=== port_io_device ===
Figure 1. Port wiring (port_io_device).
(3 px per um)
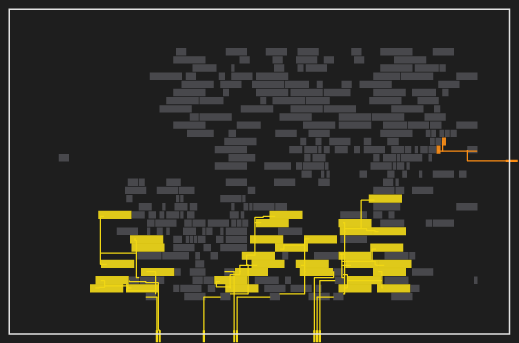
Figure 2. Wiring by layer (port_io_device).
(2 px per um)
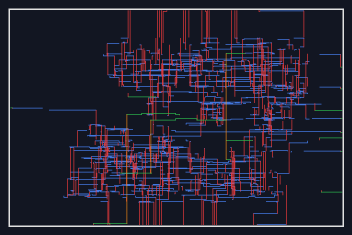
Figure 3. Sequential cells grouped by signal name (port_io_device).
(1.5 px per um)
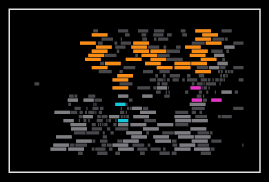
<file path="config.mk">
export PLATFORM = sky130hd
export DESIGN_NAME = port_io_device
export DESIGN_NICKNAME = d
export VERILOG_FILES = /design/src/rtl/port_io_pkg.sv /design/src/rtl/port_io_fifo.sv /design/src/rtl/port_io_device.sv
export SDC_FILE = /design/constraint.sdc
export NUM_CORES = 1
export LEC_CHECK = 0
export CORE_ASPECT_RATIO = 0.6
export CORE_MARGIN = 10
export CORE_UTILIZATION = 27
export DETAILED_ROUTE_END_ITERATION = 12
export MAX_ROUTING_LAYER = met4
export PLACE_DENSITY = 0.54
export SYNTH_ARGS = -nofsm -noshare
export SYNTH_HDL_FRONTEND = slang
export SYNTH_SLANG_ARGS = --single-unit
export TNS_END_PERCENT = 1
</file>
<file path="constraint.sdc">
create_clock -name clk -period 2.58 [get_ports clk]
set_input_delay 0.774 -clock clk [delete_from_list [all_inputs] [get_ports clk]]
set_output_delay 0.774 -clock clk [all_outputs]
set_load 0.1 [all_outputs]
</file>
<file path="src/rtl/port_io_pkg.sv">
// Shared constants and types for the processor-side port I/O peripheral.
package port_io_pkg;

    localparam int unsigned DATA_W = 8;
    localparam int unsigned DEPTH  = 4;
    localparam int unsigned ST_W   = 4;

    // Bit positions inside the status word {tx_ovf, rx_unf, tx_full, rx_empty}
    localparam int unsigned ST_RX_EMPTY = 0;
    localparam int unsigned ST_TX_FULL  = 1;
    localparam int unsigned ST_RX_UNF   = 2;
    localparam int unsigned ST_TX_OVF   = 3;

    typedef enum logic [1:0] {
        IDLE       = 2'd0,
        PULSE      = 2'd1,
        ARMED_WAIT = 2'd2
    } intr_state_t;

endpackage

</file>
<file path="src/rtl/port_io_fifo.sv">
// Synchronous FIFO with 1-cycle latency; a push is still accepted when full
// provided a pop happens on the same edge.
module port_io_fifo #(
    parameter int unsigned DATA_W = port_io_pkg::DATA_W,
    parameter int unsigned DEPTH  = port_io_pkg::DEPTH
) (
    input  logic              clk,
    input  logic              rst,
    input  logic              i_push,
    input  logic [DATA_W-1:0] i_data,
    input  logic              i_pop,
    output logic              o_full,
    output logic              o_empty,
    output logic [DATA_W-1:0] o_head
);

    localparam int unsigned PTR_W = $clog2(DEPTH);
    localparam int unsigned CNT_W = PTR_W + 1;

    logic [DATA_W-1:0] r_mem [DEPTH];
    logic [PTR_W-1:0]  r_wr_ptr;
    logic [PTR_W-1:0]  r_rd_ptr;
    logic [CNT_W-1:0]  r_count;
    logic              w_push;
    logic              w_pop;

    assign o_full  = (r_count == CNT_W'(DEPTH));
    assign o_empty = (r_count == CNT_W'(0));
    assign o_head  = r_mem[r_rd_ptr];

    // Full/empty come from registered state, so a pop frees the slot a same-edge push fills
    assign w_pop  = i_pop & ~o_empty;
    assign w_push = i_push & (~o_full | w_pop);

    always_ff @(posedge clk) begin
        if (rst) begin
            r_wr_ptr <= '0;
            r_rd_ptr <= '0;
            r_count  <= '0;
        end else begin
            if (w_push) r_wr_ptr <= r_wr_ptr + PTR_W'(1);
            if (w_pop)  r_rd_ptr <= r_rd_ptr + PTR_W'(1);
            r_count <= r_count + CNT_W'(w_push) - CNT_W'(w_pop);
        end
    end

    always_ff @(posedge clk) begin
        if (w_push) r_mem[r_wr_ptr] <= i_data;
    end

endmodule

</file>
<file path="src/rtl/port_io_device.sv">
// Port I/O peripheral: TX FIFO for processor OUT, RX FIFO for processor IN,
// sticky error flags and an optional interrupt FSM (enabled by PORT_IO_INTR_EN).
module port_io_device #(
    parameter int unsigned DATA_W = port_io_pkg::DATA_W,
    parameter int unsigned DEPTH  = port_io_pkg::DEPTH
) (
    input  logic              clk,
    input  logic              rst,
    input  logic [DATA_W-1:0] cpu_out_data,
    input  logic              cpu_out_we,
    output logic [DATA_W-1:0] cpu_in_data,
    input  logic              cpu_in_re,
    output logic              intr_signal,
    input  logic [DATA_W-1:0] host_wr_data,
    input  logic              host_wr_valid,
    output logic              host_wr_ready,
    output logic [DATA_W-1:0] host_rd_data,
    output logic              host_rd_valid,
    input  logic              host_rd_ready,
    output logic [3:0]        status
);

    import port_io_pkg::*;

    logic              w_rx_full;
    logic              w_rx_empty;
    logic [DATA_W-1:0] w_rx_head;
    logic              w_tx_full;
    logic              w_tx_empty;
    logic [DATA_W-1:0] w_tx_head;
    logic              r_tx_ovf;
    logic              r_rx_unf;

    port_io_fifo #(.DATA_W(DATA_W), .DEPTH(DEPTH)) u_rx_fifo (
        .clk     (clk),
        .rst     (rst),
        .i_push  (host_wr_valid),
        .i_data  (host_wr_data),
        .i_pop   (cpu_in_re),
        .o_full  (w_rx_full),
        .o_empty (w_rx_empty),
        .o_head  (w_rx_head)
    );

    port_io_fifo #(.DATA_W(DATA_W), .DEPTH(DEPTH)) u_tx_fifo (
        .clk     (clk),
        .rst     (rst),
        .i_push  (cpu_out_we),
        .i_data  (cpu_out_data),
        .i_pop   (host_rd_ready),
        .o_full  (w_tx_full),
        .o_empty (w_tx_empty),
        .o_head  (w_tx_head)
    );

    // A full TX FIFO only drops the byte if the host is not draining on the same edge
    always_ff @(posedge clk) begin
        if (rst) begin
            r_tx_ovf <= 1'b0;
            r_rx_unf <= 1'b0;
        end else begin
            r_tx_ovf <= r_tx_ovf | (cpu_out_we & w_tx_full & ~host_rd_ready);
            r_rx_unf <= r_rx_unf | (cpu_in_re & w_rx_empty);
        end
    end

    assign cpu_in_data   = w_rx_empty ? '0 : w_rx_head;
    assign host_rd_data  = w_tx_empty ? '0 : w_tx_head;
    assign host_wr_ready = ~w_rx_full;
    assign host_rd_valid = ~w_tx_empty;

    assign status[ST_TX_OVF]   = r_tx_ovf;
    assign status[ST_RX_UNF]   = r_rx_unf;
    assign status[ST_TX_FULL]  = w_tx_full;
    assign status[ST_RX_EMPTY] = w_rx_empty;

`ifdef PORT_IO_INTR_EN
    intr_state_t r_state;
    logic        r_intr;

    // One pulse per burst: re-armed only after the RX FIFO has drained
    always_ff @(posedge clk) begin
        if (rst) begin
            r_state <= IDLE;
            r_intr  <= 1'b0;
        end else begin
            case (r_state)
                IDLE: begin
                    r_intr <= 1'b0;
                    if (host_wr_valid & w_rx_empty) begin
                        r_state <= PULSE;
                        r_intr  <= 1'b1;
                    end
                end
                PULSE: begin
                    r_state <= ARMED_WAIT;
                    r_intr  <= 1'b0;
                end
                ARMED_WAIT: begin
                    r_intr <= 1'b0;
                    if (w_rx_empty) r_state <= IDLE;
                end
                default: begin
                    r_state <= IDLE;
                    r_intr  <= 1'b0;
                end
            endcase
        end
    end

    assign intr_signal = r_intr;
`else
    assign intr_signal = 1'b0;
`endif

endmodule

</file>
==> impl_metrics.py <==
# Auto-generated metrics
metrics = {
    "grt": {
        "grtUsageMet2_pct": 11.6,
        "grt_util_met1_pct": 10.2,
        "track_usage_pct": 8.08,
        "antenna_found_initial": 0,
    },
    "worst_hold_path": {
        "worstHoldEndpoint": "u_rx_fifo.r_rd_ptr[1]",
        "min_from": "u_rx_fifo.r_rd_ptr[1]",
    },
    "route": {
        "drt-met1-wl_mm": 3.33,
        "post-route-drc-count": 0,
        "drt-total-wl_mm": 6.78,
        "dr.first_iter.drc_count": 101,
        "wl_met3_um": 177,
    },
    "synthesis": {
        "top_area_share_pct": 55.5,
        "area_leaders": "edfxtp_1, dfxtp_1, mux4_2",
        "synth_cells": 216,
        "top_cells_by_count": "edfxtp_1, dfxtp_1, nor2b_1",
        "seq_area_frac_synth_pct": 67.0,
        "fp_nets": 252,
        "synthesis.area_um2": 3460,
        "yosysWarningCount": 0,
    },
    "timing": {
        "setup_viol": 0,
        "relSlewSlack_pct": 61.4,
        "fmax_ghz": 0.407,
        "finalClockSkew_ns": 0.00746,
    },
    "cts": {
        "cts_buffer_depth": 2,
        "cts_setup_buffers": 0,
        "cts_sinks": 84,
        "cts_tree": "done",
    },
    "placed_design": {
        "placement.cell_area_um2": 4380,
        "dp_cells": 426,
        "io_buffers": 43,
    },
    "die": {
        "coreArea_um2": 12300,
        "dieHeight_um": 108,
        "rows": 31,
        "pin_count": 45,
        "die_area_um2": 17900,
    },
    "setup_path": {
        "path_cells": "buf_6 > mux4_2 > nor2b_1 > buf_12",
        "cp.depth": 4,
        "reg2reg_from": "u_rx_fifo.r_count[1]",
        "required_ns": 1.81,
    },
    "final_layout": {
        "n_all_buffers": 58,
        "antenna_cells": 0,
        "largest_class": "sequential cells",
        "final_layout_size_suffix_gt1_share_pct": 28.2,
        "lay_top_cells": "edfxtp_1, buf_12, clkdlybuf4s50_1",
        "comb_cells": 106,
        "finish.instance_area_um2": 4710,
    },
    "run_status": {
        "status": "finished clean",
    },
    "power": {
        "leakage_nw": 1.69,
        "p_switching_mw": 2.55,
        "powerComb_mw": 3.07,
        "swShare_pct": 41.5,
        "pwr-share-seq_pct": 28.1,
        "maxPowerGroup": "combinational cells",
        "p_clk_mw": 1.34,
    },
}
Notes on Figure 1 above:
[`host_wr_data`] yellow | bits: 8 | direction: input | edge: bottom | end cells: 32 | buffers: 8 | wire: 473 um
[`host_rd_ready`] orange | bits: 1 | direction: input | edge: right | end cells: 2 | buffers: 1 | wire: 34.0 um

Notes on Figure 2 above:
[M4] orange | wire length: 134 um
[M3] green | wire length: 177 um
[M2] red | wire length: 3150 um
[M1] blue | wire length: 3330 um

Notes on Figure 3 above:
[`u_tx_fifo.r_mem`] orange | placed flops: 32
[`u_tx_fifo.r_count`] magenta | placed flops: 3
[`u_rx_fifo.r_rd_ptr`] cyan | placed flops: 2
not coloured: 47
sequential cell area: 2320 um^2
flop share of the area: 49.3%
Finished Core Util: 38.3%
sequential power: 1.73 mW

-- state kept, by name (all words and copies together) (netlist names), named ones only --
name and cells:
u_tx_fifo.r_mem 32, r_tx_ovf 1, u_tx_fifo.r_rd_ptr 2, u_rx_fifo.r_count 3, r_rx_unf 1, u_rx_fifo.r_rd_ptr 2, u_rx_fifo.r_wr_ptr 2, u_rx_fifo.r_mem 32
u_tx_fifo.r_wr_ptr 2, u_tx_fifo.r_count 3
-- worst reg2reg max path: cells and delay by family (launching register included) --
kind,cells,cell delay [ns]
adders and majority gates,3,0.78
DFF,1,0.37
AOI/OAI and AO/OA,1,0.33
and+or+nand+nor,2,0.27
buffers and inverters,3,0.18
xor gates and xnor gates,1,0.16
-- cell families (layout without fill, tap and decap cells) --
| kind of cell | count (synthesis) | count (layout) | synth area share [%] |
|---|---|---|---|
| AOI/OAI and AO/OA | 12 | 12 | 2.31 |
| xor gates and xnor gates | 3 | 3 | 0.759 |
| adders and majority gates | 14 | 14 | 5.49 |
| buffers and inverters | 26 | 87 | 3.43 |
| DFF | 84 | 84 | 67.0 |
| muxes | 20 | 20 | 11.7 |
| other | 1 | 1 | 0.108 |
| and+or+nand+nor | 56 | 56 | 9.14 |

=== alu_seq_param ===
### src/rtl/alu_seq_param.sv
// Handshaked WIDTH-bit ALU: 16 ops, accumulator, sticky carry and a shift-add multiplier.
// One op in flight; single-cycle ops answer next cycle, MUL after WIDTH cycles.
module alu_seq_param #(
    parameter int unsigned WIDTH = 8
) (
    input  logic             clk,
    input  logic             rst,
    input  logic             in_valid,
    output logic             in_ready,
    input  logic [3:0]       op,
    input  logic [WIDTH-1:0] a,
    input  logic [WIDTH-1:0] b,
    input  logic             use_acc,
    output logic             out_valid,
    input  logic             out_ready,
    output logic [WIDTH-1:0] result,
    output logic [WIDTH-1:0] hi,
    output logic [4:0]       flags
);
    localparam int unsigned SHW = (WIDTH > 1) ? $clog2(WIDTH) : 1;

    localparam logic [3:0] OpAdd    = 4'd0;
    localparam logic [3:0] OpSub    = 4'd1;
    localparam logic [3:0] OpAnd    = 4'd2;
    localparam logic [3:0] OpOr     = 4'd3;
    localparam logic [3:0] OpXor    = 4'd4;
    localparam logic [3:0] OpNor    = 4'd5;
    localparam logic [3:0] OpNot    = 4'd6;
    localparam logic [3:0] OpPass   = 4'd7;
    localparam logic [3:0] OpAdc    = 4'd8;
    localparam logic [3:0] OpSbb    = 4'd9;
    localparam logic [3:0] OpShl    = 4'd10;
    localparam logic [3:0] OpShr    = 4'd11;
    localparam logic [3:0] OpSar    = 4'd12;
    localparam logic [3:0] OpMul    = 4'd13;
    localparam logic [3:0] OpCmp    = 4'd14;
    localparam logic [3:0] OpClrAcc = 4'd15;

    typedef enum logic [0:0] {StIdle, StMul} state_e;

    state_e               state_q, state_d;
    logic [WIDTH-1:0]     acc_q, acc_d;
    logic                 cs_q, cs_d;
    logic                 out_valid_q, out_valid_d;
    logic [WIDTH-1:0]     result_q, result_d;
    logic [WIDTH-1:0]     hi_q, hi_d;
    logic [4:0]           flags_q, flags_d;
    logic [2*WIDTH-1:0]   mcand_q, mcand_d;
    logic [WIDTH-1:0]     mplier_q, mplier_d;
    logic [2*WIDTH-1:0]   prod_q, prod_d;
    logic [SHW-1:0]       cnt_q, cnt_d;

    logic [WIDTH-1:0]     opa;
    logic [SHW-1:0]       amt;
    logic [WIDTH:0]       add_full, sub_full, shl_full, shr_full, sar_full;
    logic                 add_v, sub_v;
    logic [WIDTH-1:0]     alu_res, flag_src;
    logic                 alu_c, alu_v;
    logic [4:0]           alu_flags;
    logic [2*WIDTH-1:0]   prod_step;
    logic [4:0]           mul_flags;
    logic                 accept;

    // Datapath: every op except MUL resolves combinationally from the presented operands.
    always_comb begin
        opa      = use_acc ? acc_q : a;
        amt      = b[SHW-1:0];
        add_full = {1'b0, opa} + {1'b0, b} + {{WIDTH{1'b0}}, (op == OpAdc) & cs_q};
        sub_full = {1'b0, opa} - {1'b0, b} - {{WIDTH{1'b0}}, (op == OpSbb) & cs_q};
        // Extra bit on the out-going side captures the last bit shifted out.
        shl_full = {1'b0, opa} << amt;
        shr_full = {opa, 1'b0} >> amt;
        sar_full = $unsigned($signed({opa, 1'b0}) >>> amt);
        add_v    = (opa[WIDTH-1] == b[WIDTH-1]) && (add_full[WIDTH-1] != opa[WIDTH-1]);
        sub_v    = (opa[WIDTH-1] != b[WIDTH-1]) && (sub_full[WIDTH-1] != opa[WIDTH-1]);

        alu_res  = '0;
        alu_c    = 1'b0;
        alu_v    = 1'b0;
        case (op)
            OpAdd, OpAdc: begin
                alu_res = add_full[WIDTH-1:0];
                alu_c   = add_full[WIDTH];
                alu_v   = add_v;
            end
            OpSub, OpSbb: begin
                alu_res = sub_full[WIDTH-1:0];
                alu_c   = sub_full[WIDTH];
                alu_v   = sub_v;
            end
            OpAnd:    alu_res = opa & b;
            OpOr:     alu_res = opa | b;
            OpXor:    alu_res = opa ^ b;
            OpNor:    alu_res = ~(opa | b);
            OpNot:    alu_res = ~opa;
            OpPass:   alu_res = b;
            OpShl: begin
                alu_res = shl_full[WIDTH-1:0];
                alu_c   = shl_full[WIDTH];
            end
            OpShr: begin
                alu_res = shr_full[WIDTH:1];
                alu_c   = shr_full[0];
            end
            OpSar: begin
                alu_res = sar_full[WIDTH:1];
                alu_c   = sar_full[0];
            end
            OpMul:    alu_res = '0;
            OpCmp: begin
                alu_res = opa;
                alu_c   = sub_full[WIDTH];
                alu_v   = sub_v;
            end
            OpClrAcc: alu_res = '0;
        endcase

        // CMP reports the flags of the difference while returning A unchanged.
        flag_src  = (op == OpCmp) ? sub_full[WIDTH-1:0] : alu_res;
        alu_flags = {^flag_src, alu_v, flag_src[WIDTH-1], flag_src == '0, alu_c};

        prod_step = prod_q + (mplier_q[0] ? mcand_q : '0);
        mul_flags = {^prod_step[WIDTH-1:0], 1'b0, prod_step[WIDTH-1], prod_step == '0, 1'b0};
    end

    always_comb begin
        state_d     = state_q;
        acc_d       = acc_q;
        cs_d        = cs_q;
        out_valid_d = out_valid_q;
        result_d    = result_q;
        hi_d        = hi_q;
        flags_d     = flags_q;
        mcand_d     = mcand_q;
        mplier_d    = mplier_q;
        prod_d      = prod_q;
        cnt_d       = cnt_q;

        in_ready = (state_q == StIdle) && (!out_valid_q || out_ready);
        accept   = in_valid && in_ready;

        if (out_valid_q && out_ready) begin
            out_valid_d = 1'b0;
        end

        unique case (state_q)
            StIdle: begin
                if (accept) begin
                    if (op == OpMul) begin
                        state_d  = StMul;
                        mcand_d  = {{WIDTH{1'b0}}, opa};
                        mplier_d = b;
                        prod_d   = '0;
                        cnt_d    = '0;
                    end else begin
                        result_d    = alu_res;
                        hi_d        = '0;
                        flags_d     = alu_flags;
                        out_valid_d = 1'b1;
                        if (op == OpClrAcc) begin
                            acc_d = '0;
                            cs_d  = 1'b0;
                        end else if (op != OpCmp) begin
                            acc_d = alu_res;
                        end
                        if (op == OpAdd || op == OpSub || op == OpAdc || op == OpSbb ||
                            op == OpCmp) begin
                            cs_d = alu_c;
                        end
                    end
                end
            end
            StMul: begin
                prod_d   = prod_step;
                mcand_d  = mcand_q << 1;
                mplier_d = mplier_q >> 1;
                cnt_d    = cnt_q + SHW'(1);
                if (cnt_q == SHW'(WIDTH - 1)) begin
                    state_d     = StIdle;
                    result_d    = prod_step[WIDTH-1:0];
                    hi_d        = prod_step[2*WIDTH-1:WIDTH];
                    flags_d     = mul_flags;
                    out_valid_d = 1'b1;
                    acc_d       = prod_step[WIDTH-1:0];
                end
            end
        endcase
    end

    always_ff @(posedge clk) begin
        if (rst) begin
            state_q     <= StIdle;
            acc_q       <= '0;
            cs_q        <= 1'b0;
            out_valid_q <= 1'b0;
            result_q    <= '0;
            hi_q        <= '0;
            flags_q     <= '0;
            mcand_q     <= '0;
            mplier_q    <= '0;
            prod_q      <= '0;
            cnt_q       <= '0;
        end else begin
            state_q     <= state_d;
            acc_q       <= acc_d;
            cs_q        <= cs_d;
            out_valid_q <= out_valid_d;
            result_q    <= result_d;
            hi_q        <= hi_d;
            flags_q     <= flags_d;
            mcand_q     <= mcand_d;
            mplier_q    <= mplier_d;
            prod_q      <= prod_d;
            cnt_q       <= cnt_d;
        end
    end

    assign out_valid = out_valid_q;
    assign result    = result_q;
    assign hi        = hi_q;
    assign flags     = flags_q;

endmodule

### config.mk
export PLATFORM = sky130hd
export DESIGN_NAME = alu_seq_param
export DESIGN_NICKNAME = d
export VERILOG_FILES = /design/src/rtl/alu_seq_param.sv
export SDC_FILE = /design/constraint.sdc
export NUM_CORES = 1
export LEC_CHECK = 0
export CAP_MARGIN = 20
export CORE_ASPECT_RATIO = 1.4
export CORE_MARGIN = 1
export CORE_UTILIZATION = 40
export DETAILED_ROUTE_END_ITERATION = 7
export PLACE_DENSITY_LB_ADDON = 0.2
export SYNTH_ARGS = -nofsm -noshare
export SYNTH_HDL_FRONTEND = slang
export SYNTH_SLANG_ARGS = --single-unit
### constraint.sdc
create_clock -name clk -period 6.9 [get_ports clk]
set_input_delay 2.07 -clock clk [delete_from_list [all_inputs] [get_ports clk]]
set_output_delay 2.07 -clock clk [all_outputs]
set_load 0.05 [all_outputs]
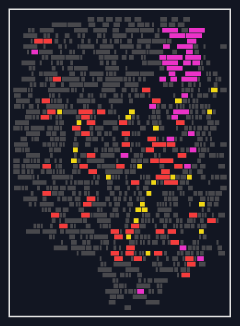
Figure 4: alu_seq_param, gate-type map.
(2 px per um)
[non-inverting ao/oa cells] yellow | cells: 24 | most used: a21o_1
[mux cells] magenta | cells: 33 | most used: mux2i_1
[fa/ha/maj cells] red | cells: 59 | most used: ha_1
multi-input combinational area share: 62.0%
non-filler cells in the finished layout: 1075
Commonest Layout Cell: nor2_1

==> impl_metrics.py <==
# Auto-generated metrics
metrics = {
    "synthesis": {
        "top_cells_by_count": "nor2_1, a21oi_1, nand2_1",
        "ff_type": "dfxtp_1",
        "yosysWarningCount": 0,
        "top_area_share_pct": 23.1,
        "seq_area_frac_synth_pct": 23.1,
        "area_leaders": "dfxtp_1, ha_1, a21oi_1",
    },
    "die": {
        "pin_count": 48,
        "nWellTaps": 196,
        "coreArea_um2": 15700,
    },
    "setup_path": {
        "critPathTopFamily": "AND-OR/OR-AND gates",
        "critPathBufInv": 3,
        "cp_slowest_cell": "clkdlybuf4s50_1",
        "crit_type": "in2reg",
        "path_cells": "clkdlybuf4s50_1 > buf_4 > mux2_2 > inv_2 > ha_1 > a21o_1 > a211oi_1 > o21ai_0 > and3_1 > o21a_1 > nor3_1 > a21oi_1 > ha_1 > xnor2_1 > xnor2_1 > o211ai_1 > a21oi_1",
    },
    "cts": {
        "clkTransAtPathRegs_ns": 0.06,
        "cts_made_buffers": 9,
        "clock.latency.late_pin_ns": 0.34,
        "cts_root_buf": "clkbuf_16",
        "postCtsHoldBufs": 0,
        "cts_tree": "done",
    },
    "final_layout": {
        "antenna_cells": 0,
        "seq_share_pct": 20.1,
        "final_layout_size_suffix_gt1_share_pct": 8.99,
        "clock_cell_area_share_pct": 3.88,
        "num-nets-final": 959,
        "logic_area_um2": 4640,
        "ff_latch_area_um2": 1500,
    },
    "run": {
        "maxCapViolCount": 0,
        "warning_count": 41,
    },
    "grt": {
        "top_usage_layer": "met2",
        "track_usage_pct": 25.5,
        "grt_start_max_net_pins": 79,
        "grt_pass1_wl_mm": 32.7,
        "antenna_found_initial": 0,
    },
    "power": {
        "peakVddDrop_v": 0.000135,
        "leakage_nw": 2.91,
    },
    "timing": {
        "tightest_slew_ns": 0.992,
        "setup_viol": 0,
        "rsz0062_at_grt": "false",
        "hold_viol": 0,
        "relSlewSlack_pct": 33.8,
    },
    "route": {
        "drt-met1-wl_mm": 8.19,
        "met2WireLength_mm": 10.6,
        "vias_per_cell": 6.02,
        "vias": 6468,
        "drtAntennaViolNets": 0,
    },
    "placed_design": {
        "placement.cell_area_um2": 7190,
        "dp_hpwl_mm": 15.7,
        "gp_congestion": 0.973,
    },
    "worst_hold_path": {
        "min_path_type": "reg2reg",
    },
    "run_status": {
        "status": "finished clean",
    },
}
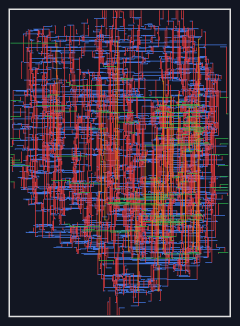
Figure 5: alu_seq_param, wiring by layer.
(2 px per um)
[M4] orange | wire length: 1150 um
[M1] blue | wire length: 8190 um
[M3] green | wire length: 1010 um
[M2] red | wire length: 10600 um
WL final: 20.9 mm
WL/cell: 19.5 um

## logic make-up (layout without fill, tap and decap cells)
group	count (synthesis)	in the layout	synth area share, %
and+or+nand+nor	298	298	21.6
AOI/OAI and AO/OA	250	250	25.1
buffers and inverters	93	126	5.63
DFF	75	75	23.1
adders and majority gates	59	59	11.9
xor gates and xnor gates	38	38	5.12
muxes	33	33	7.52
## worst paths after layout
path | startpoint | slack, ns | depth (start not counted) | endpoint
setup / recovery | use_acc | 1.01 | 17 | flags[4]
hold / removal | mplier_q[3] | 0.46 | 2 | mplier_q[3]
setup reg to reg | mplier_q[0] | 2.94 | 16 | flags[1]
hold reg to reg | mplier_q[3] | 0.46 | 2 | mplier_q[3]
## power by group
part,switching (mW),internal [mW]
combinational,0.278,0.179
clock,0.194,0.279
sequential,0.0135,0.449
## layout by cell type, fill, tap and decap left out, drive strengths merged, types with 10 or more instances in the layout
cell           instances
buf                   27
xor2                  12
nor3                  23
a211oi                19
clkdlybuf4s50         46
a22oi                 19
mux2i                 17
nand2b                11
nand2                 81
dfxtp                 75
mux4                  12
nand3                 33
inv                   39
and2                  20
xnor2                 26
a21o                  11
nor2                  87
o21ai                 34
ha                    54
a21oi                 86
a221oi                10

=== seg7_scan_decoder ===
===== config.mk =====
export PLATFORM = sky130hd
export DESIGN_NAME = seg7_scan_decoder
export DESIGN_NICKNAME = d
export VERILOG_FILES = /design/src/rtl/seg7_pkg.sv /design/src/rtl/seg7_inv.sv /design/src/rtl/seg7_scan_decoder.sv
export SDC_FILE = /design/constraint.sdc
export NUM_CORES = 1
export LEC_CHECK = 0
export CORE_AREA = 2 2 100 102
export CTS_BUF_LIST = sky130_fd_sc_hd__clkbuf_4 sky130_fd_sc_hd__clkbuf_8
export DETAILED_ROUTE_END_ITERATION = 10
export DIE_AREA = 0 0 102 104
export PLACE_DENSITY = 0.53
export SLEW_MARGIN = 5
export SYNTH_ARGS = -nofsm -noshare
export SYNTH_HDL_FRONTEND = slang
export SYNTH_SLANG_ARGS = --single-unit

===== constraint.sdc =====
create_clock -name clk_i -period 3.1 [get_ports clk_i]
set_input_delay 0.62 -clock clk_i [delete_from_list [all_inputs] [get_ports clk_i]]
set_output_delay 0.62 -clock clk_i [all_outputs]
set_load 0.02 [all_outputs]

===== src/rtl/seg7_pkg.sv =====
// rtl/seg7_pkg.sv - font constants, blank pattern and FSM state type for the seg7 scan decoder
package seg7_pkg;

   // Active-low hex font, bit0 = a ... bit6 = g
   localparam logic [6:0] FONT_0 = 7'h40;
   localparam logic [6:0] FONT_1 = 7'h79;
   localparam logic [6:0] FONT_2 = 7'h24;
   localparam logic [6:0] FONT_3 = 7'h30;
   localparam logic [6:0] FONT_4 = 7'h19;
   localparam logic [6:0] FONT_5 = 7'h12;
   localparam logic [6:0] FONT_6 = 7'h02;
   localparam logic [6:0] FONT_7 = 7'h78;
   localparam logic [6:0] FONT_8 = 7'h00;
   localparam logic [6:0] FONT_9 = 7'h10;
   localparam logic [6:0] FONT_A = 7'h08;
   localparam logic [6:0] FONT_B = 7'h03;
   localparam logic [6:0] FONT_C = 7'h46;
   localparam logic [6:0] FONT_D = 7'h21;
   localparam logic [6:0] FONT_E = 7'h06;
   localparam logic [6:0] FONT_F = 7'h0E;

   // All segments dark
   localparam logic [6:0] SEG_BLANK = 7'h7F;

   typedef enum logic [1:0] {
      IDLE   = 2'd0,
      TRACK  = 2'd1,
      LOCKED = 2'd2
   } state_t;

endpackage


===== src/rtl/seg7_inv.sv =====
// rtl/seg7_inv.sv - combinational segment pattern to nibble lookup with hit and blank flags
module seg7_inv
   import seg7_pkg::*;
(
   input  logic [6:0] seg_i,
   output logic [3:0] nibble_o,
   output logic       hit_o,
   output logic       blank_o
);

   // Reverse font lookup; unknown patterns report no hit and a zero nibble
   always_comb begin
      nibble_o = 4'h0;
      hit_o    = 1'b1;
      blank_o  = 1'b0;
      case (seg_i)
         FONT_0:    nibble_o = 4'h0;
         FONT_1:    nibble_o = 4'h1;
         FONT_2:    nibble_o = 4'h2;
         FONT_3:    nibble_o = 4'h3;
         FONT_4:    nibble_o = 4'h4;
         FONT_5:    nibble_o = 4'h5;
         FONT_6:    nibble_o = 4'h6;
         FONT_7:    nibble_o = 4'h7;
         FONT_8:    nibble_o = 4'h8;
         FONT_9:    nibble_o = 4'h9;
         FONT_A:    nibble_o = 4'hA;
         FONT_B:    nibble_o = 4'hB;
         FONT_C:    nibble_o = 4'hC;
         FONT_D:    nibble_o = 4'hD;
         FONT_E:    nibble_o = 4'hE;
         FONT_F:    nibble_o = 4'hF;
         SEG_BLANK: begin
            hit_o   = 1'b0;
            blank_o = 1'b1;
         end
         default:   hit_o = 1'b0;
      endcase
   end

endmodule


===== src/rtl/seg7_scan_decoder.sv =====
// rtl/seg7_scan_decoder.sv - debounced capture and decode of a scanned 4-digit 7-seg display; SEG7_DP_EN adds decimal point capture
module seg7_scan_decoder
   import seg7_pkg::*;
#(
   parameter int unsigned STABLE_CNT = 4
) (
   input  logic        clk_i,
   input  logic        rst_n_i,
   input  logic [6:0]  seg_i,
   input  logic [3:0]  dig_i,
`ifdef SEG7_DP_EN
   input  logic        dp_i,
   output logic [3:0]  dp_o,
`endif
   output logic [15:0] hex_o,
   output logic [3:0]  valid_o,
   output logic [3:0]  blank_o,
   output logic        update_o,
   output logic        err_o
);

   localparam logic [3:0] STABLE_LIM = STABLE_CNT[3:0];

   logic [6:0]  seg_q;
   logic [3:0]  dig_q;
   logic [6:0]  ref_seg;
   logic [3:0]  ref_dig;
   logic [3:0]  count_q;
   logic [3:0]  count_d;
   logic [3:0]  cnt_inc;
   state_t      state_q;
   state_t      state_d;
   logic        ref_load;
   logic        accept;
   logic        same;
   logic        sel_valid;
   logic [1:0]  sel_idx;
   logic [3:0]  inv_nibble;
   logic        inv_hit;
   logic        inv_blank;
   logic [15:0] hex_d;
   logic [3:0]  valid_d;
   logic [3:0]  blank_d;
   logic        err_d;
   logic        changed;

`ifdef SEG7_DP_EN
   logic        dp_q;
   logic        ref_dp;
   logic [3:0]  dp_d;

   // Decimal point sample and reference ride alongside the segment sample
   always_ff @(posedge clk_i or negedge rst_n_i) begin
      if (!rst_n_i) begin
         dp_q   <= 1'b1;
         ref_dp <= 1'b0;
      end else begin
         dp_q <= dp_i;
         if (ref_load) ref_dp <= dp_q;
      end
   end

   assign same = (seg_q == ref_seg) && (dig_q == ref_dig) && (dp_q == ref_dp);
`else
   assign same = (seg_q == ref_seg) && (dig_q == ref_dig);
`endif

   // Single input register stage; everything downstream sees only this sample
   always_ff @(posedge clk_i or negedge rst_n_i) begin
      if (!rst_n_i) begin
         seg_q <= SEG_BLANK;
         dig_q <= 4'hF;
      end else begin
         seg_q <= seg_i;
         dig_q <= dig_i;
      end
   end

   // Exactly one digit enable low selects a digit; anything else is a scan gap
   always_comb begin
      sel_valid = 1'b1;
      sel_idx   = 2'd0;
      case (dig_q)
         4'b1110: sel_idx = 2'd0;
         4'b1101: sel_idx = 2'd1;
         4'b1011: sel_idx = 2'd2;
         4'b0111: sel_idx = 2'd3;
         default: sel_valid = 1'b0;
      endcase
   end

   assign cnt_inc = (count_q == 4'hF) ? 4'hF : count_q + 4'd1;

   seg7_inv u_inv (
      .seg_i    (seg_q),
      .nibble_o (inv_nibble),
      .hit_o    (inv_hit),
      .blank_o  (inv_blank)
   );

   // State, stability count and reference sample registers
   always_ff @(posedge clk_i or negedge rst_n_i) begin
      if (!rst_n_i) begin
         state_q <= IDLE;
         count_q <= 4'd0;
         ref_seg <= 7'd0;
         ref_dig <= 4'd0;
      end else begin
         state_q <= state_d;
         count_q <= count_d;
         if (ref_load) begin
            ref_seg <= seg_q;
            ref_dig <= dig_q;
         end
      end
   end

   // Next state: accept fires on the same edge the count reaches the limit
   always_comb begin
      state_d  = state_q;
      count_d  = count_q;
      ref_load = 1'b0;
      accept   = 1'b0;
      case (state_q)
         IDLE: begin
            if (sel_valid) begin
               state_d  = TRACK;
               count_d  = 4'd1;
               ref_load = 1'b1;
            end else begin
               count_d = 4'd0;
            end
         end
         TRACK: begin
            if (!sel_valid) begin
               state_d = IDLE;
               count_d = 4'd0;
            end else if (same) begin
               count_d = cnt_inc;
               if (cnt_inc == STABLE_LIM) begin
                  state_d = LOCKED;
                  accept  = 1'b1;
               end
            end else begin
               count_d  = 4'd1;
               ref_load = 1'b1;
            end
         end
         LOCKED: begin
            if (!sel_valid) begin
               state_d = IDLE;
               count_d = 4'd0;
            end else if (!same) begin
               state_d  = TRACK;
               count_d  = 4'd1;
               ref_load = 1'b1;
            end else begin
               count_d = cnt_inc;
            end
         end
         default: begin
            state_d = IDLE;
            count_d = 4'd0;
         end
      endcase
   end

   // Per-digit result of an accept; unchanged stored state means no update pulse
   always_comb begin
      hex_d   = hex_o;
      valid_d = valid_o;
      blank_d = blank_o;
      err_d   = 1'b0;
`ifdef SEG7_DP_EN
      dp_d    = dp_o;
`endif
      if (accept) begin
`ifdef SEG7_DP_EN
         dp_d[sel_idx] = dp_q;
`endif
         if (inv_hit) begin
            hex_d[{sel_idx, 2'b00} +: 4] = inv_nibble;
            valid_d[sel_idx]             = 1'b1;
            blank_d[sel_idx]             = 1'b0;
         end else if (inv_blank) begin
            valid_d[sel_idx] = 1'b0;
            blank_d[sel_idx] = 1'b1;
         end else begin
            valid_d[sel_idx] = 1'b0;
            blank_d[sel_idx] = 1'b0;
            err_d            = 1'b1;
         end
      end
`ifdef SEG7_DP_EN
      changed = (hex_d != hex_o) || (valid_d != valid_o) || (blank_d != blank_o) || (dp_d != dp_o);
`else
      changed = (hex_d != hex_o) || (valid_d != valid_o) || (blank_d != blank_o);
`endif
   end

   // Stored digit state and single-cycle status pulses
   always_ff @(posedge clk_i or negedge rst_n_i) begin
      if (!rst_n_i) begin
         hex_o    <= 16'h0000;
         valid_o  <= 4'h0;
         blank_o  <= 4'h0;
         update_o <= 1'b0;
         err_o    <= 1'b0;
`ifdef SEG7_DP_EN
         dp_o     <= 4'h0;
`endif
      end else begin
         hex_o    <= hex_d;
         valid_o  <= valid_d;
         blank_o  <= blank_d;
         update_o <= accept && changed;
         err_o    <= err_d;
`ifdef SEG7_DP_EN
         dp_o     <= dp_d;
`endif
      end
   end

endmodule


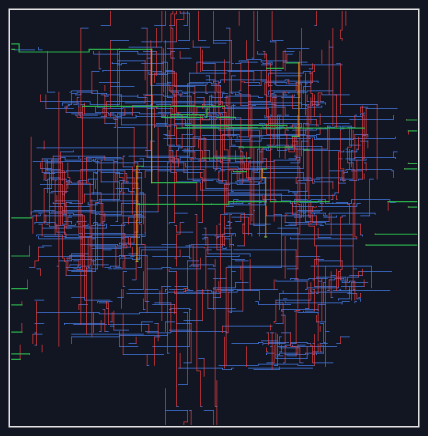
Figure 6: seg7_scan_decoder, wiring by layer.
(4 px per um)
[M4] orange | wire length: 93.4 um
[M3] green | wire length: 339 um
[M2] red | wire length: 3640 um
[M1] blue | wire length: 3810 um

==> impl_metrics.py <==
# Auto-generated metrics
metrics = {
    "route": {
        "met2WireLength_mm": 3.64,
        "vias": 2640,
        "post_drt_wl_per_cell_um": 15.6,
        "top_layer_used": "met4",
        "vias_per_cell": 5.23,
        "drt-met1-wl_mm": 3.81,
    },
    "setup_path": {
        "cpMostUsedCell": "nand2_1",
        "crit_type": "reg2reg",
        "cp_data_arrival_time_ns": 3.06,
        "critPathCaptureType": "register",
        "r2r_end": "update_o",
        "critPathTopFamily": "simple AND/OR/NAND/NOR gates",
        "critPathBufInv": 0,
    },
    "synthesis": {
        "synthDistinctLibCells": 65,
        "yosys_area_um2": 3270,
        "ys_cells": 334,
        "ys_sh_aoi_pct": 16.4,
        "topCombFamilyByArea": "simple AND/OR/NAND/NOR gates",
        "synthesis.area_um2": 3270,
        "xor_area_share_pct": 5.35,
        "area_leaders": "dfrtp_1, dfstp_2, mux2_2",
        "synth_flops": 54,
        "ys_sh_simple_pct": 22.2,
        "fa_ha_area_share_pct": 3.44,
    },
    "timing": {
        "setup_tns_ns": 0,
        "period_needed_ns": 2.88,
        "fin_ws_ns": 0.223,
        "rsz0062_at_grt": "false",
        "hold_viol": 0,
    },
    "placed_design": {
        "place_ws_ns": 0.191,
        "dp_hpwl_mm": 5.63,
        "placement.cell_area_um2": 3790,
        "gp_congestion": 0.796,
    },
    "die": {
        "fp_util_pct": 34.3,
        "pin_count": 39,
        "rows": 36,
    },
    "run_status": {
        "status": "finished clean",
    },
    "final_layout": {
        "lay_top_count": "nand2_1",
        "reg_top3": "hex_o (16), ref_seg (7), seg_q (7)",
        "lay_top_cells": "nand2_1, dfrtp_1, clkdlybuf4s50_1",
        "area_growth_pct": 19.2,
        "num-nets-final": 393,
        "finish.instance_area_um2": 3900,
    },
    "power": {
        "pwr-share-comb_pct": 23.2,
        "peakVddDrop_v": 0.000193,
        "pwr-share-clk_pct": 24.7,
        "pwr-share-seq_pct": 52.1,
        "leakage_nw": 1.53,
        "p_clk_uw": 425,
        "powerComb_uw": 399,
        "p_per_area_nw_per_um2": 441,
    },
    "grt": {
        "grt_start_max_net_pins": 55,
        "grtUsageMet3_pct": 2.28,
        "antenna_found_initial": 0,
        "grt_util_met1_pct": 23.3,
    },
    "cts": {
        "cts_made_buffers": 5,
        "postCtsHoldBufs": 0,
        "cts_tree": "done",
        "cts_setup_buffers": 0,
    },
}
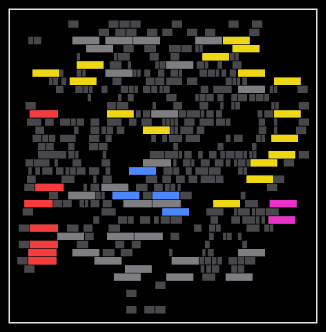
Figure 7: seg7_scan_decoder, sequential cells grouped by signal name.
(3 px per um)
[`state_q`] magenta | placed flops: 2
[`ref_dig`] blue | placed flops: 4 | where: middle
[`seg_q`] red | placed flops: 7
[`hex_o`] yellow | placed flops: 16
not coloured: 25
Finished Core Util: 40.9%
flop share of the area: 35.0%
sequential power: 897 uW

[final cells by class]
class                      count  area (um^2)
sequential                    54         1370
multi-input combinational    247         1760
tap                          133          166
timing repair buffer          50          465
clock buffer                   5         68.8
clock inverter                 3         26.3
fill                         976         5650
inverter                      13         48.8
[worst max path at each step]
| stage | from | to | slack, ns | depth (start not counted) |
|---|---|---|---|---|
| final | dig_q[2] | update_o | 0.22 | 9 |
| after global routing | dig_q[2] | update_o | 0.02 | 12 |
| after CTS | dig_q[2] | update_o | 0.17 | 10 |
| after detailed placement | dig_q[2] | update_o | 0.19 | 10 |
| after global placement | dig_q[2] | update_o | 0.30 | 10 |
| after floorplan | dig_q[3] | update_o | 0.25 | 12 |
[cells in the mapped netlist (4+ instances only)]
cell type,n
nand2_1,48
dfrtp_1,43
o21ai_0,17
mux2_2,16
nand3_1,15
xnor2_1,15
inv_1,13
buf_2,12
dfstp_2,11
ha_1,9
nor2_1,9
nor3_1,8
nor2b_1,7
o22ai_1,7
a22oi_1,5
a31oi_1,5
o31ai_1,5
xor2_1,5
a21oi_1,4
nand2b_1,4
nand4_1,4
nand4b_1,4
nor3b_1,4
nor4bb_1,4

=== tx_frame_sched ===
Figure 8. Port wiring (tx_frame_sched).
(6 px per um)
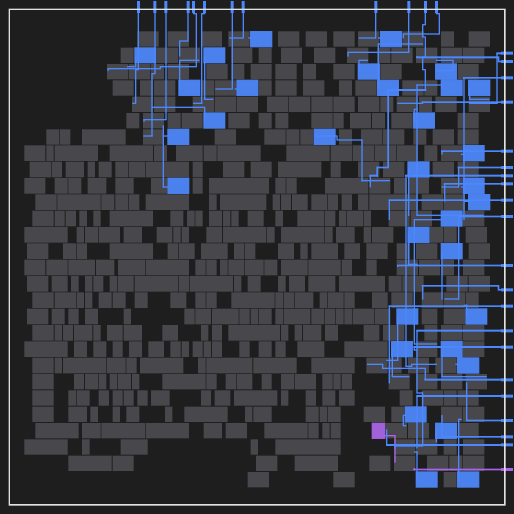
===== src/rtl/tx_frame_sched.sv =====
// Frame scheduler ahead of pam_map: round-robin arbitration of two AXI-Stream sources,
// whole-frame grants, max-length truncation with drain, and a forced inter-frame gap.
module tx_frame_sched #(
  parameter int unsigned DATA_WIDTH = 32,
  parameter int unsigned MAX_WORDS  = 1024,
  parameter int unsigned IFG_CYCLES = 16,
  parameter int unsigned CNT_WIDTH  = 16
) (
  input  logic                    clk,
  input  logic                    arst_n,
  input  logic                    en,
  input  logic                    clr_err,
  input  logic [DATA_WIDTH-1:0]   s0_tdata,
  input  logic [DATA_WIDTH/8-1:0] s0_tkeep,
  input  logic                    s0_tlast,
  input  logic                    s0_tvalid,
  output logic                    s0_tready,
  input  logic [DATA_WIDTH-1:0]   s1_tdata,
  input  logic [DATA_WIDTH/8-1:0] s1_tkeep,
  input  logic                    s1_tlast,
  input  logic                    s1_tvalid,
  output logic                    s1_tready,
  output logic [DATA_WIDTH-1:0]   m_tdata,
  output logic [DATA_WIDTH/8-1:0] m_tkeep,
  output logic                    m_tlast,
  output logic                    m_tvalid,
  input  logic                    m_tready,
  output logic [1:0]              grant,
  output logic                    busy,
  output logic [CNT_WIDTH-1:0]    frame_cnt,
  output logic                    err_trunc
);

  localparam int unsigned KeepWidth = DATA_WIDTH / 8;
  localparam int unsigned WcWidth   = $clog2(MAX_WORDS + 1);
  localparam int unsigned GapWidth  = (IFG_CYCLES > 1) ? $clog2(IFG_CYCLES) : 1;

  localparam logic [WcWidth-1:0]  MaxLast = WcWidth'(MAX_WORDS - 1);
  localparam logic [GapWidth-1:0] GapLast = GapWidth'((IFG_CYCLES > 0) ? IFG_CYCLES - 1 : 0);

  typedef enum logic [1:0] {StIdle, StXfer, StDrop, StGap} state_e;

  // With no gap configured a finished frame returns straight to arbitration.
  localparam state_e FrameEndSt = (IFG_CYCLES == 0) ? StIdle : StGap;

  state_e                state_q, state_d;
  logic [1:0]            grant_q, grant_d;
  logic                  rr_s1_q, rr_s1_d;
  logic [WcWidth-1:0]    word_cnt_q, word_cnt_d;
  logic [GapWidth-1:0]   gap_cnt_q, gap_cnt_d;
  logic [CNT_WIDTH-1:0]  frame_cnt_q, frame_cnt_d;
  logic                  err_q, err_d;

  logic                  pick_s1;
  logic [DATA_WIDTH-1:0] src_tdata;
  logic [KeepWidth-1:0]  src_tkeep;
  logic                  src_tlast;
  logic                  src_tvalid;
  logic                  at_max;

  always_ff @(posedge clk) begin
    if (!arst_n) begin
      state_q     <= StIdle;
      grant_q     <= 2'b00;
      rr_s1_q     <= 1'b1;
      word_cnt_q  <= '0;
      gap_cnt_q   <= '0;
      frame_cnt_q <= '0;
      err_q       <= 1'b0;
    end else begin
      state_q     <= state_d;
      grant_q     <= grant_d;
      rr_s1_q     <= rr_s1_d;
      word_cnt_q  <= word_cnt_d;
      gap_cnt_q   <= gap_cnt_d;
      frame_cnt_q <= frame_cnt_d;
      err_q       <= err_d;
    end
  end

  // Source mux is driven by the latched grant only, so it is stable for the whole frame.
  always_comb begin
    if (grant_q[1]) begin
      src_tdata  = s1_tdata;
      src_tkeep  = s1_tkeep;
      src_tlast  = s1_tlast;
      src_tvalid = s1_tvalid;
    end else begin
      src_tdata  = s0_tdata;
      src_tkeep  = s0_tkeep;
      src_tlast  = s0_tlast;
      src_tvalid = s0_tvalid;
    end
  end

  assign at_max = (word_cnt_q == MaxLast);

  always_comb begin
    state_d     = state_q;
    grant_d     = grant_q;
    rr_s1_d     = rr_s1_q;
    word_cnt_d  = word_cnt_q;
    gap_cnt_d   = gap_cnt_q;
    frame_cnt_d = frame_cnt_q;
    err_d       = clr_err ? 1'b0 : err_q;
    pick_s1     = 1'b0;
    m_tdata     = '0;
    m_tkeep     = '0;
    m_tlast     = 1'b0;
    m_tvalid    = 1'b0;
    s0_tready   = 1'b0;
    s1_tready   = 1'b0;

    unique case (state_q)
      StIdle: begin
        if (en && (s0_tvalid || s1_tvalid)) begin
          pick_s1    = (s0_tvalid && s1_tvalid) ? rr_s1_q : s1_tvalid;
          grant_d    = pick_s1 ? 2'b10 : 2'b01;
          rr_s1_d    = ~pick_s1;
          word_cnt_d = '0;
          state_d    = StXfer;
        end
      end

      StXfer: begin
        m_tdata   = src_tdata;
        m_tkeep   = src_tkeep;
        m_tlast   = src_tlast | at_max;
        m_tvalid  = src_tvalid;
        s0_tready = grant_q[0] & m_tready;
        s1_tready = grant_q[1] & m_tready;
        if (src_tvalid && m_tready) begin
          if (src_tlast || at_max) begin
            frame_cnt_d = frame_cnt_q + CNT_WIDTH'(1);
            word_cnt_d  = '0;
            if (src_tlast) begin
              state_d   = FrameEndSt;
              gap_cnt_d = '0;
            end else begin
              // Truncation overrides a same-cycle clr_err.
              err_d   = 1'b1;
              state_d = StDrop;
            end
          end else begin
            word_cnt_d = word_cnt_q + WcWidth'(1);
          end
        end
      end

      StDrop: begin
        s0_tready = grant_q[0];
        s1_tready = grant_q[1];
        if (src_tvalid && src_tlast) begin
          state_d   = FrameEndSt;
          gap_cnt_d = '0;
        end
      end

      StGap: begin
        if (gap_cnt_q == GapLast) begin
          state_d = StIdle;
        end else begin
          gap_cnt_d = gap_cnt_q + GapWidth'(1);
        end
      end

      default: state_d = StIdle;
    endcase
  end

  assign grant     = ((state_q == StXfer) || (state_q == StDrop)) ? grant_q : 2'b00;
  assign busy      = (state_q != StIdle);
  assign frame_cnt = frame_cnt_q;
  assign err_trunc = err_q;

endmodule


===== config.mk =====
export PLATFORM = sky130hd
export DESIGN_NAME = tx_frame_sched
export DESIGN_NICKNAME = d
export VERILOG_FILES = /design/src/rtl/tx_frame_sched.sv
export SDC_FILE = /design/constraint.sdc
export NUM_CORES = 1
export LEC_CHECK = 0
export CAP_MARGIN = 20
export CORE_MARGIN = 2
export CORE_UTILIZATION = 44
export CTS_BUF_LIST = sky130_fd_sc_hd__clkbuf_2
export DETAILED_ROUTE_END_ITERATION = 10
export HOLD_SLACK_MARGIN = 0.05
export PLACE_DENSITY = 0.88
export SLEW_MARGIN = 20
export SYNTH_ARGS = -nofsm -noshare
export SYNTH_HDL_FRONTEND = slang
export SYNTH_SLANG_ARGS = --single-unit

===== constraint.sdc =====
create_clock -name clk -period 3.4 [get_ports clk]
set_clock_uncertainty 0.15 [all_clocks]
set_input_delay 0.68 -clock clk [delete_from_list [all_inputs] [get_ports clk]]
set_output_delay 0.68 -clock clk [all_outputs]
set_load 0.02 [all_outputs]

==> impl_metrics.py <==
# Auto-generated metrics
metrics = {
    "die": {
        "fp_util_pct": 45.6,
        "coreArea_um2": 5920,
        "rows": 28,
    },
    "cts": {
        "clkTransAtPathRegs_ns": 0.19,
        "cts_made_buffers": 5,
        "postCtsHoldBufs": 0,
        "cts_resized": 0,
        "cts_setup_buffers": 0,
    },
    "timing": {
        "fmax_ghz": 0.321,
        "rsz0062_at_grt": "false",
        "fin_crit_sh_pct": 91.6,
        "finalMaxSlewViolations": 0,
        "fin_ws_ns": 0.286,
        "setup_tns_ns": 0,
    },
    "final_layout": {
        "final_cells": 548,
        "finish.instance_area_um2": 4280,
        "lay_top_cells": "clkdlybuf4s50_1, nor2b_1, mux2i_1",
        "ff_latch_area_um2": 743,
        "fillCellCount": 477,
    },
    "synthesis": {
        "ys_sh_aoi_pct": 12.2,
        "synth_cells": 329,
        "ys_sh_mux_pct": 15.7,
        "area_leaders": "dfxtp_1, mux2i_1, nor2b_1",
        "topCombFamilyByArea": "simple AND/OR/NAND/NOR gates",
        "xor_area_share_pct": 3.57,
        "fp_nets": 418,
        "yosys.area.top_type": "dfxtp_1",
        "top_cells_by_count": "mux2i_1, nor2b_1, dfxtp_1",
        "synthesis.area_um2": 2700,
        "yosys_area_um2": 2700,
        "edf_count": 0,
    },
    "placed_design": {
        "dp_hpwl_mm": 7.12,
        "io_buffers": 140,
        "gp_congestion": 0.848,
    },
    "power": {
        "p_per_area_nw_per_um2": 449,
        "pwr-share-seq_pct": 25.5,
        "peakVddDrop_v": 0.000276,
        "pwr-share-clk_pct": 14.5,
    },
    "route": {
        "wl_met3_um": 938,
        "dr.first_iter.drc_count": 123,
        "drtAntennaViolNets": 0,
        "vias": 2997,
    },
    "setup_path": {
        "critPathCaptureType": "primary output",
        "cp_slowest_cell": "clkdlybuf4s50_1",
        "critPathMaxStageDelay_ns": 0.62,
        "required_ns": 2.57,
        "path_cells": "inv_1 > ha_2 > buf_4 > nor2b_1 > clkdlybuf4s50_1",
        "critPathTopFamily": "buffers and inverters",
    },
    "grt": {
        "grtUsageMet2_pct": 48.1,
        "grt_pass1_vias": 2854,
        "antenna_found_initial": 2,
    },
    "run_status": {
        "status": "finished clean",
    },
    "run": {
        "warning_count": 30,
    },
}
Notes on Figure 8 above:
[`m_tvalid`] purple | bits: 1 | direction: output | edge: right | end cells: 1 | buffers: 1 | wire: 21.0 um
[`s0_tdata`] blue | bits: 32 | direction: input | edge: 20 right, 12 top | end cells: 32 | buffers: 32 | wire: 872 um

==> cell families after synthesis <==
kind of cell / after synthesis
AOI/OAI and AO/OA: 51
xor gates and xnor gates: 11
and+or+nand+nor: 153
adders and majority gates: 8
buffers and inverters: 28
muxes: 41
DFF: 37
==> final cells by class <==
type	instances	share of cell area, %
Inverter	11	0.966
Antenna cell	2	0.117
Multi-Input combinational cell	264	43.1
Tap cell	75	2.19
Clock inverter	2	0.790
Sequential cell	37	17.4
Clock buffer	6	0.702
Timing Repair Buffer	151	34.8
==> power groups by stage <==
stage               registers (mW)  logic, mW  clock network [mW]
CTS                          0.489       1.15               0.278
global route                 0.494       1.24               0.293
finish                       0.490       1.15               0.277
detailed placement           0.499       1.15                   0
global placement             0.498       1.12                   0
floorplan                    0.482      0.694                   0
==> worst paths after layout <==
path | start | end | slack (ns) | depth (start not counted)
worst max-delay path | state_q[1] | m_tkeep[2] | 0.29 | 5
worst min-delay path | word_cnt_q[0] | word_cnt_q[0] | 0.35 | 1
worst max register to register | state_q[1] | frame_cnt[12] | 0.80 | 8
worst min register to register | word_cnt_q[0] | word_cnt_q[0] | 0.35 | 1

=== adv7393_line_fetch_sched_flat ===
File: src/rtl/adv7393_line_fetch_sched_if.sv
`default_nettype none
// ============================================================================
// Module   : adv7393_line_fetch_sched_if
// Brief    : Read-command handshake between the line fetch scheduler and the
//            AXI read mover feeding the pixel line buffer.
// Revision : 1.0 - initial release
// ============================================================================
interface adv7393_line_fetch_sched_if #(
    parameter int ADDR_W  = 32,
    parameter int BEATS_W = 16
);
    logic               cmd_valid;
    logic               cmd_ready;
    logic [ADDR_W-1:0]  cmd_addr;
    logic [BEATS_W-1:0] cmd_beats;
    logic               cmd_buf;
    logic               fetch_done;

    modport master (
        output cmd_valid, cmd_addr, cmd_beats, cmd_buf,
        input  cmd_ready, fetch_done
    );

    modport slave (
        input  cmd_valid, cmd_addr, cmd_beats, cmd_buf,
        output cmd_ready, fetch_done
    );
endinterface
`default_nettype wire

File: src/rtl/adv7393_line_fetch_sched.sv
`default_nettype none
// ============================================================================
// Module   : adv7393_line_fetch_sched
// Brief    : Issues one DDR read per active line for the next line into the
//            idle half of a 2-deep line ping-pong buffer; owns fb_sel,
//            vertical centring window, blanking and underrun detection.
// Revision : 1.0 - initial release
// ============================================================================
module adv7393_line_fetch_sched #(
    parameter int ADDR_W     = 32,
    parameter int LINE_W     = 10,
    parameter int BEATS_W    = 16,
    parameter int PIX_PER_BT = 4
) (
    input  wire logic                clk,
    input  wire logic                rst_n,
    input  wire logic                enable,
    input  wire logic [ADDR_W-1:0]   cfg_base,
    input  wire logic [ADDR_W-1:0]   cfg_line_step,
    input  wire logic [LINE_W-1:0]   cfg_lines,
    input  wire logic [15:0]         cfg_line_len,
    input  wire logic [LINE_W-1:0]   std_act_lines,
    input  wire logic                frame_start,
    input  wire logic                line_start,
    input  wire logic [LINE_W-1:0]   line_num,
    input  wire logic                swap_req,
    adv7393_line_fetch_sched_if.master cmd,
    output logic                     disp_buf,
    output logic                     disp_blank,
    output logic                     fb_sel,
    output logic                     underrun,
    output logic                     busy
);

    localparam logic [1:0] c_st_idle = 2'd0;
    localparam logic [1:0] c_st_calc = 2'd1;
    localparam logic [1:0] c_st_req  = 2'd2;
    localparam logic [1:0] c_st_wait = 2'd3;

    localparam int c_beat_shift = $clog2(PIX_PER_BT);

    // Window is centred when the stored frame fits, otherwise cropped to the standard.
    function automatic logic [LINE_W-1:0] f_win_start(input logic [LINE_W-1:0] lines,
                                                      input logic [LINE_W-1:0] act);
        if (lines > act) return '0;
        return (act - lines) >> 1;
    endfunction

    function automatic logic [LINE_W-1:0] f_win_stop(input logic [LINE_W-1:0] lines,
                                                     input logic [LINE_W-1:0] act);
        if (lines > act) return act;
        return f_win_start(lines, act) + lines;
    endfunction

    logic [1:0]          r_state;
    logic [ADDR_W-1:0]   r_base;
    logic [ADDR_W-1:0]   r_step;
    logic [LINE_W-1:0]   r_lines;
    logic [15:0]         r_len;
    logic [LINE_W-1:0]   r_act;
    logic                r_en;
    logic                r_fb_sel;
    logic                r_swap_pend;
    logic                r_pf_pend;
    logic                r_stale;
    logic                r_rst_done;
    logic [LINE_W-1:0]   r_req_line;
    logic [LINE_W-1:0]   r_req_k;
    logic                r_req_buf;
    logic                r_cmd_valid;
    logic [ADDR_W-1:0]   r_cmd_addr;
    logic [BEATS_W-1:0]  r_cmd_beats;
    logic                r_cmd_buf;
    logic                r_disp_buf;
    logic                r_disp_blank;
    logic                r_underrun;
    logic [1:0]          r_ok_valid;
    logic [1:0][LINE_W-1:0] r_ok_line;

    logic [LINE_W-1:0]   w_win_start;
    logic [LINE_W-1:0]   w_win_stop;
    logic [LINE_W-1:0]   w_in_win_start;
    logic                w_in_nonempty;
    logic                w_pf_ok;
    logic                w_cur_active;
    logic [LINE_W:0]     w_nxt_line;
    logic                w_nxt_active;
    logic                w_disp_sel;
    logic                w_line_ok;
    logic                w_busy;
    logic                w_done_now;
    logic [ADDR_W-1:0]   w_frame_off;
    logic [ADDR_W-1:0]   w_addr;
    logic [BEATS_W-1:0]  w_beats;

    assign w_win_start    = f_win_start(r_lines, r_act);
    assign w_win_stop     = f_win_stop(r_lines, r_act);
    assign w_in_win_start = f_win_start(cfg_lines, std_act_lines);
    assign w_in_nonempty  = f_win_stop(cfg_lines, std_act_lines) > w_in_win_start;
    assign w_pf_ok        = r_en && (w_win_stop > w_win_start);

    assign w_cur_active = (line_num >= w_win_start) && (line_num < w_win_stop);
    assign w_nxt_line   = {1'b0, line_num} + (LINE_W+1)'(1);
    assign w_nxt_active = (w_nxt_line >= {1'b0, w_win_start}) && (w_nxt_line < {1'b0, w_win_stop});
    assign w_disp_sel   = line_num[0] ^ w_win_start[0];
    assign w_line_ok    = r_ok_valid[w_disp_sel] && (r_ok_line[w_disp_sel] == line_num);
    assign w_busy       = (r_state != c_st_idle);
    assign w_done_now   = (r_state == c_st_wait) && cmd.fetch_done;

    assign w_frame_off = r_fb_sel ? ({{(ADDR_W-LINE_W){1'b0}}, r_lines} * r_step) : '0;
    assign w_addr      = r_base + w_frame_off + ({{(ADDR_W-LINE_W){1'b0}}, r_req_k} * r_step);
    assign w_beats     = BEATS_W'(r_len >> c_beat_shift);

    always_ff @(posedge clk) begin
        if (!rst_n) begin
            r_state      <= c_st_idle;
            r_base       <= '0;
            r_step       <= '0;
            r_lines      <= '0;
            r_len        <= '0;
            r_act        <= '0;
            r_en         <= 1'b0;
            r_fb_sel     <= 1'b0;
            r_swap_pend  <= 1'b0;
            r_pf_pend    <= 1'b0;
            r_stale      <= 1'b0;
            r_rst_done   <= 1'b0;
            r_req_line   <= '0;
            r_req_k      <= '0;
            r_req_buf    <= 1'b0;
            r_cmd_valid  <= 1'b0;
            r_cmd_addr   <= '0;
            r_cmd_beats  <= '0;
            r_cmd_buf    <= 1'b0;
            r_disp_buf   <= 1'b0;
            r_disp_blank <= 1'b0;
            r_underrun   <= 1'b0;
            r_ok_valid   <= '0;
            r_ok_line    <= '0;
        end else begin
            case (r_state)
                c_st_idle: begin
                    if (frame_start) begin
                        if (enable && w_in_nonempty) begin
                            r_req_line <= w_in_win_start;
                            r_req_k    <= '0;
                            r_req_buf  <= 1'b0;
                            r_state    <= c_st_calc;
                        end
                    end else if (line_start) begin
                        if (r_en && w_nxt_active) begin
                            r_req_line <= w_nxt_line[LINE_W-1:0];
                            r_req_k    <= w_nxt_line[LINE_W-1:0] - w_win_start;
                            r_req_buf  <= w_nxt_line[0] ^ w_win_start[0];
                            r_state    <= c_st_calc;
                        end
                    end else if (r_pf_pend) begin
                        r_pf_pend <= 1'b0;
                        if (w_pf_ok) begin
                            r_req_line <= w_win_start;
                            r_req_k    <= '0;
                            r_req_buf  <= 1'b0;
                            r_state    <= c_st_calc;
                        end
                    end
                end
                c_st_calc: begin
                    r_cmd_addr             <= w_addr;
                    r_cmd_beats            <= w_beats;
                    r_cmd_buf              <= r_req_buf;
                    r_cmd_valid            <= 1'b1;
                    r_ok_valid[r_req_buf]  <= 1'b0;
                    r_state                <= c_st_req;
                end
                c_st_req: begin
                    if (cmd.cmd_ready) begin
                        r_cmd_valid <= 1'b0;
                        r_state     <= c_st_wait;
                    end
                end
                c_st_wait: begin
                    if (cmd.fetch_done) begin
                        if (!r_stale) begin
                            r_ok_valid[r_cmd_buf] <= 1'b1;
                            r_ok_line[r_cmd_buf]  <= r_req_line;
                        end
                        r_stale <= 1'b0;
                        r_state <= c_st_idle;
                    end
                end
                default: r_state <= c_st_idle;
            endcase

            // Placed after the FSM so a new frame wins over a same-cycle completion.
            if (frame_start) begin
                r_base      <= cfg_base;
                r_step      <= cfg_line_step;
                r_lines     <= cfg_lines;
                r_len       <= cfg_line_len;
                r_act       <= std_act_lines;
                r_en        <= enable;
                r_swap_pend <= swap_req;
                if (r_swap_pend) r_fb_sel <= ~r_fb_sel;
                r_ok_valid  <= '0;
                r_pf_pend   <= w_busy;
                r_stale     <= w_busy && !w_done_now;
            end else if (swap_req) begin
                r_swap_pend <= 1'b1;
            end

            r_rst_done <= 1'b1;
            if (!r_rst_done) r_disp_blank <= 1'b1;

            if (line_start) begin
                r_disp_buf   <= w_disp_sel;
                r_disp_blank <= !(r_en && w_cur_active && w_line_ok) || w_busy;
                if (w_busy) r_underrun <= 1'b1;
            end
        end
    end

    assign cmd.cmd_valid = r_cmd_valid;
    assign cmd.cmd_addr  = r_cmd_addr;
    assign cmd.cmd_beats = r_cmd_beats;
    assign cmd.cmd_buf   = r_cmd_buf;

    assign disp_buf   = r_disp_buf;
    assign disp_blank = r_disp_blank;
    assign fb_sel     = r_fb_sel;
    assign underrun   = r_underrun;
    assign busy       = w_busy;

endmodule
`default_nettype wire

File: src/flat_wrapper.sv
// flat-port wrapper written by rule: the top's interface ports become plain ports
module adv7393_line_fetch_sched_flat 
#(
    parameter int ADDR_W     = 32,
    parameter int LINE_W     = 10,
    parameter int BEATS_W    = 16,
    parameter int PIX_PER_BT = 4
)
  (clk, rst_n, enable, cfg_base, cfg_line_step, cfg_lines, cfg_line_len, std_act_lines, frame_start, line_start, line_num, swap_req, disp_buf, disp_blank, fb_sel, underrun, busy, cmd_cmd_valid, cmd_cmd_addr, cmd_cmd_beats, cmd_cmd_buf, cmd_cmd_ready, cmd_fetch_done);
  adv7393_line_fetch_sched_if #(.ADDR_W(ADDR_W), .BEATS_W(BEATS_W)) cmd_i ();
  input  wire logic clk;
  input  wire logic rst_n;
  input  wire logic enable;
  input  wire logic [ADDR_W-1:0] cfg_base;
  input  wire logic [ADDR_W-1:0] cfg_line_step;
  input  wire logic [LINE_W-1:0] cfg_lines;
  input  wire logic [15:0] cfg_line_len;
  input  wire logic [LINE_W-1:0] std_act_lines;
  input  wire logic frame_start;
  input  wire logic line_start;
  input  wire logic [LINE_W-1:0] line_num;
  input  wire logic swap_req;
  output logic disp_buf;
  output logic disp_blank;
  output logic fb_sel;
  output logic underrun;
  output logic busy;
  output wire logic [$bits(cmd_i.cmd_valid)-1:0] cmd_cmd_valid;
  output wire logic [$bits(cmd_i.cmd_addr)-1:0] cmd_cmd_addr;
  output wire logic [$bits(cmd_i.cmd_beats)-1:0] cmd_cmd_beats;
  output wire logic [$bits(cmd_i.cmd_buf)-1:0] cmd_cmd_buf;
  input wire logic [$bits(cmd_i.cmd_ready)-1:0] cmd_cmd_ready;
  input wire logic [$bits(cmd_i.fetch_done)-1:0] cmd_fetch_done;
  assign cmd_cmd_valid = cmd_i.cmd_valid;
  assign cmd_cmd_addr = cmd_i.cmd_addr;
  assign cmd_cmd_beats = cmd_i.cmd_beats;
  assign cmd_cmd_buf = cmd_i.cmd_buf;
  assign cmd_i.cmd_ready = cmd_cmd_ready;
  assign cmd_i.fetch_done = cmd_fetch_done;
  adv7393_line_fetch_sched #(.ADDR_W(ADDR_W), .LINE_W(LINE_W), .BEATS_W(BEATS_W), .PIX_PER_BT(PIX_PER_BT)) u_core (.clk(clk), .rst_n(rst_n), .enable(enable), .cfg_base(cfg_base), .cfg_line_step(cfg_line_step), .cfg_lines(cfg_lines), .cfg_line_len(cfg_line_len), .std_act_lines(std_act_lines), .frame_start(frame_start), .line_start(line_start), .line_num(line_num), .swap_req(swap_req), .cmd(cmd_i), .disp_buf(disp_buf), .disp_blank(disp_blank), .fb_sel(fb_sel), .underrun(underrun), .busy(busy));
endmodule
File: config.mk
export PLATFORM = sky130hd
export DESIGN_NAME = adv7393_line_fetch_sched_flat
export DESIGN_NICKNAME = d
export VERILOG_FILES = /design/src/rtl/adv7393_line_fetch_sched_if.sv /design/src/rtl/adv7393_line_fetch_sched.sv /design/src/flat_wrapper.sv
export SDC_FILE = /design/constraint.sdc
export NUM_CORES = 2
export LEC_CHECK = 0
export ABC_AREA = 1
export CAP_MARGIN = 30
export CORE_ASPECT_RATIO = 0.7
export CORE_MARGIN = 2
export CORE_UTILIZATION = 40
export CTS_BUF_LIST = sky130_fd_sc_hd__clkbuf_16
export DETAILED_ROUTE_END_ITERATION = 6
export PLACE_DENSITY = 0.59
export SLEW_MARGIN = 20
export SYNTH_ARGS = -nofsm -noshare
export SYNTH_HDL_FRONTEND = slang
export SYNTH_SLANG_ARGS = --single-unit
File: constraint.sdc
create_clock -name clk -period 16.7 [get_ports clk]
set_input_delay 2.505 -clock clk [delete_from_list [all_inputs] [get_ports clk]]
set_output_delay 2.505 -clock clk [all_outputs]
set_load 0.05 [all_outputs]
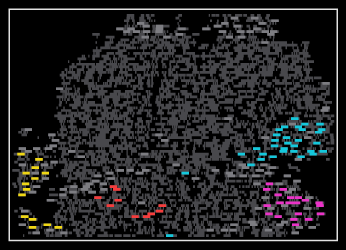
Figure 9: adv7393_line_fetch_sched_flat, sequential cells grouped by signal name.
(1 px per um)
[`u_core.r_ok_line`] magenta | placed flops: 20 | where: bottom right
[`u_core.r_act`] red | placed flops: 10
[`u_core.cmd.cmd_addr`] cyan | placed flops: 32 | where: right middle
[`u_core.r_len`] yellow | placed flops: 14 | where: bottom left
sequential cell area: 4010 um^2
sequential power: 657 uW

==> impl_metrics.py <==
# Auto-generated metrics
metrics = {
    "run_status": {
        "status": "finished clean",
    },
    "synthesis": {
        "area_leaders": "fa_1, dfxtp_1, nand2_1",
        "synth_flops": 200,
    },
    "die": {
        "rows": 82,
        "fp_util_pct": 40.5,
    },
    "setup_path": {
        "required_ns": 17.16,
        "startpoint": "u_core.r_lines[1]",
        "critPathTopFamily": "adder cells",
    },
    "cts": {
        "cts_tree": "done",
        "clkTransAtPathRegs_ns": 0.10,
    },
    "placed_design": {
        "placement.cell_area_um2": 31700,
    },
    "timing": {
        "hold_slack_ns": 0.466,
        "relSlewSlack_pct": 33.4,
    },
    "grt": {
        "overflow": 0,
        "antenna_found_initial": 0,
    },
    "final_layout": {
        "final_util_pct": 45.1,
        "lay_top_cells": "nand2_1, inv_1, fa_1",
        "num-nets-final": 4789,
    },
}
state kept, by name, indices dropped and copies added (netlist names), 2 cells and up:
name                  flops
u_core.r_state            2
u_core.r_len             14
u_core.r_ok_valid         2
u_core.r_step            32
u_core.cmd.cmd_addr      32
u_core.r_ok_line         20
u_core.r_req_k           10
u_core.r_base            32
u_core.cmd.cmd_beats     14
u_core.r_req_line        10
u_core.r_act             10
u_core.r_lines           10
per-layer routing:
layer | vias to the layer above | routed length [um] | track usage [%]
met5 | - | 0 | 0
met4 | 0 | 1180 | 4.86
met3 | 74 | 8620 | 6.56
met2 | 869 | 36600 | 34.7
met1 | 11900 | 44200 | 37.0
li1 | 12000 | - | -
tightest hold or removal path: cells and delay by family (launching register included):
family | cells | cell delay, ns
AND-OR/OR-AND | 1 | 0.06
flip-flops | 1 | 0.31
buffers and inverters | 1 | 0.06
cell type report:
cell class / count / area (um^2) / share of cell area (%)
sequential: 200 / 4010 / 12.4
clock buffer: 17 / 425 / 1.31
tap: 966 / 1210 / 3.73
multi-input combinational: 2694 / 21000 / 64.9
inverter: 886 / 3330 / 10.3
timing repair buffer: 222 / 2170 / 6.72
clock inverter: 15 / 231 / 0.715

=== pipe_scroller ===
## src/rtl/pipe_pkg.sv

```systemverilog
// Shared types and helpers for the pipe scroller: FSM states, coordinate widths
// and the LFSR-to-gap-height mapping.
package pipe_pkg;

  typedef enum logic [1:0] {S_IDLE, S_INIT, S_WAIT, S_MOVE} state_t;

  localparam int X_W  = 11;
  localparam int Y_W  = 9;
  // Stored X needs one extra bit: freshly seeded slots reach 1088, beyond 11-bit signed.
  localparam int XI_W = X_W + 1;

  function automatic logic [Y_W-1:0] gap_map(input logic [4:0] rnd,
                                             input int gap_min,
                                             input int gap_step);
    logic [Y_W-1:0] scaled;
    scaled = Y_W'(rnd) * Y_W'(gap_step);
    return Y_W'(gap_min) + scaled;
  endfunction

endpackage

```

## src/rtl/pipe_slot_update.sv

```systemverilog
// Combinational per-frame update of one pipe slot: scroll, wrap-around respawn
// with a fresh gap height, and bird-pass detection.
module pipe_slot_update
  import pipe_pkg::*;
#(
  parameter int PIPE_W     = 52,
  parameter int SPEED      = 2,
  parameter int WRAP_DIST  = 672,
  parameter int BIRD_X     = 160,
  parameter int GAP_Y_MIN  = 80,
  parameter int GAP_STEP   = 8
) (
  input  logic signed [XI_W-1:0] cur_x,
  input  logic        [4:0]      rand_val,
  output logic signed [XI_W-1:0] new_x,
  output logic        [Y_W-1:0]  new_y,
  output logic                   wrap,
  output logic                   score
);

  localparam logic signed [XI_W-1:0] SPEED_S  = XI_W'(SPEED);
  localparam logic signed [XI_W-1:0] PIPE_W_S = XI_W'(PIPE_W);
  localparam logic signed [XI_W-1:0] NEG_W_S  = -XI_W'(PIPE_W);
  localparam logic signed [XI_W-1:0] WRAP_S   = XI_W'(WRAP_DIST);
  localparam logic signed [XI_W-1:0] BIRD_S   = XI_W'(BIRD_X);

  logic signed [XI_W-1:0] moved_x;

  always_comb begin
    moved_x = cur_x - SPEED_S;
    wrap    = moved_x < NEG_W_S;
    new_x   = wrap ? (moved_x + WRAP_S) : moved_x;
    new_y   = gap_map(rand_val, GAP_Y_MIN, GAP_STEP);
    // Score only on the frame where the trailing edge crosses the bird column.
    score   = ((cur_x + PIPE_W_S) >= BIRD_S) && ((moved_x + PIPE_W_S) < BIRD_S);
  end

endmodule

```

## src/rtl/pipe_scroller.sv

```systemverilog
// Seeds and scrolls N pipe slots once per frame tick, one slot per clock,
// respawning off-screen pipes and pulsing a score when a pipe passes the bird.
module pipe_scroller
  import pipe_pkg::*;
#(
  parameter int N_PIPES      = 3,
  parameter int SCREEN_W     = 640,
  parameter int PIPE_SPACING = 224,
  parameter int PIPE_W       = 52,
  parameter int SPEED        = 2,
  parameter int GAP_Y_MIN    = 80,
  parameter int GAP_STEP     = 8,
  parameter int BIRD_X       = 160
) (
  input  logic                   i_Clk,
  input  logic                   i_Reset,
  input  logic                   i_Start,
  input  logic                   i_Freeze,
  input  logic                   i_Frame_Tick,
  input  logic [4:0]             i_LFSR_Data,
  output logic [N_PIPES*X_W-1:0] o_Pipe_X,
  output logic [N_PIPES*Y_W-1:0] o_Gap_Y,
  output logic                   o_Ready,
  output logic                   o_Score
);

  localparam int IDX_W = (N_PIPES > 1) ? $clog2(N_PIPES) : 1;
  localparam logic [IDX_W-1:0]       LAST_IDX = IDX_W'(N_PIPES - 1);
  localparam logic signed [XI_W-1:0] RESET_X  = XI_W'(SCREEN_W);
  localparam logic [Y_W-1:0]         RESET_Y  = Y_W'(GAP_Y_MIN);

  state_t                 state;
  logic [IDX_W-1:0]       slot_idx;
  logic signed [XI_W-1:0] pos_x [N_PIPES];
  logic [Y_W-1:0]         gap_y [N_PIPES];

  logic signed [XI_W-1:0] seed_x;
  logic signed [XI_W-1:0] upd_x;
  logic [Y_W-1:0]         upd_y;
  logic                   upd_wrap;
  logic                   upd_score;
  logic                   last_slot;

  assign seed_x    = XI_W'(SCREEN_W) + XI_W'(PIPE_SPACING) * XI_W'(slot_idx);
  assign last_slot = (slot_idx == LAST_IDX);

  // A single update datapath serves every slot, selected by slot_idx.
  pipe_slot_update #(
    .PIPE_W    (PIPE_W),
    .SPEED     (SPEED),
    .WRAP_DIST (N_PIPES * PIPE_SPACING),
    .BIRD_X    (BIRD_X),
    .GAP_Y_MIN (GAP_Y_MIN),
    .GAP_STEP  (GAP_STEP)
  ) u_update (
    .cur_x    (pos_x[slot_idx]),
    .rand_val (i_LFSR_Data),
    .new_x    (upd_x),
    .new_y    (upd_y),
    .wrap     (upd_wrap),
    .score    (upd_score)
  );

  always_ff @(posedge i_Clk) begin
    if (i_Reset) begin
      state    <= S_IDLE;
      slot_idx <= '0;
      o_Ready  <= 1'b0;
      o_Score  <= 1'b0;
      for (int k = 0; k < N_PIPES; k++) begin
        pos_x[k] <= RESET_X;
        gap_y[k] <= RESET_Y;
      end
    end else begin
      o_Score <= 1'b0;
      case (state)
        S_IDLE: begin
          if (i_Start) begin
            state    <= S_INIT;
            slot_idx <= '0;
          end
        end
        S_INIT: begin
          pos_x[slot_idx] <= seed_x;
          gap_y[slot_idx] <= gap_map(i_LFSR_Data, GAP_Y_MIN, GAP_STEP);
          if (last_slot) begin
            state    <= S_WAIT;
            slot_idx <= '0;
            o_Ready  <= 1'b1;
          end else begin
            slot_idx <= slot_idx + 1'b1;
          end
        end
        S_WAIT: begin
          // Start takes priority over a coincident tick.
          if (i_Start) begin
            state    <= S_INIT;
            slot_idx <= '0;
            o_Ready  <= 1'b0;
          end else if (i_Frame_Tick && !i_Freeze) begin
            state    <= S_MOVE;
            slot_idx <= '0;
            o_Ready  <= 1'b0;
          end
        end
        S_MOVE: begin
          if (i_Start) begin
            state    <= S_INIT;
            slot_idx <= '0;
          end else begin
            pos_x[slot_idx] <= upd_x;
            if (upd_wrap) gap_y[slot_idx] <= upd_y;
            o_Score <= upd_score;
            if (last_slot) begin
              state    <= S_WAIT;
              slot_idx <= '0;
              o_Ready  <= 1'b1;
            end else begin
              slot_idx <= slot_idx + 1'b1;
            end
          end
        end
        default: state <= S_IDLE;
      endcase
    end
  end

  for (genvar k = 0; k < N_PIPES; k++) begin : g_out
    assign o_Pipe_X[X_W*k +: X_W] = pos_x[k][X_W-1:0];
    assign o_Gap_Y[Y_W*k +: Y_W]  = gap_y[k];
  end

endmodule

```

## config.mk

```make
export PLATFORM = sky130hd
export DESIGN_NAME = pipe_scroller
export DESIGN_NICKNAME = d
export VERILOG_FILES = /design/src/rtl/pipe_pkg.sv /design/src/rtl/pipe_slot_update.sv /design/src/rtl/pipe_scroller.sv
export SDC_FILE = /design/constraint.sdc
export NUM_CORES = 1
export LEC_CHECK = 0
export ABC_AREA = 1
export CAP_MARGIN = 40
export CORE_MARGIN = 2
export CORE_UTILIZATION = 45
export CTS_CLUSTER_SIZE = 25
export DETAILED_ROUTE_END_ITERATION = 10
export PLACE_DENSITY_LB_ADDON = 0.08
export SLEW_MARGIN = 20
export SYNTH_ARGS = -nofsm -noshare
export SYNTH_HDL_FRONTEND = slang
export SYNTH_HIERARCHICAL = 1
export SYNTH_SLANG_ARGS = --single-unit
```

## constraint.sdc

```tcl
create_clock -name i_Clk -period 3.15 [get_ports i_Clk]
set_input_delay 0.63 -clock i_Clk [delete_from_list [all_inputs] [get_ports i_Clk]]
set_output_delay 0.63 -clock i_Clk [all_outputs]
set_load 0.01 [all_outputs]
```

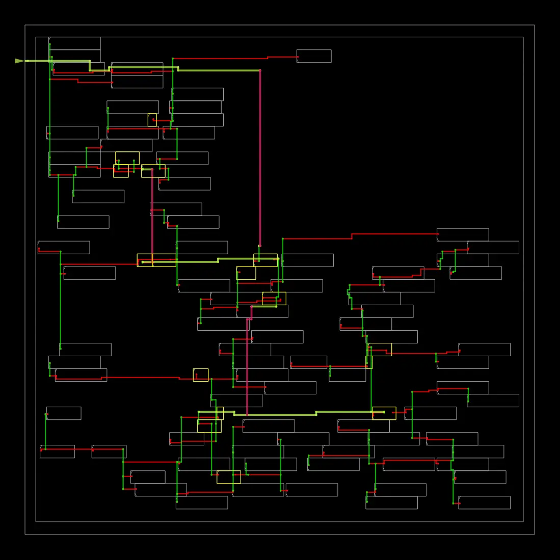
Figure 10: pipe_scroller, clock nets.
TritonCTS Sinks: 83
P_clk: 716 uW
clock skew: 0.0145 ns

==> impl_metrics.py <==
# Auto-generated metrics
metrics = {
    "run_status": {
        "status": "finished clean",
    },
    "final_layout": {
        "logic_area_um2": 1930,
        "final_layout_size_suffix_gt1_share_pct": 19.8,
        "largest_register_ffs": 48,
        "buffer_area_share_pct": 17.5,
        "comb_cells": 358,
        "num-nets-final": 669,
        "clkbuf_count": 9,
        "n_all_buffers": 114,
        "inverters": 80,
        "ff_latch_area_um2": 2410,
        "sh_comb_area_pct": 31.8,
        "finish.instance_area_um2": 6050,
    },
    "worst_hold_path": {
        "holdPathStages": 2,
        "min_from": "o_Ready",
    },
    "setup_path": {
        "path_cells": "inv_2 > buf_4 > nor2_1 > o22ai_2 > inv_1 > ha_1 > nand2_1 > nand2_1 > nand2_2 > nand3_4 > nand4_4 > nand2_4 > inv_2 > inv_1 > nor2_2 > nand3_2 > buf_4 > o21ai_2 > nand2_1",
        "critPathTopFamily": "simple AND/OR/NAND/NOR gates",
        "cp_max_fo": 8,
        "cp_data_arrival_time_ns": 3.08,
        "worst_setup_path_start_kind": "register",
        "critPathMaxStageDelay_ns": 0.35,
        "crit_type": "reg2reg",
    },
    "cts": {
        "htreeDepth": 3,
        "postCtsHoldBufs": 0,
        "clkTransAtPathRegs_ns": 0.09,
        "cts_made_buffers": 9,
        "cts_resized": 1,
        "cts_root_buf": "clkbuf_8",
        "cts_setup_buffers": 0,
    },
    "power": {
        "p_per_area_nw_per_um2": 461,
        "swShare_pct": 33.5,
        "powerComb_uw": 800,
        "peakVddDrop_v": 0.000247,
        "pwr-share-clk_pct": 25.7,
        "pg_seq_mw": 1.27,
        "leakage_nw": 2.60,
    },
    "synthesis": {
        "yosysWarningCount": 6,
        "seq_area_frac_synth_pct": 48.9,
        "yosys_area_um2": 4930,
        "synthesis.area_um2": 4930,
        "avgSynthCellArea_um2": 8.68,
        "edf_count": 75,
        "yosys.area.top_type": "edfxtp_1",
    },
    "placed_design": {
        "io_buffers": 71,
        "gp_congestion": 0.917,
    },
    "timing": {
        "period_needed_ns": 2.97,
        "hold_slack_ns": 0.499,
        "tightest_slew_ns": 0.645,
        "hold_viol": 0,
    },
    "route": {
        "wl_met3_um": 687,
        "vias": 3914,
        "post_drt_wl_per_cell_um": 15.5,
    },
    "grt": {
        "top_usage_layer": "met2",
        "antenna_found_initial": 0,
        "track_usage_pct": 21.5,
    },
    "die": {
        "rows": 38,
        "nWellTaps": 140,
        "pin_count": 72,
        "die_w_um": 109,
    },
}
-- kinds of logic after synthesis --
group / after synthesis / synth area share, %
compound gates: 67 / 8.20
simple gates: 264 / 24.0
buf+inv: 129 / 13.2
fa+ha+maj: 13 / 3.30
flops: 83 / 48.9
xor+xnor: 11 / 2.34
other cells: 1 / 0.0761
-- layout by cell type (no fill, tap or decap), drive strengths merged --
master         Yosys  layout
nor2             109     109
o21a               2       2
nor3               1       1
o22ai             12      12
and2               1       1
nand3             26      26
inv               79      82
clkdlybuf4s50      0      71
nand2            121     121
buf               43      43
xnor2              2       2
ha                13      13
nand4              5       5
xor2               9       9
a21oi              8       8
edfxtp            75      75
o21ai             45      45
and3               1       1
dfxtp              8       8
clkinv             1       5
clkbuf             6       9
conb               1       3
-- through the flow --
stage | worst slack, ns | instances | TNS, ns | utilization, %
2_1_floorplan | 0.0459 | 570 | 0 | -
3_3_place_gp | 0.0420 | 771 | 0 | 53.9
3_5_place_dp | 0.0114 | 771 | 0 | 53.9
4_1_cts | 0.0210 | 787 | 0 | 55.6
5_1_grt | -0.00866 | 791 | -0.0170 | 56.3
6_report | 0.183 | 791 | 0 | 56.3

=== rob_reorder_stage ===
<file path="config.mk">
export PLATFORM = sky130hd
export DESIGN_NAME = rob_reorder_stage
export DESIGN_NICKNAME = d
export VERILOG_FILES = /design/src/rtl/rob_reorder_stage.sv
export SDC_FILE = /design/constraint.sdc
export NUM_CORES = 1
export LEC_CHECK = 0
export CORE_MARGIN = 2
export CORE_UTILIZATION = 30
export DETAILED_ROUTE_END_ITERATION = 8
export GPL_TIMING_DRIVEN = 0
export HOLD_SLACK_MARGIN = 0.02
export PLACE_DENSITY = 0.43
export REMOVE_ABC_BUFFERS = 1
export SYNTH_ARGS = -nofsm -noshare
export SYNTH_HDL_FRONTEND = slang
export SYNTH_SLANG_ARGS = --single-unit
</file>
<file path="constraint.sdc">
create_clock -name clk -period 6.7 [get_ports clk]
set_clock_uncertainty 0.2 [all_clocks]
set_input_delay 1.34 -clock clk [delete_from_list [all_inputs] [get_ports clk]]
set_output_delay 1.34 -clock clk [all_outputs]
set_load 0.01 [all_outputs]
</file>
<file path="src/rtl/rob_reorder_stage.sv">
// ---------------------------------------------------------------------------
// rob_reorder_stage
//
// Tag-ordered reorder stage. Tags are handed out in strict circular order on
// the allocation side; returning R beats are parked in the slot named by their
// tag. Beats then leave through a registered output strictly in allocation
// order. Responses may come back in any order, and they are still delivered in
// request order.
//
// Optional feature macro: ROB_TAG_CHECK_EN
//   defined   - beats for unallocated tags, or for slots that are already
//               filled, are accepted but dropped. err_cnt counts them and
//               saturates at 255.
//   undefined - no check is made. Such a beat overwrites its slot and sets the
//               slot's filled bit. err_cnt is tied to zero.
//
// Ports
//   clk, rst_n        clock; asynchronous active-low reset
//   alloc_req         request path asks for a tag this cycle
//   alloc_ready       a free tag exists (occupancy < NSLOT)
//   alloc_tag         tag granted on alloc_req && alloc_ready
//   in_id/in_data/in_resp/in_last/in_tagid/in_valid/in_ready
//                     beats from the incoming response buffer
//   out_id/out_data/out_resp/out_last/out_tagid/out_valid/out_ready
//                     in-order beats to the requesting master (registered)
//   occupancy         allocated-but-not-released tag count
//   err_cnt           illegal-beat counter (ROB_TAG_CHECK_EN only)
// ---------------------------------------------------------------------------
module rob_reorder_stage #(
    parameter int ID_WIDTH   = 4,
    parameter int DATA_WIDTH = 64,
    parameter int RESP_WIDTH = 2,
    parameter int TAG_WIDTH  = 4
) (
    input  logic                  clk,
    input  logic                  rst_n,

    input  logic                  alloc_req,
    output logic                  alloc_ready,
    output logic [TAG_WIDTH-1:0]  alloc_tag,

    input  logic [ID_WIDTH-1:0]   in_id,
    input  logic [DATA_WIDTH-1:0] in_data,
    input  logic [RESP_WIDTH-1:0] in_resp,
    input  logic                  in_last,
    input  logic [TAG_WIDTH-1:0]  in_tagid,
    input  logic                  in_valid,
    output logic                  in_ready,

    output logic [ID_WIDTH-1:0]   out_id,
    output logic [DATA_WIDTH-1:0] out_data,
    output logic [RESP_WIDTH-1:0] out_resp,
    output logic                  out_last,
    output logic [TAG_WIDTH-1:0]  out_tagid,
    output logic                  out_valid,
    input  logic                  out_ready,

    output logic [TAG_WIDTH:0]    occupancy,
    output logic [7:0]            err_cnt
);

    localparam int NSLOT = 1 << TAG_WIDTH;
    localparam logic [TAG_WIDTH:0] PTR_ONE = (TAG_WIDTH + 1)'(1);

    // Pointers carry one extra wrap bit, so full and empty stay distinguishable.
    logic [TAG_WIDTH:0]    head;
    logic [TAG_WIDTH:0]    tail;
    logic [TAG_WIDTH-1:0]  head_idx;
    logic [NSLOT-1:0]      filled;

    logic [ID_WIDTH-1:0]   slot_id   [NSLOT];
    logic [DATA_WIDTH-1:0] slot_data [NSLOT];
    logic [RESP_WIDTH-1:0] slot_resp [NSLOT];
    logic                  slot_last [NSLOT];

    logic full;
    logic alloc_fire;
    logic release_fire;
    logic write_ok;

    // Occupancy never exceeds NSLOT, so its MSB is set only when full.
    assign occupancy   = tail - head;
    assign full        = occupancy[TAG_WIDTH];
    assign alloc_ready = ~full;
    assign alloc_tag   = tail[TAG_WIDTH-1:0];
    assign head_idx    = head[TAG_WIDTH-1:0];

    // Slots are reserved at allocation time, so the input never back-pressures.
    assign in_ready    = rst_n;

    assign alloc_fire  = alloc_req & alloc_ready;

    // filled is sampled before the edge. A beat that lands in the head slot
    // this cycle is therefore released on the following cycle.
    assign release_fire = filled[head_idx] & (~out_valid | out_ready);

`ifdef ROB_TAG_CHECK_EN
    logic [TAG_WIDTH-1:0] tag_offset;
    logic                 tag_live;
    logic                 write_bad;

    // A tag is live when its circular distance from head is below occupancy.
    assign tag_offset = in_tagid - head_idx;
    assign tag_live   = ({1'b0, tag_offset} < occupancy);
    assign write_ok   = in_valid & tag_live & ~filled[in_tagid];
    assign write_bad  = in_valid & ~write_ok;

    // Dropped beats are counted. The counter saturates instead of wrapping.
    always_ff @(posedge clk or negedge rst_n) begin
        if (!rst_n) begin
            err_cnt <= 8'd0;
        end else if (write_bad && (err_cnt != 8'hFF)) begin
            err_cnt <= err_cnt + 8'd1;
        end
    end
`else
    assign write_ok = in_valid;
    assign err_cnt  = 8'd0;
`endif

    always_ff @(posedge clk or negedge rst_n) begin
        if (!rst_n) begin
            head <= '0;
            tail <= '0;
        end else begin
            if (alloc_fire) begin
                tail <= tail + PTR_ONE;
            end
            if (release_fire) begin
                head <= head + PTR_ONE;
            end
        end
    end

    // The set comes after the clear, so a write to the slot being released
    // leaves that slot marked filled.
    always_ff @(posedge clk or negedge rst_n) begin
        if (!rst_n) begin
            filled <= '0;
        end else begin
            if (release_fire) begin
                filled[head_idx] <= 1'b0;
            end
            if (write_ok) begin
                filled[in_tagid] <= 1'b1;
            end
        end
    end

    // Payload storage needs no reset. The filled bits decide what is valid.
    always_ff @(posedge clk) begin
        if (write_ok) begin
            slot_id[in_tagid]   <= in_id;
            slot_data[in_tagid] <= in_data;
            slot_resp[in_tagid] <= in_resp;
            slot_last[in_tagid] <= in_last;
        end
    end

    // Registered output stage. The payload is held while out_valid waits for
    // out_ready.
    always_ff @(posedge clk or negedge rst_n) begin
        if (!rst_n) begin
            out_valid <= 1'b0;
            out_id    <= '0;
            out_data  <= '0;
            out_resp  <= '0;
            out_last  <= 1'b0;
            out_tagid <= '0;
        end else if (release_fire) begin
            out_valid <= 1'b1;
            out_id    <= slot_id[head_idx];
            out_data  <= slot_data[head_idx];
            out_resp  <= slot_resp[head_idx];
            out_last  <= slot_last[head_idx];
            out_tagid <= head_idx;
        end else if (out_valid && out_ready) begin
            out_valid <= 1'b0;
        end
    end

endmodule

</file>
==> impl_metrics.py <==
# Auto-generated metrics
metrics = {
    "route": {
        "firstDrtPassIters": 5,
        "post-route-drc-count": 0,
    },
    "worst_hold_path": {
        "holdPathStages": 1,
    },
    "synthesis": {
        "fa_ha_area_share_pct": 0.283,
        "ff_type": "edfxtp_1",
        "avgSynthCellArea_um2": 22.6,
        "area_leaders": "edfxtp_1, mux4_2, dfrtp_1",
        "top_area_share_pct": 72.8,
        "synthesis.area_um2": 46900,
        "yosysWarningCount": 0,
        "seq_area_frac_synth_pct": 78.2,
        "synthArstFlopShare_pct": 8.24,
    },
    "setup_path": {
        "path_cells": "ha_1 > fa_1 > nor2b_1 > o21ai_0 > a21oi_1 > nor2_1 > inv_1 > clkdlybuf4s50_1",
        "critPathMaxStageDelay_ns": 0.70,
        "cp_max_fo": 26,
    },
    "placed_design": {
        "dp_cells": 4355,
    },
    "grt": {
        "antenna_found_initial": 16,
        "track_usage_pct": 15.0,
        "grt_start_max_net_pins": 66,
        "overflow": 0,
    },
    "timing": {
        "setup_tns_ns": 0,
        "finalMaxSlewViolations": 0,
        "tightest_slew_ns": 0.995,
        "relSlewSlack_pct": 32.0,
        "period_needed_ns": 4.94,
    },
    "run_status": {
        "status": "finished clean",
    },
    "cts": {
        "postCtsHoldBufs": 0,
        "htreeDepth": 4,
    },
    "power": {
        "p_per_area_nw_per_um2": 412,
    },
    "final_layout": {
        "logic_area_um2": 9680,
    },
    "die": {
        "rows": 145,
    },
}
[per-layer routing]
layer	vias up	part of all wire (%)
li1	9472	-
met1	12000	45
met2	522	48
met3	159	5.0
met4	18	1.5
met5	-	0.093
[final cells by class]
class | instances | area share [%]
repair buffers | 337 | 7.50
inverters | 12 | 0.0780
multi-input cells | 710 | 16.7
flip-flops and latches | 1238 | 63.5
well taps | 2058 | 4.46
clock inverters | 64 | 1.08
clock buffers | 187 | 6.67
[synth_stat cells, types with 2 or more instances]
cell type     n
edfxtp_1   1136
mux4_2      285
a22oi_1     142
dfrtp_1     102
nand2_1      84
clkbuf_1     47
mux2_1       41
mux2_2       37
buf_2        34
buf_4        20
a21o_1       17
buf_1        15
nor2_1       15
nand3_1      13
ha_1          9
inv_1         9
nor3_1        8
xnor2_1       7
mux2i_1       6
a21oi_1       5
nand2b_1      5
and3_1        4
buf_8         4
inv_2         3
nor4_1        3
xor2_1        3
nand3b_1      2
nand4_1       2
nor3_2        2
[power by group]
part / switching (mW) / internal (mW)
registers: 0.335 / 8.94
logic: 3.47 / 3.62
clock network: 2.99 / 4.45
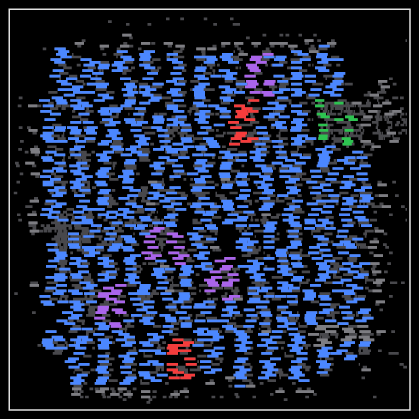
Figure 11: rob_reorder_stage, sequential cells grouped by signal name.
(1 px per um)
[`slot_resp`] red | placed flops: 32 | where: a column down the middle
[`filled`] green | placed flops: 16 | where: top right
[`slot_id`] purple | placed flops: 64
[`slot_data`] blue | placed flops: 1024 | where: widely spread
Finished Core Util: 37.1%
sequential cell area: 36700 um^2
flop share of the area: 63.5%
sequential power: 9.28 mW

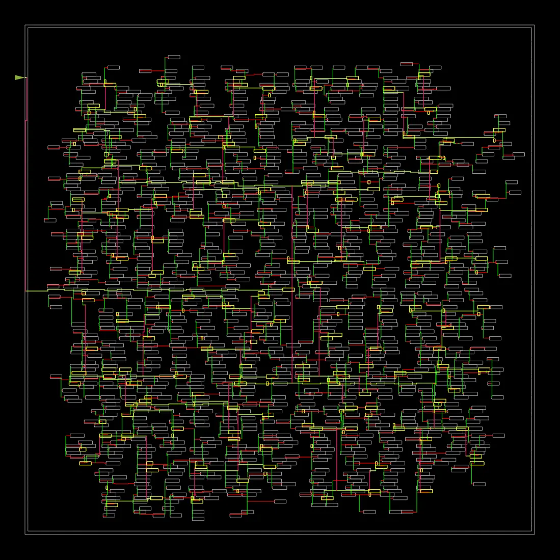
Figure 12: rob_reorder_stage, clock nets.
clock latency on the worst-skew pair: 0.74 ns
Seq cells: 1238
P_clk: 7.44 mW
Num CTS Buffers: 137

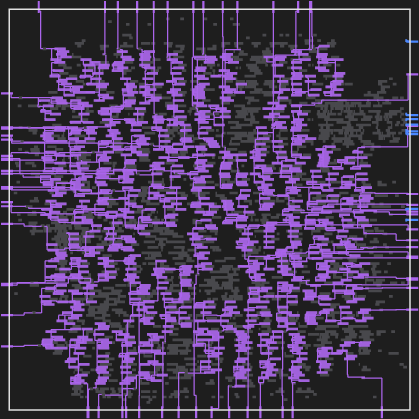
Figure 13: rob_reorder_stage, port wiring.
(1 px per um)
[`in_data`] purple | bits: 64 | direction: input | edge: 19 left, 16 bottom, 15 right, 14 top | end cells: 1024 | buffers: 64 | wire: 13500 um
[`err_cnt`] blue | bits: 8 | direction: output | edge: right | end cells: 8 | buffers: 0 | wire: 19.6 um
top-level port count: 175
I/O Buffers: 166


=== pool_input_map_writer ===
===== src/rtl/pool_input_map_writer.sv =====
// pool_input_map_writer
// Streams one full pooling input feature map (all channels, raster order
// col -> row -> channel) into the pool input BRAM write port, then holds the
// pool engine enabled until it reports completion, blocking new samples.
//
// Ports:
//   clk, reset          single rising-edge clock, async active-low reset
//   in_valid/in_ready   producer handshake; in_data sample, in_last frame marker
//   bram_en/bram_we     registered BRAM write strobe (one per accepted sample)
//   bram_addr/bram_din  registered BRAM write address / data
//   pool_start          level enable to the pool engine while running
//   pool_done           one-cycle completion pulse from the pool engine
//   frame_err           sticky: in_last disagreed with the counted frame end
//   busy                high while flushing the last write or pooling
//
// Build option: define POOL_WRITER_RELU_EN to clamp negative samples to zero
// on their way into the BRAM.

module pool_input_map_writer #(
  parameter int unsigned input_size                  = 20,
  parameter int unsigned channel                     = 6,
  parameter int unsigned input_map_address_datawidth = 13,
  parameter int unsigned number_datawidth            = 16
) (
  input  logic                                   clk,
  input  logic                                   reset,
  input  logic                                   in_valid,
  output logic                                   in_ready,
  input  logic [number_datawidth-1:0]            in_data,
  input  logic                                   in_last,
  output logic                                   bram_en,
  output logic                                   bram_we,
  output logic [input_map_address_datawidth-1:0] bram_addr,
  output logic [number_datawidth-1:0]            bram_din,
  output logic                                   pool_start,
  input  logic                                   pool_done,
  output logic                                   frame_err,
  output logic                                   busy
);

  localparam int unsigned AW    = input_map_address_datawidth;
  localparam int unsigned DW    = number_datawidth;
  localparam int unsigned COL_W = (input_size > 1) ? $clog2(input_size) : 1;
  localparam int unsigned CH_W  = (channel > 1) ? $clog2(channel) : 1;
  localparam int unsigned PLANE = input_size * input_size;

  typedef enum logic [1:0] {LOAD, WRITE_FLUSH, RUN} state_t;

  state_t             state, state_d;
  logic [COL_W-1:0]   col, col_d, row, row_d;
  logic [CH_W-1:0]    ch, ch_d;
  logic               wr, wr_d;
  logic [AW-1:0]      addr_d;
  logic [DW-1:0]      din_d, din_val;
  logic               ready_d, start_d, busy_d, err_d;
  logic               accept, col_end, row_end, ch_end, last_pos;

  // Both strobes share one register: every write is a full-word store.
  assign bram_en = wr;
  assign bram_we = wr;

  // Sample value presented to the BRAM.
  always_comb begin
    din_val = in_data;
`ifdef POOL_WRITER_RELU_EN
    if (in_data[DW-1]) din_val = '0;
`endif
  end

  // Next-state and registered-output values.
  always_comb begin
    state_d = state;
    col_d   = col;
    row_d   = row;
    ch_d    = ch;
    wr_d    = 1'b0;
    addr_d  = bram_addr;
    din_d   = bram_din;

    accept   = (state == LOAD) && in_ready && in_valid;
    col_end  = (col == COL_W'(input_size - 1));
    row_end  = (row == COL_W'(input_size - 1));
    ch_end   = (ch == CH_W'(channel - 1));
    last_pos = col_end && row_end && ch_end;
    // Frame end is decided by the counters; in_last is only cross-checked.
    err_d    = frame_err | (accept && (in_last != last_pos));

    case (state)
      LOAD: begin
        if (accept) begin
          wr_d   = 1'b1;
          addr_d = AW'(ch) * AW'(PLANE) + AW'(row) * AW'(input_size) + AW'(col);
          din_d  = din_val;
          if (col_end) begin
            col_d = '0;
            if (row_end) begin
              row_d = '0;
              ch_d  = ch_end ? '0 : ch + CH_W'(1);
            end else begin
              row_d = row + COL_W'(1);
            end
          end else begin
            col_d = col + COL_W'(1);
          end
          if (last_pos) state_d = WRITE_FLUSH;
        end
      end
      WRITE_FLUSH: state_d = RUN;
      RUN: if (pool_done) state_d = LOAD;
      default: state_d = LOAD;
    endcase

    ready_d = (state_d == LOAD);
    busy_d  = (state_d != LOAD);
    // Enable follows RUN by one cycle but drops on the same edge as pool_done.
    start_d = (state == RUN) && !pool_done;
  end

  // State and output registers.
  always_ff @(posedge clk or negedge reset) begin
    if (!reset) begin
      state      <= LOAD;
      col        <= '0;
      row        <= '0;
      ch         <= '0;
      wr         <= 1'b0;
      bram_addr  <= '0;
      bram_din   <= '0;
      in_ready   <= 1'b0;
      pool_start <= 1'b0;
      busy       <= 1'b0;
      frame_err  <= 1'b0;
    end else begin
      state      <= state_d;
      col        <= col_d;
      row        <= row_d;
      ch         <= ch_d;
      wr         <= wr_d;
      bram_addr  <= addr_d;
      bram_din   <= din_d;
      in_ready   <= ready_d;
      pool_start <= start_d;
      busy       <= busy_d;
      frame_err  <= err_d;
    end
  end

endmodule


===== config.mk =====
export PLATFORM = sky130hd
export DESIGN_NAME = pool_input_map_writer
export DESIGN_NICKNAME = d
export VERILOG_FILES = /design/src/rtl/pool_input_map_writer.sv
export SDC_FILE = /design/constraint.sdc
export NUM_CORES = 1
export LEC_CHECK = 0
export ABC_AREA = 1
export CAP_MARGIN = 25
export CORE_MARGIN = 10
export CORE_UTILIZATION = 30
export DETAILED_ROUTE_END_ITERATION = 8
export HOLD_SLACK_MARGIN = 0.08
export PLACE_DENSITY_LB_ADDON = 0.3
export SYNTH_ARGS = -nofsm -noshare
export SYNTH_HDL_FRONTEND = slang
export SYNTH_SLANG_ARGS = --single-unit

===== constraint.sdc =====
create_clock -name clk -period 3.47 [get_ports clk]
set_input_delay 0.694 -clock clk [delete_from_list [all_inputs] [get_ports clk]]
set_output_delay 0.694 -clock clk [all_outputs]
set_load 0.02 [all_outputs]

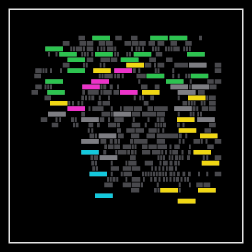
Figure 14: pool_input_map_writer, sequential cells grouped by signal name.
(2 px per um)
[`ch`] cyan | placed flops: 3
[`bram_addr`] yellow | placed flops: 13
[`col`] magenta | placed flops: 5
[`bram_din`] green | placed flops: 16
not coloured: 12
Finished Core Util: 40.1%
flop share of the area: 34.6%
sequential cell area: 1230 um^2
sequential power: 768 uW

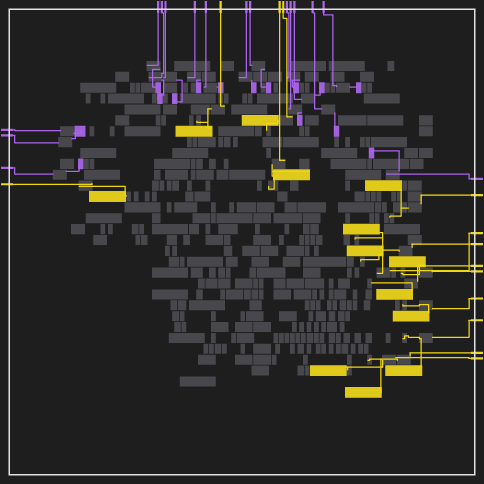
Figure 15: pool_input_map_writer, port wiring.
(4 px per um)
[`in_data`] purple | bits: 16 | direction: input | edge: 12 top, 3 left, 1 right | end cells: 16 | buffers: 16 | wire: 375 um
[`bram_addr`] yellow | bits: 13 | direction: output | edge: 9 right, 3 top, 1 left | end cells: 13 | buffers: 13 | wire: 424 um

==> impl_metrics.py <==
# Auto-generated metrics
metrics = {
    "synthesis": {
        "yosys_area_um2": 2760,
        "yosysWarningCount": 0,
        "seq_area_frac_synth_pct": 44.4,
        "synthDistinctLibCells": 26,
        "synth_flops": 49,
        "synthArstFlopShare_pct": 100,
    },
    "timing": {
        "rsz0062_at_grt": "false",
        "tightest_slew_ns": 0.569,
        "hold_viol": 0,
        "finalMaxSlewViolations": 0,
    },
    "final_layout": {
        "antenna_cells": 0,
        "num-nets-final": 438,
        "lay_top_count": "nand2_1",
        "inverters": 35,
        "top_register": "bram_din",
        "sh_comb_area_pct": 38.2,
        "n_all_buffers": 59,
        "final_cells": 494,
    },
    "power": {
        "swShare_pct": 35.4,
        "internal_power_mw": 1.19,
        "pwr-share-seq_pct": 41.9,
        "peakVddDrop_v": 0.000185,
    },
    "route": {
        "vias_per_cell": 4.37,
        "top_layer_used": "met4",
        "drt-met1-wl_mm": 2.85,
        "post-route-drc-count": 0,
    },
    "placed_design": {
        "dp_hpwl_mm": 4.66,
        "gp_congestion": 0.809,
    },
    "cts": {
        "cts_setup_buffers": 0,
    },
    "setup_path": {
        "required_ns": 3.67,
        "cp_max_fo": 5,
        "worst_setup_path_start_kind": "register",
        "crit_type": "reg2reg",
        "reg2reg_setup_slack_ns": 0.60,
    },
    "die": {
        "rows": 34,
        "coreArea_um2": 8850,
        "die_w_um": 116,
    },
    "run_status": {
        "status": "finished clean",
    },
    "grt": {
        "grtUsageMet2_pct": 14.3,
    },
}
cell families after synthesis:
group	Yosys count	synth area share (%)
XOR/XNOR	9	2.85
AND-OR/OR-AND	20	3.80
adder cells (fa/ha/maj)	32	15.3
AND/OR/NAND/NOR	174	27.1
flip-flops	49	44.4
buffers and inverters	43	6.61
power groups by stage:
| stage | combinational [mW] | clock, mW | sequential [mW] |
|---|---|---|---|
| 2_1_floorplan | 0.350 | 0 | 0.837 |
| 3_3_place_gp | 0.653 | 0 | 0.777 |
| 3_5_place_dp | 0.668 | 0 | 0.779 |
| 4_1_cts | 0.674 | 0.435 | 0.769 |
| 5_1_grt | 0.745 | 0.452 | 0.786 |
| 6_report | 0.659 | 0.407 | 0.768 |
metrics by stage:
| step | power, mW | instance area (um^2) | setup slack (ns) | hold slack (ns) |
|---|---|---|---|---|
| floorplan | 1.19 | 2760 | 0.817 | 0.398 |
| detailed placement | 1.45 | 3440 | 0.621 | 0.450 |
| CTS | 1.88 | 3550 | 0.594 | 0.381 |
| global placement | 1.43 | 3420 | 0.688 | 0.449 |
| finish | 1.83 | 3550 | 0.604 | 0.375 |
| global route | 1.98 | 3550 | 0.364 | 0.403 |

=== load_use_interlock ===
`src/rtl/load_use_interlock_pkg.sv`:
```
// Shared opcode constants and FSM state type for the pipeline interlock.
package load_use_interlock_pkg;

    localparam logic [6:0] OPC_LOAD  = 7'b0000011;
    localparam logic [6:0] OPC_STYPE = 7'b0100011;

    typedef enum logic {
        RUN      = 1'b0,
        MEM_WAIT = 1'b1
    } state_e;

endpackage

```
`src/rtl/sat_counter.sv`:
```
// Saturating up-counter with synchronous clear; clear+inc together loads 1.
module sat_counter #(
    parameter int unsigned W = 8
) (
    input  logic         clk,
    input  logic         rst_n,
    input  logic         clr_i,
    input  logic         inc_i,
    output logic [W-1:0] cnt_o
);

    logic [W-1:0] cnt_q;
    logic [W-1:0] cnt_d;

    // Next count: clear wins, otherwise increment until all-ones.
    always_comb begin
        cnt_d = cnt_q;
        if (clr_i) begin
            cnt_d = inc_i ? W'(1) : '0;
        end else if (inc_i && (cnt_q != '1)) begin
            cnt_d = cnt_q + W'(1);
        end
    end

    // Count register.
    always_ff @(posedge clk or negedge rst_n) begin
        if (!rst_n) begin
            cnt_q <= '0;
        end else begin
            cnt_q <= cnt_d;
        end
    end

    assign cnt_o = cnt_q;

endmodule

```
`src/rtl/load_use_interlock.sv`:
```
// Load-use bubble insertion and Dcache-wait pipeline freeze for the 5-stage core.
module load_use_interlock
    import load_use_interlock_pkg::*;
#(
    parameter int unsigned CNT_W    = 32,
    parameter int unsigned MAX_WAIT = 255
) (
    input  logic             clk,
    input  logic             rst_n,
    input  logic [6:0]       opcode_EX,
    input  logic [4:0]       rd_EX,
    input  logic             RF_write_EX,
    input  logic [6:0]       opcode_ID,
    input  logic [4:0]       rs1_ID,
    input  logic [4:0]       rs2_ID,
    input  logic             rs1_used_ID,
    input  logic             rs2_used_ID,
    input  logic             Dcache_req_MEM,
    input  logic             Dcache_ready,
    output logic             PC_write,
    output logic             IF_ID_write,
    output logic             ID_EX_flush,
    output logic             pipe_freeze,
    output logic             wait_timeout,
    output logic [CNT_W-1:0] bubble_cnt,
    output logic [CNT_W-1:0] freeze_cnt
);

    localparam int unsigned WAIT_W = ($clog2(MAX_WAIT + 1) > 8) ? $clog2(MAX_WAIT + 1) : 8;

    state_e              state_q;
    state_e              state_d;
    logic                timeout_q;
    logic                timeout_d;
    logic                load_use_c;
    logic                mem_wait_c;
    logic                freeze_c;
    logic                flush_c;
    logic                wait_hit_c;
    logic [WAIT_W-1:0]   wait_q;

    // Store data (rs2) of a store is covered by WB->MEM forwarding, so it never needs a bubble.
    assign load_use_c = (opcode_EX == OPC_LOAD) && RF_write_EX && (rd_EX != 5'd0) &&
                        ((rs1_used_ID && (rs1_ID == rd_EX)) ||
                         (rs2_used_ID && (rs2_ID == rd_EX) && (opcode_ID != OPC_STYPE)));

    assign mem_wait_c = Dcache_req_MEM && !Dcache_ready;

    // Next state and Mealy control; outputs forced to reset values while rst_n is low.
    always_comb begin
        state_d  = state_q;
        freeze_c = 1'b0;
        flush_c  = 1'b0;
        if (rst_n) begin
            case (state_q)
                RUN: begin
                    if (mem_wait_c) begin
                        freeze_c = 1'b1;
                        state_d  = MEM_WAIT;
                    end else if (load_use_c) begin
                        flush_c = 1'b1;
                    end
                end
                MEM_WAIT: begin
                    freeze_c = 1'b1;
                    if (Dcache_ready) begin
                        state_d = RUN;
                    end
                end
                default: begin
                    state_d = RUN;
                end
            endcase
        end
    end

    // True when this freeze cycle brings wait_ctr up to MAX_WAIT.
    always_comb begin
        wait_hit_c = 1'b0;
        if (state_q == RUN) begin
            wait_hit_c = (MAX_WAIT <= 1);
        end else begin
            wait_hit_c = ((32'(wait_q) + 32'd1) >= MAX_WAIT);
        end
    end

    assign timeout_d = timeout_q || (freeze_c && wait_hit_c);

    // State and sticky timeout registers.
    always_ff @(posedge clk or negedge rst_n) begin
        if (!rst_n) begin
            state_q   <= RUN;
            timeout_q <= 1'b0;
        end else begin
            state_q   <= state_d;
            timeout_q <= timeout_d;
        end
    end

    // wait_ctr restarts at 1 on freeze entry and counts each MEM_WAIT cycle.
    sat_counter #(.W(WAIT_W)) u_wait_ctr (
        .clk   (clk),
        .rst_n (rst_n),
        .clr_i (state_q == RUN),
        .inc_i (freeze_c),
        .cnt_o (wait_q)
    );

    sat_counter #(.W(CNT_W)) u_bubble_cnt (
        .clk   (clk),
        .rst_n (rst_n),
        .clr_i (1'b0),
        .inc_i (flush_c),
        .cnt_o (bubble_cnt)
    );

    sat_counter #(.W(CNT_W)) u_freeze_cnt (
        .clk   (clk),
        .rst_n (rst_n),
        .clr_i (1'b0),
        .inc_i (freeze_c),
        .cnt_o (freeze_cnt)
    );

    assign PC_write     = !(freeze_c || flush_c);
    assign IF_ID_write  = !(freeze_c || flush_c);
    assign ID_EX_flush  = flush_c;
    assign pipe_freeze  = freeze_c;
    assign wait_timeout = timeout_q;

endmodule

```
`config.mk`:
```
export PLATFORM = sky130hd
export DESIGN_NAME = load_use_interlock
export DESIGN_NICKNAME = d
export VERILOG_FILES = /design/src/rtl/load_use_interlock_pkg.sv /design/src/rtl/sat_counter.sv /design/src/rtl/load_use_interlock.sv
export SDC_FILE = /design/constraint.sdc
export NUM_CORES = 1
export LEC_CHECK = 0
export CAP_MARGIN = 10
export CELL_PAD_IN_SITES_DETAIL_PLACEMENT = 1
export CELL_PAD_IN_SITES_GLOBAL_PLACEMENT = 1
export CORE_MARGIN = 2
export CORE_UTILIZATION = 34
export CTS_CLUSTER_DIAMETER = 50
export CTS_CLUSTER_SIZE = 20
export DETAILED_ROUTE_END_ITERATION = 6
export HOLD_SLACK_MARGIN = 0.03
export MAX_ROUTING_LAYER = met4
export PLACE_DENSITY_LB_ADDON = 0.12
export SYNTH_ARGS = -nofsm -noshare
export SYNTH_HDL_FRONTEND = slang
export SYNTH_SLANG_ARGS = --single-unit
```
`constraint.sdc`:
```
create_clock -name clk -period 6.2 [get_ports clk]
set_clock_uncertainty 0.2 [all_clocks]
set_input_delay 1.24 -clock clk [delete_from_list [all_inputs] [get_ports clk]]
set_output_delay 1.24 -clock clk [all_outputs]
set_load 0.02 [all_outputs]
```
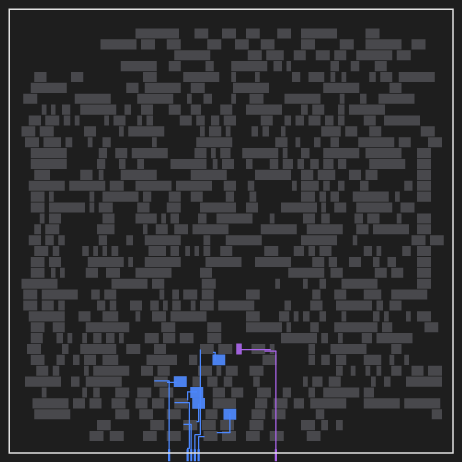
Figure 16: load_use_interlock, port wiring.
(4 px per um)
[`rs1_ID`] blue | bits: 5 | direction: input | edge: bottom | end cells: 5 | buffers: 5 | wire: 99.5 um
[`ID_EX_flush`] purple | bits: 1 | direction: output | edge: bottom | end cells: 1 | buffers: 1 | wire: 35.3 um
I/O Buffers: 104
top-level port count: 105

==> impl_metrics.py <==
# Auto-generated metrics
metrics = {
    "run_status": {
        "status": "finished clean",
    },
    "setup_path": {
        "critPathCaptureType": "primary output",
        "r2r_end": "u_bubble_cnt.cnt_o[1]",
    },
    "synthesis": {
        "seq_area_frac_synth_pct": 47.9,
        "yosysMostFrequentCell": "dfrtp_1",
        "fa_ha_area_share_pct": 1.30,
        "ys_sh_aoi_pct": 3.95,
        "top_area_share_pct": 47.9,
    },
    "route": {
        "drtAntennaViolNets": 0,
        "post_drt_wl_per_cell_um": 16.4,
        "post-route-drc-count": 0,
    },
    "timing": {
        "setup_viol": 0,
        "tightest_slew_ns": 1.04,
        "fmax_ghz": 0.195,
    },
    "cts": {
        "cts_setup_buffers": 0,
        "cts_resized": 0,
        "htreeDepth": 3,
        "clock.latency.late_pin_ns": 0.34,
        "postCtsHoldBufs": 0,
        "cts_made_buffers": 9,
    },
    "power": {
        "pwr-share-seq_pct": 40.9,
        "pg_seq_uw": 535,
        "pwr-share-clk_pct": 46.8,
        "p_per_area_nw_per_um2": 242,
    },
    "worst_hold_path": {
        "holdPathStages": 1,
    },
    "final_layout": {
        "antenna_cells": 0,
        "num-nets-final": 528,
        "final_util_pct": 49.2,
        "lay_top_count": "clkdlybuf4s50_1",
        "finish.instance_area_um2": 5400,
        "ff_latch_area_um2": 1850,
    },
    "run": {
        "warning_count": 27,
        "maxCapViolCount": 0,
    },
    "grt": {
        "grt_util_met1_pct": 22.6,
        "grtUsageMet3_pct": 3.35,
        "grtUsageMet2_pct": 30.3,
        "top_usage_layer": "met2",
    },
    "die": {
        "die_w_um": 111,
        "rows": 38,
        "fp_util_pct": 35.2,
    },
    "placed_design": {
        "gp_congestion": 0.765,
    },
}
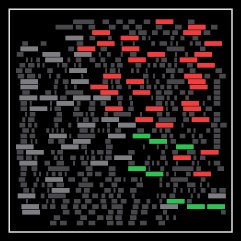
Figure 17: load_use_interlock, sequential cells grouped by signal name.
(2 px per um)
[`u_wait_ctr.cnt_o`] green | placed flops: 8
[`u_freeze_cnt.cnt_o`] red | placed flops: 32

[worst max-delay path, stage by stage]
cell             delay, ns
clkdlybuf4s50_1       0.47
or4_1                 0.53
nor2_1                0.18
nor3_4                0.09
o21ai_2               0.19
inv_1                 0.11
nor2_1                0.20
clkdlybuf4s50_1       0.66
[layout make-up]
type / instances / area share [%]
Timing Repair Buffer: 105 / 19.4
Clock inverter: 6 / 2.11
Multi-Input combinational cell: 286 / 35.7
Sequential cell: 74 / 34.3
Tap cell: 140 / 3.24
Clock buffer: 10 / 4.43
Inverter: 12 / 0.834
[state kept, by name, indices dropped and copies added (netlist names)]
signal / flops
state_q: 1
u_wait_ctr.cnt_o: 8
u_bubble_cnt.cnt_o: 32
wait_timeout: 1
u_freeze_cnt.cnt_o: 32
[how the worst max path moves through the flow]
stage	from	endpoint	slack (ns)
finish	rd_EX[1]	IF_ID_write	1.08
global route	opcode_ID[2]	IF_ID_write	0.84
CTS	opcode_ID[2]	IF_ID_write	0.99
detailed placement	opcode_ID[2]	IF_ID_write	0.99
global placement	opcode_ID[2]	IF_ID_write	1.04
floorplan	opcode_ID[2]	PC_write	1.81

=== spi_xfer_sequencer ===
Figure 18. Wiring by layer (spi_xfer_sequencer).
(4 px per um)
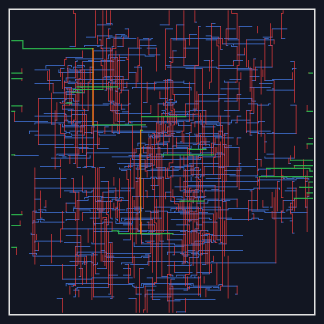
Figure 19. Port wiring (spi_xfer_sequencer).
(6 px per um)
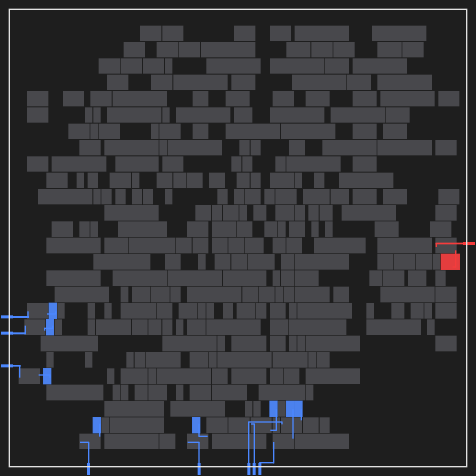
## src/rtl/spi_xfer_sequencer.sv

```systemverilog
// SPI master transfer sequencer: frames bytes with CS, divides SCLK, shifts MOSI/MISO
// in all four CPOL/CPHA modes and hands each received byte downstream with overrun detection.
module spi_xfer_sequencer #(
    parameter int DATA_W = 8,
    parameter int DIV_W  = 8
) (
    input  logic              CLK,
    input  logic              CLR,
    input  logic              ENABLE,
    input  logic              CPOL,
    input  logic              CPHA,
    input  logic [DIV_W-1:0]  DIV,
    input  logic              TX_VALID,
    input  logic [DATA_W-1:0] TX_DATA,
    output logic              TX_READY,
    output logic              RX_VALID,
    output logic [DATA_W-1:0] RX_DATA,
    input  logic              RX_READY,
    output logic              RX_OVERRUN,
    input  logic              OVR_CLR,
    output logic              BUSY,
    output logic              SCLK,
    output logic              MOSI,
    input  logic              MISO,
    output logic              CS
);
    localparam int EDGES  = 2 * DATA_W;
    localparam int BCNT_W = $clog2(EDGES) + 1;

    typedef enum logic [2:0] {IDLE, SETUP, SHIFT, HOLD, GAP} state_t;
    state_t state, state_next;

    logic [DIV_W-1:0]  hcnt, div_q;
    logic [BCNT_W-1:0] edge_cnt, edge_next;
    logic [DATA_W-1:0] tx_sr, rx_sr, rx_data_q;
    logic              cpha_q, cpha_eff, sclk_q, mosi_q, rx_valid_q, ovr_q;
    logic              half_done, accept, do_edge, sample_phase, edge_sample, edge_drive, push;

    always_ff @(posedge CLK or posedge CLR) begin
        if (CLR) state <= IDLE;
        else     state <= state_next;
    end

    // NOTE: every signal driven here gets a default first, so no path can infer a latch.
    always_comb begin
        half_done    = (hcnt == div_q);
        edge_next    = edge_cnt + BCNT_W'(1);
        TX_READY     = ENABLE && !CLR && ((state == IDLE) || (state == HOLD && half_done));
        accept       = TX_VALID && TX_READY;
        cpha_eff     = (state == IDLE) ? CPHA : cpha_q;
        do_edge      = half_done && (state == SETUP || state == SHIFT);
        // Odd edges sample when CPHA=0, even edges sample when CPHA=1.
        sample_phase = edge_next[0] ^ cpha_q;
        edge_sample  = do_edge && sample_phase;
        edge_drive   = do_edge && !sample_phase && (edge_next != BCNT_W'(EDGES));
        push         = (state == HOLD) && half_done;
        state_next   = state;
        case (state)
            IDLE:    if (accept) state_next = SETUP;
            SETUP:   if (half_done) state_next = SHIFT;
            SHIFT:   if (half_done && edge_next == BCNT_W'(EDGES)) state_next = HOLD;
            HOLD:    if (half_done) state_next = accept ? SETUP : GAP;
            GAP:     if (half_done) state_next = IDLE;
            default: state_next = IDLE;
        endcase
        CS       = !(state == SETUP || state == SHIFT || state == HOLD);
        BUSY     = (state != IDLE);
        SCLK     = sclk_q;
        MOSI     = mosi_q;
        RX_VALID = rx_valid_q;
        RX_DATA  = rx_data_q;
        RX_OVERRUN = ovr_q;
    end

    // NOTE: sequential state uses non-blocking assignments so every register sees pre-edge values.
    always_ff @(posedge CLK or posedge CLR) begin
        if (CLR) begin
            hcnt       <= '0;
            div_q      <= '0;
            edge_cnt   <= '0;
            tx_sr      <= '0;
            rx_sr      <= '0;
            rx_data_q  <= '0;
            cpha_q     <= 1'b0;
            sclk_q     <= 1'b0;
            mosi_q     <= 1'b0;
            rx_valid_q <= 1'b0;
            ovr_q      <= 1'b0;
        end else begin
            hcnt <= (state == IDLE || half_done) ? '0 : hcnt + DIV_W'(1);
            if (state == IDLE) sclk_q <= CPOL;

            if (accept) begin
                div_q    <= DIV;
                edge_cnt <= '0;
                if (state == IDLE) cpha_q <= CPHA;
                // CPHA=0 needs the MSB on MOSI before the first (sampling) edge.
                if (cpha_eff) begin
                    tx_sr <= TX_DATA;
                end else begin
                    mosi_q <= TX_DATA[DATA_W-1];
                    tx_sr  <= TX_DATA << 1;
                end
            end

            if (do_edge) begin
                sclk_q   <= ~sclk_q;
                edge_cnt <= edge_next;
            end
            if (edge_sample) rx_sr <= {rx_sr[DATA_W-2:0], MISO};
            if (edge_drive) begin
                mosi_q <= tx_sr[DATA_W-1];
                tx_sr  <= tx_sr << 1;
            end

            if (push && (!rx_valid_q || RX_READY)) begin
                rx_data_q  <= rx_sr;
                rx_valid_q <= 1'b1;
            end else if (rx_valid_q && RX_READY) begin
                rx_valid_q <= 1'b0;
            end
            // A new overrun beats a simultaneous clear.
            if (push && rx_valid_q && !RX_READY) ovr_q <= 1'b1;
            else if (OVR_CLR)                    ovr_q <= 1'b0;
        end
    end
endmodule

```

## config.mk

```make
export PLATFORM = sky130hd
export DESIGN_NAME = spi_xfer_sequencer
export DESIGN_NICKNAME = d
export VERILOG_FILES = /design/src/rtl/spi_xfer_sequencer.sv
export SDC_FILE = /design/constraint.sdc
export NUM_CORES = 1
export LEC_CHECK = 0
export CAP_MARGIN = 5
export CORE_MARGIN = 1
export CORE_UTILIZATION = 47
export CTS_BUF_LIST = sky130_fd_sc_hd__clkbuf_4
export CTS_CLUSTER_SIZE = 14
export DETAILED_ROUTE_END_ITERATION = 10
export PLACE_DENSITY_LB_ADDON = 0.3
export SETUP_SLACK_MARGIN = 0.2
export SYNTH_ARGS = -nofsm -noshare
export SYNTH_HDL_FRONTEND = slang
export SYNTH_SLANG_ARGS = --single-unit
```

## constraint.sdc

```tcl
create_clock -name CLK -period 2.5 [get_ports CLK]
set_clock_uncertainty 0.1 [all_clocks]
set_input_delay 0.25 -clock CLK [delete_from_list [all_inputs] [get_ports CLK]]
set_output_delay 0.25 -clock CLK [all_outputs]
set_load 0.01 [all_outputs]
```

==> impl_metrics.py <==
# Auto-generated metrics
metrics = {
    "run_status": {
        "status": "finished clean",
    },
    "synthesis": {
        "avgSynthCellArea_um2": 11.0,
        "synth_flops": 53,
    },
    "timing": {
        "setup_viol": 0,
    },
    "power": {
        "p_per_area_nw_per_um2": 947,
        "pwr-share-comb_pct": 43.3,
        "internal_power_mw": 1.95,
    },
    "cts": {
        "cts_setup_buffers": 10,
        "clock.latency.late_pin_ns": 0.37,
        "cts_root_buf": "clkbuf_4",
    },
    "setup_path": {
        "cp_max_fo": 9,
        "r2r_end": "tx_sr[1]",
        "critPathTopFamily": "buffers and inverters",
    },
    "route": {
        "dr.first_iter.drc_count": 132,
    },
    "placed_design": {
        "place_ws_ns": 0.212,
        "placement.cell_area_um2": 3060,
    },
}
Notes on Figure 18 above:
[M4] orange | wire length: 44.9 um
[M1] blue | wire length: 2280 um
[M3] green | wire length: 171 um
[M2] red | wire length: 2580 um

Notes on Figure 19 above:
[`TX_VALID`] red | bits: 1 | direction: input | edge: right | end cells: 1 | buffers: 1 | wire: 8.20 um
[`DIV`] blue | bits: 8 | direction: input | edge: 5 bottom, 3 left | end cells: 8 | buffers: 8 | wire: 68.0 um
I/O Buffers: 39
top-level port count: 40

## layout make-up
class | count | area, um^2
tap | 70 | 87.6
clock inverter | 3 | 21.3
clock buffer | 5 | 37.5
inverter | 5 | 18.8
multi-input combinational | 166 | 1260
timing repair buffer | 60 | 556
fill | 409 | 1900
sequential | 53 | 1330
## worst max path at each step
stage / start / endpoint / slack [ns] / cells after the start
2_1_floorplan: CLR / TX_READY / 0.42 / 3
3_3_place_gp: hcnt[0] / TX_READY / 0.25 / 6
3_5_place_dp: hcnt[5] / TX_READY / 0.21 / 6
4_1_cts: div_q[1] / TX_READY / 0.21 / 6
5_1_grt: state[2] / BUSY / 0.21 / 3
6_report: state[2] / BUSY / 0.31 / 3
## power by group through the flow
stage / combinational, mW / clock [mW] / sequential [mW]
after CTS: 1.27 / 0.406 / 1.36
after detailed placement: 1.09 / 0 / 1.36
after floorplan: 0.817 / 0 / 1.30
after global routing: 1.48 / 0.435 / 1.42
final: 1.36 / 0.387 / 1.39
after global placement: 1.07 / 0 / 1.35
## flip-flops by register name (all words and copies together), names as in the netlist, 3 cells and up
signal	flops
state	3
RX_DATA	8
hcnt	8
edge_cnt	5
tx_sr	8
div_q	8
rx_sr	8


==> notes/layouts.md <==
Pictures saved along the way, in no particular order.

Gate-type map.
Plate I
(3 px per um)
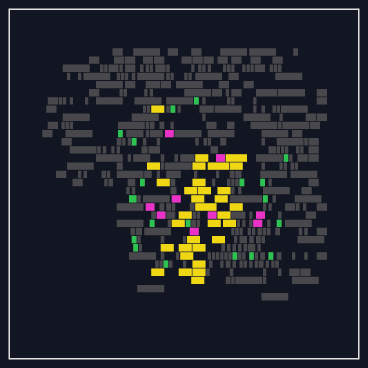
Plate II
(3 px per um)
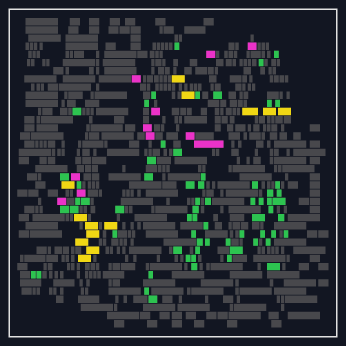
Plate III
(4 px per um)
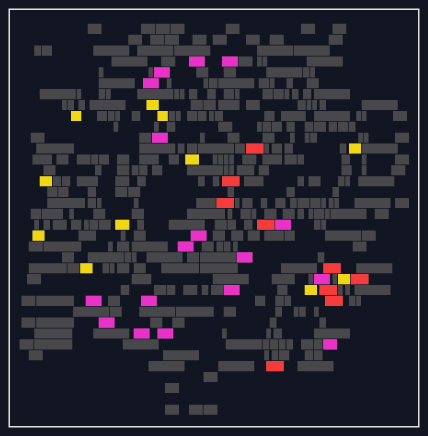
Plate IV
(2 px per um)
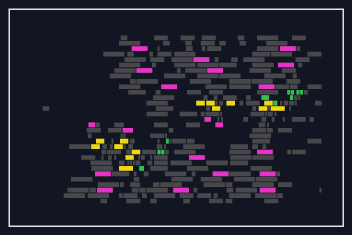
Plate V
(4 px per um)
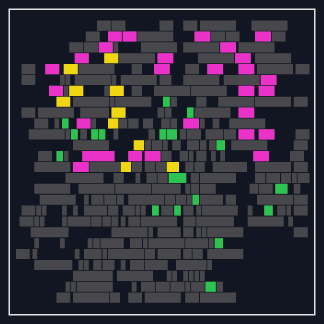
Plate VI
(4 px per um)
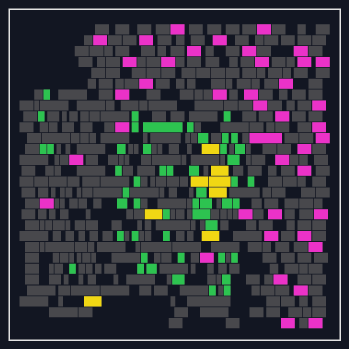
- Plate II = pipe_scroller
- Plate I = pool_input_map_writer
- Plate IV = port_io_device
- Plate V = spi_xfer_sequencer
- Plate VI = tx_frame_sched
- Plate III = seg7_scan_decoder


==> gallery <==
Clock nets.
panel A
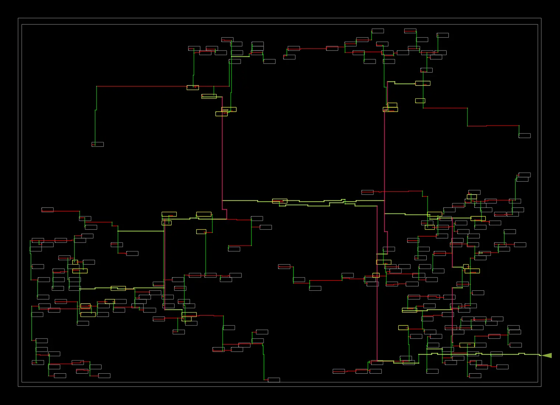
panel B
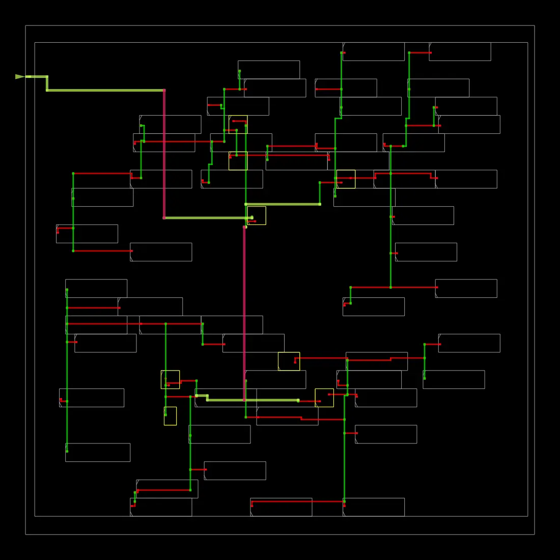
panel C
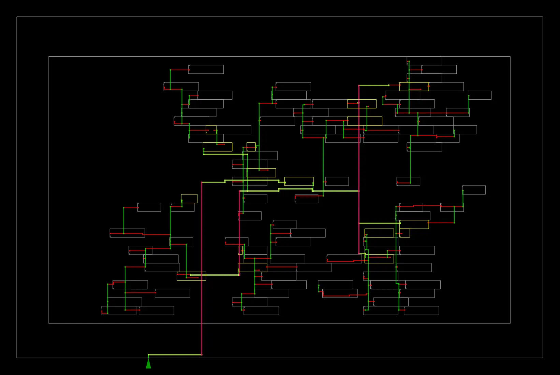
panel D
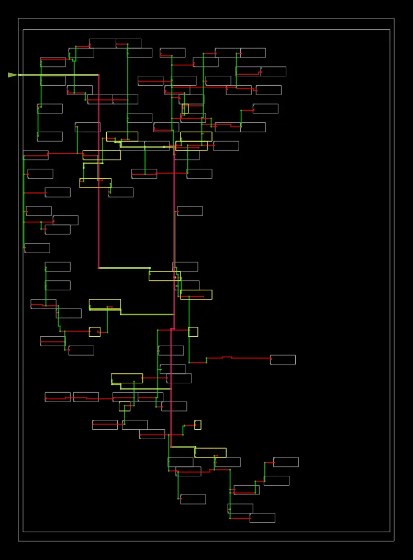
panel E
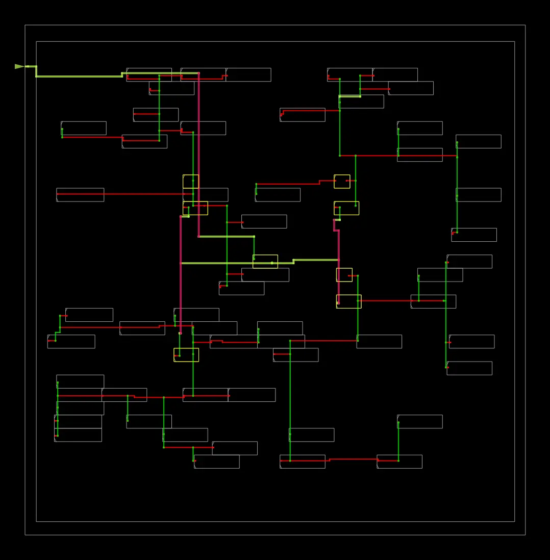
panel F
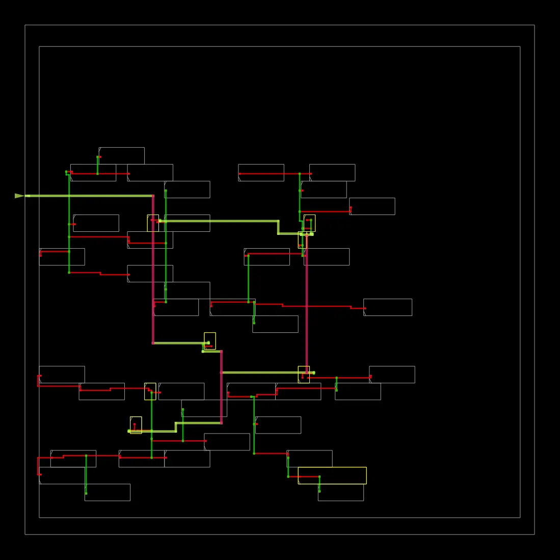
The one with the fewest sequential cells is panel F.
adv7393_line_fetch_sched_flat: panel A
tx_frame_sched: panel F
alu_seq_param: panel D
spi_xfer_sequencer: panel B
port_io_device: panel C
seg7_scan_decoder: panel E

Power figures rest on the tool's default switching activity, not on a simulated workload.
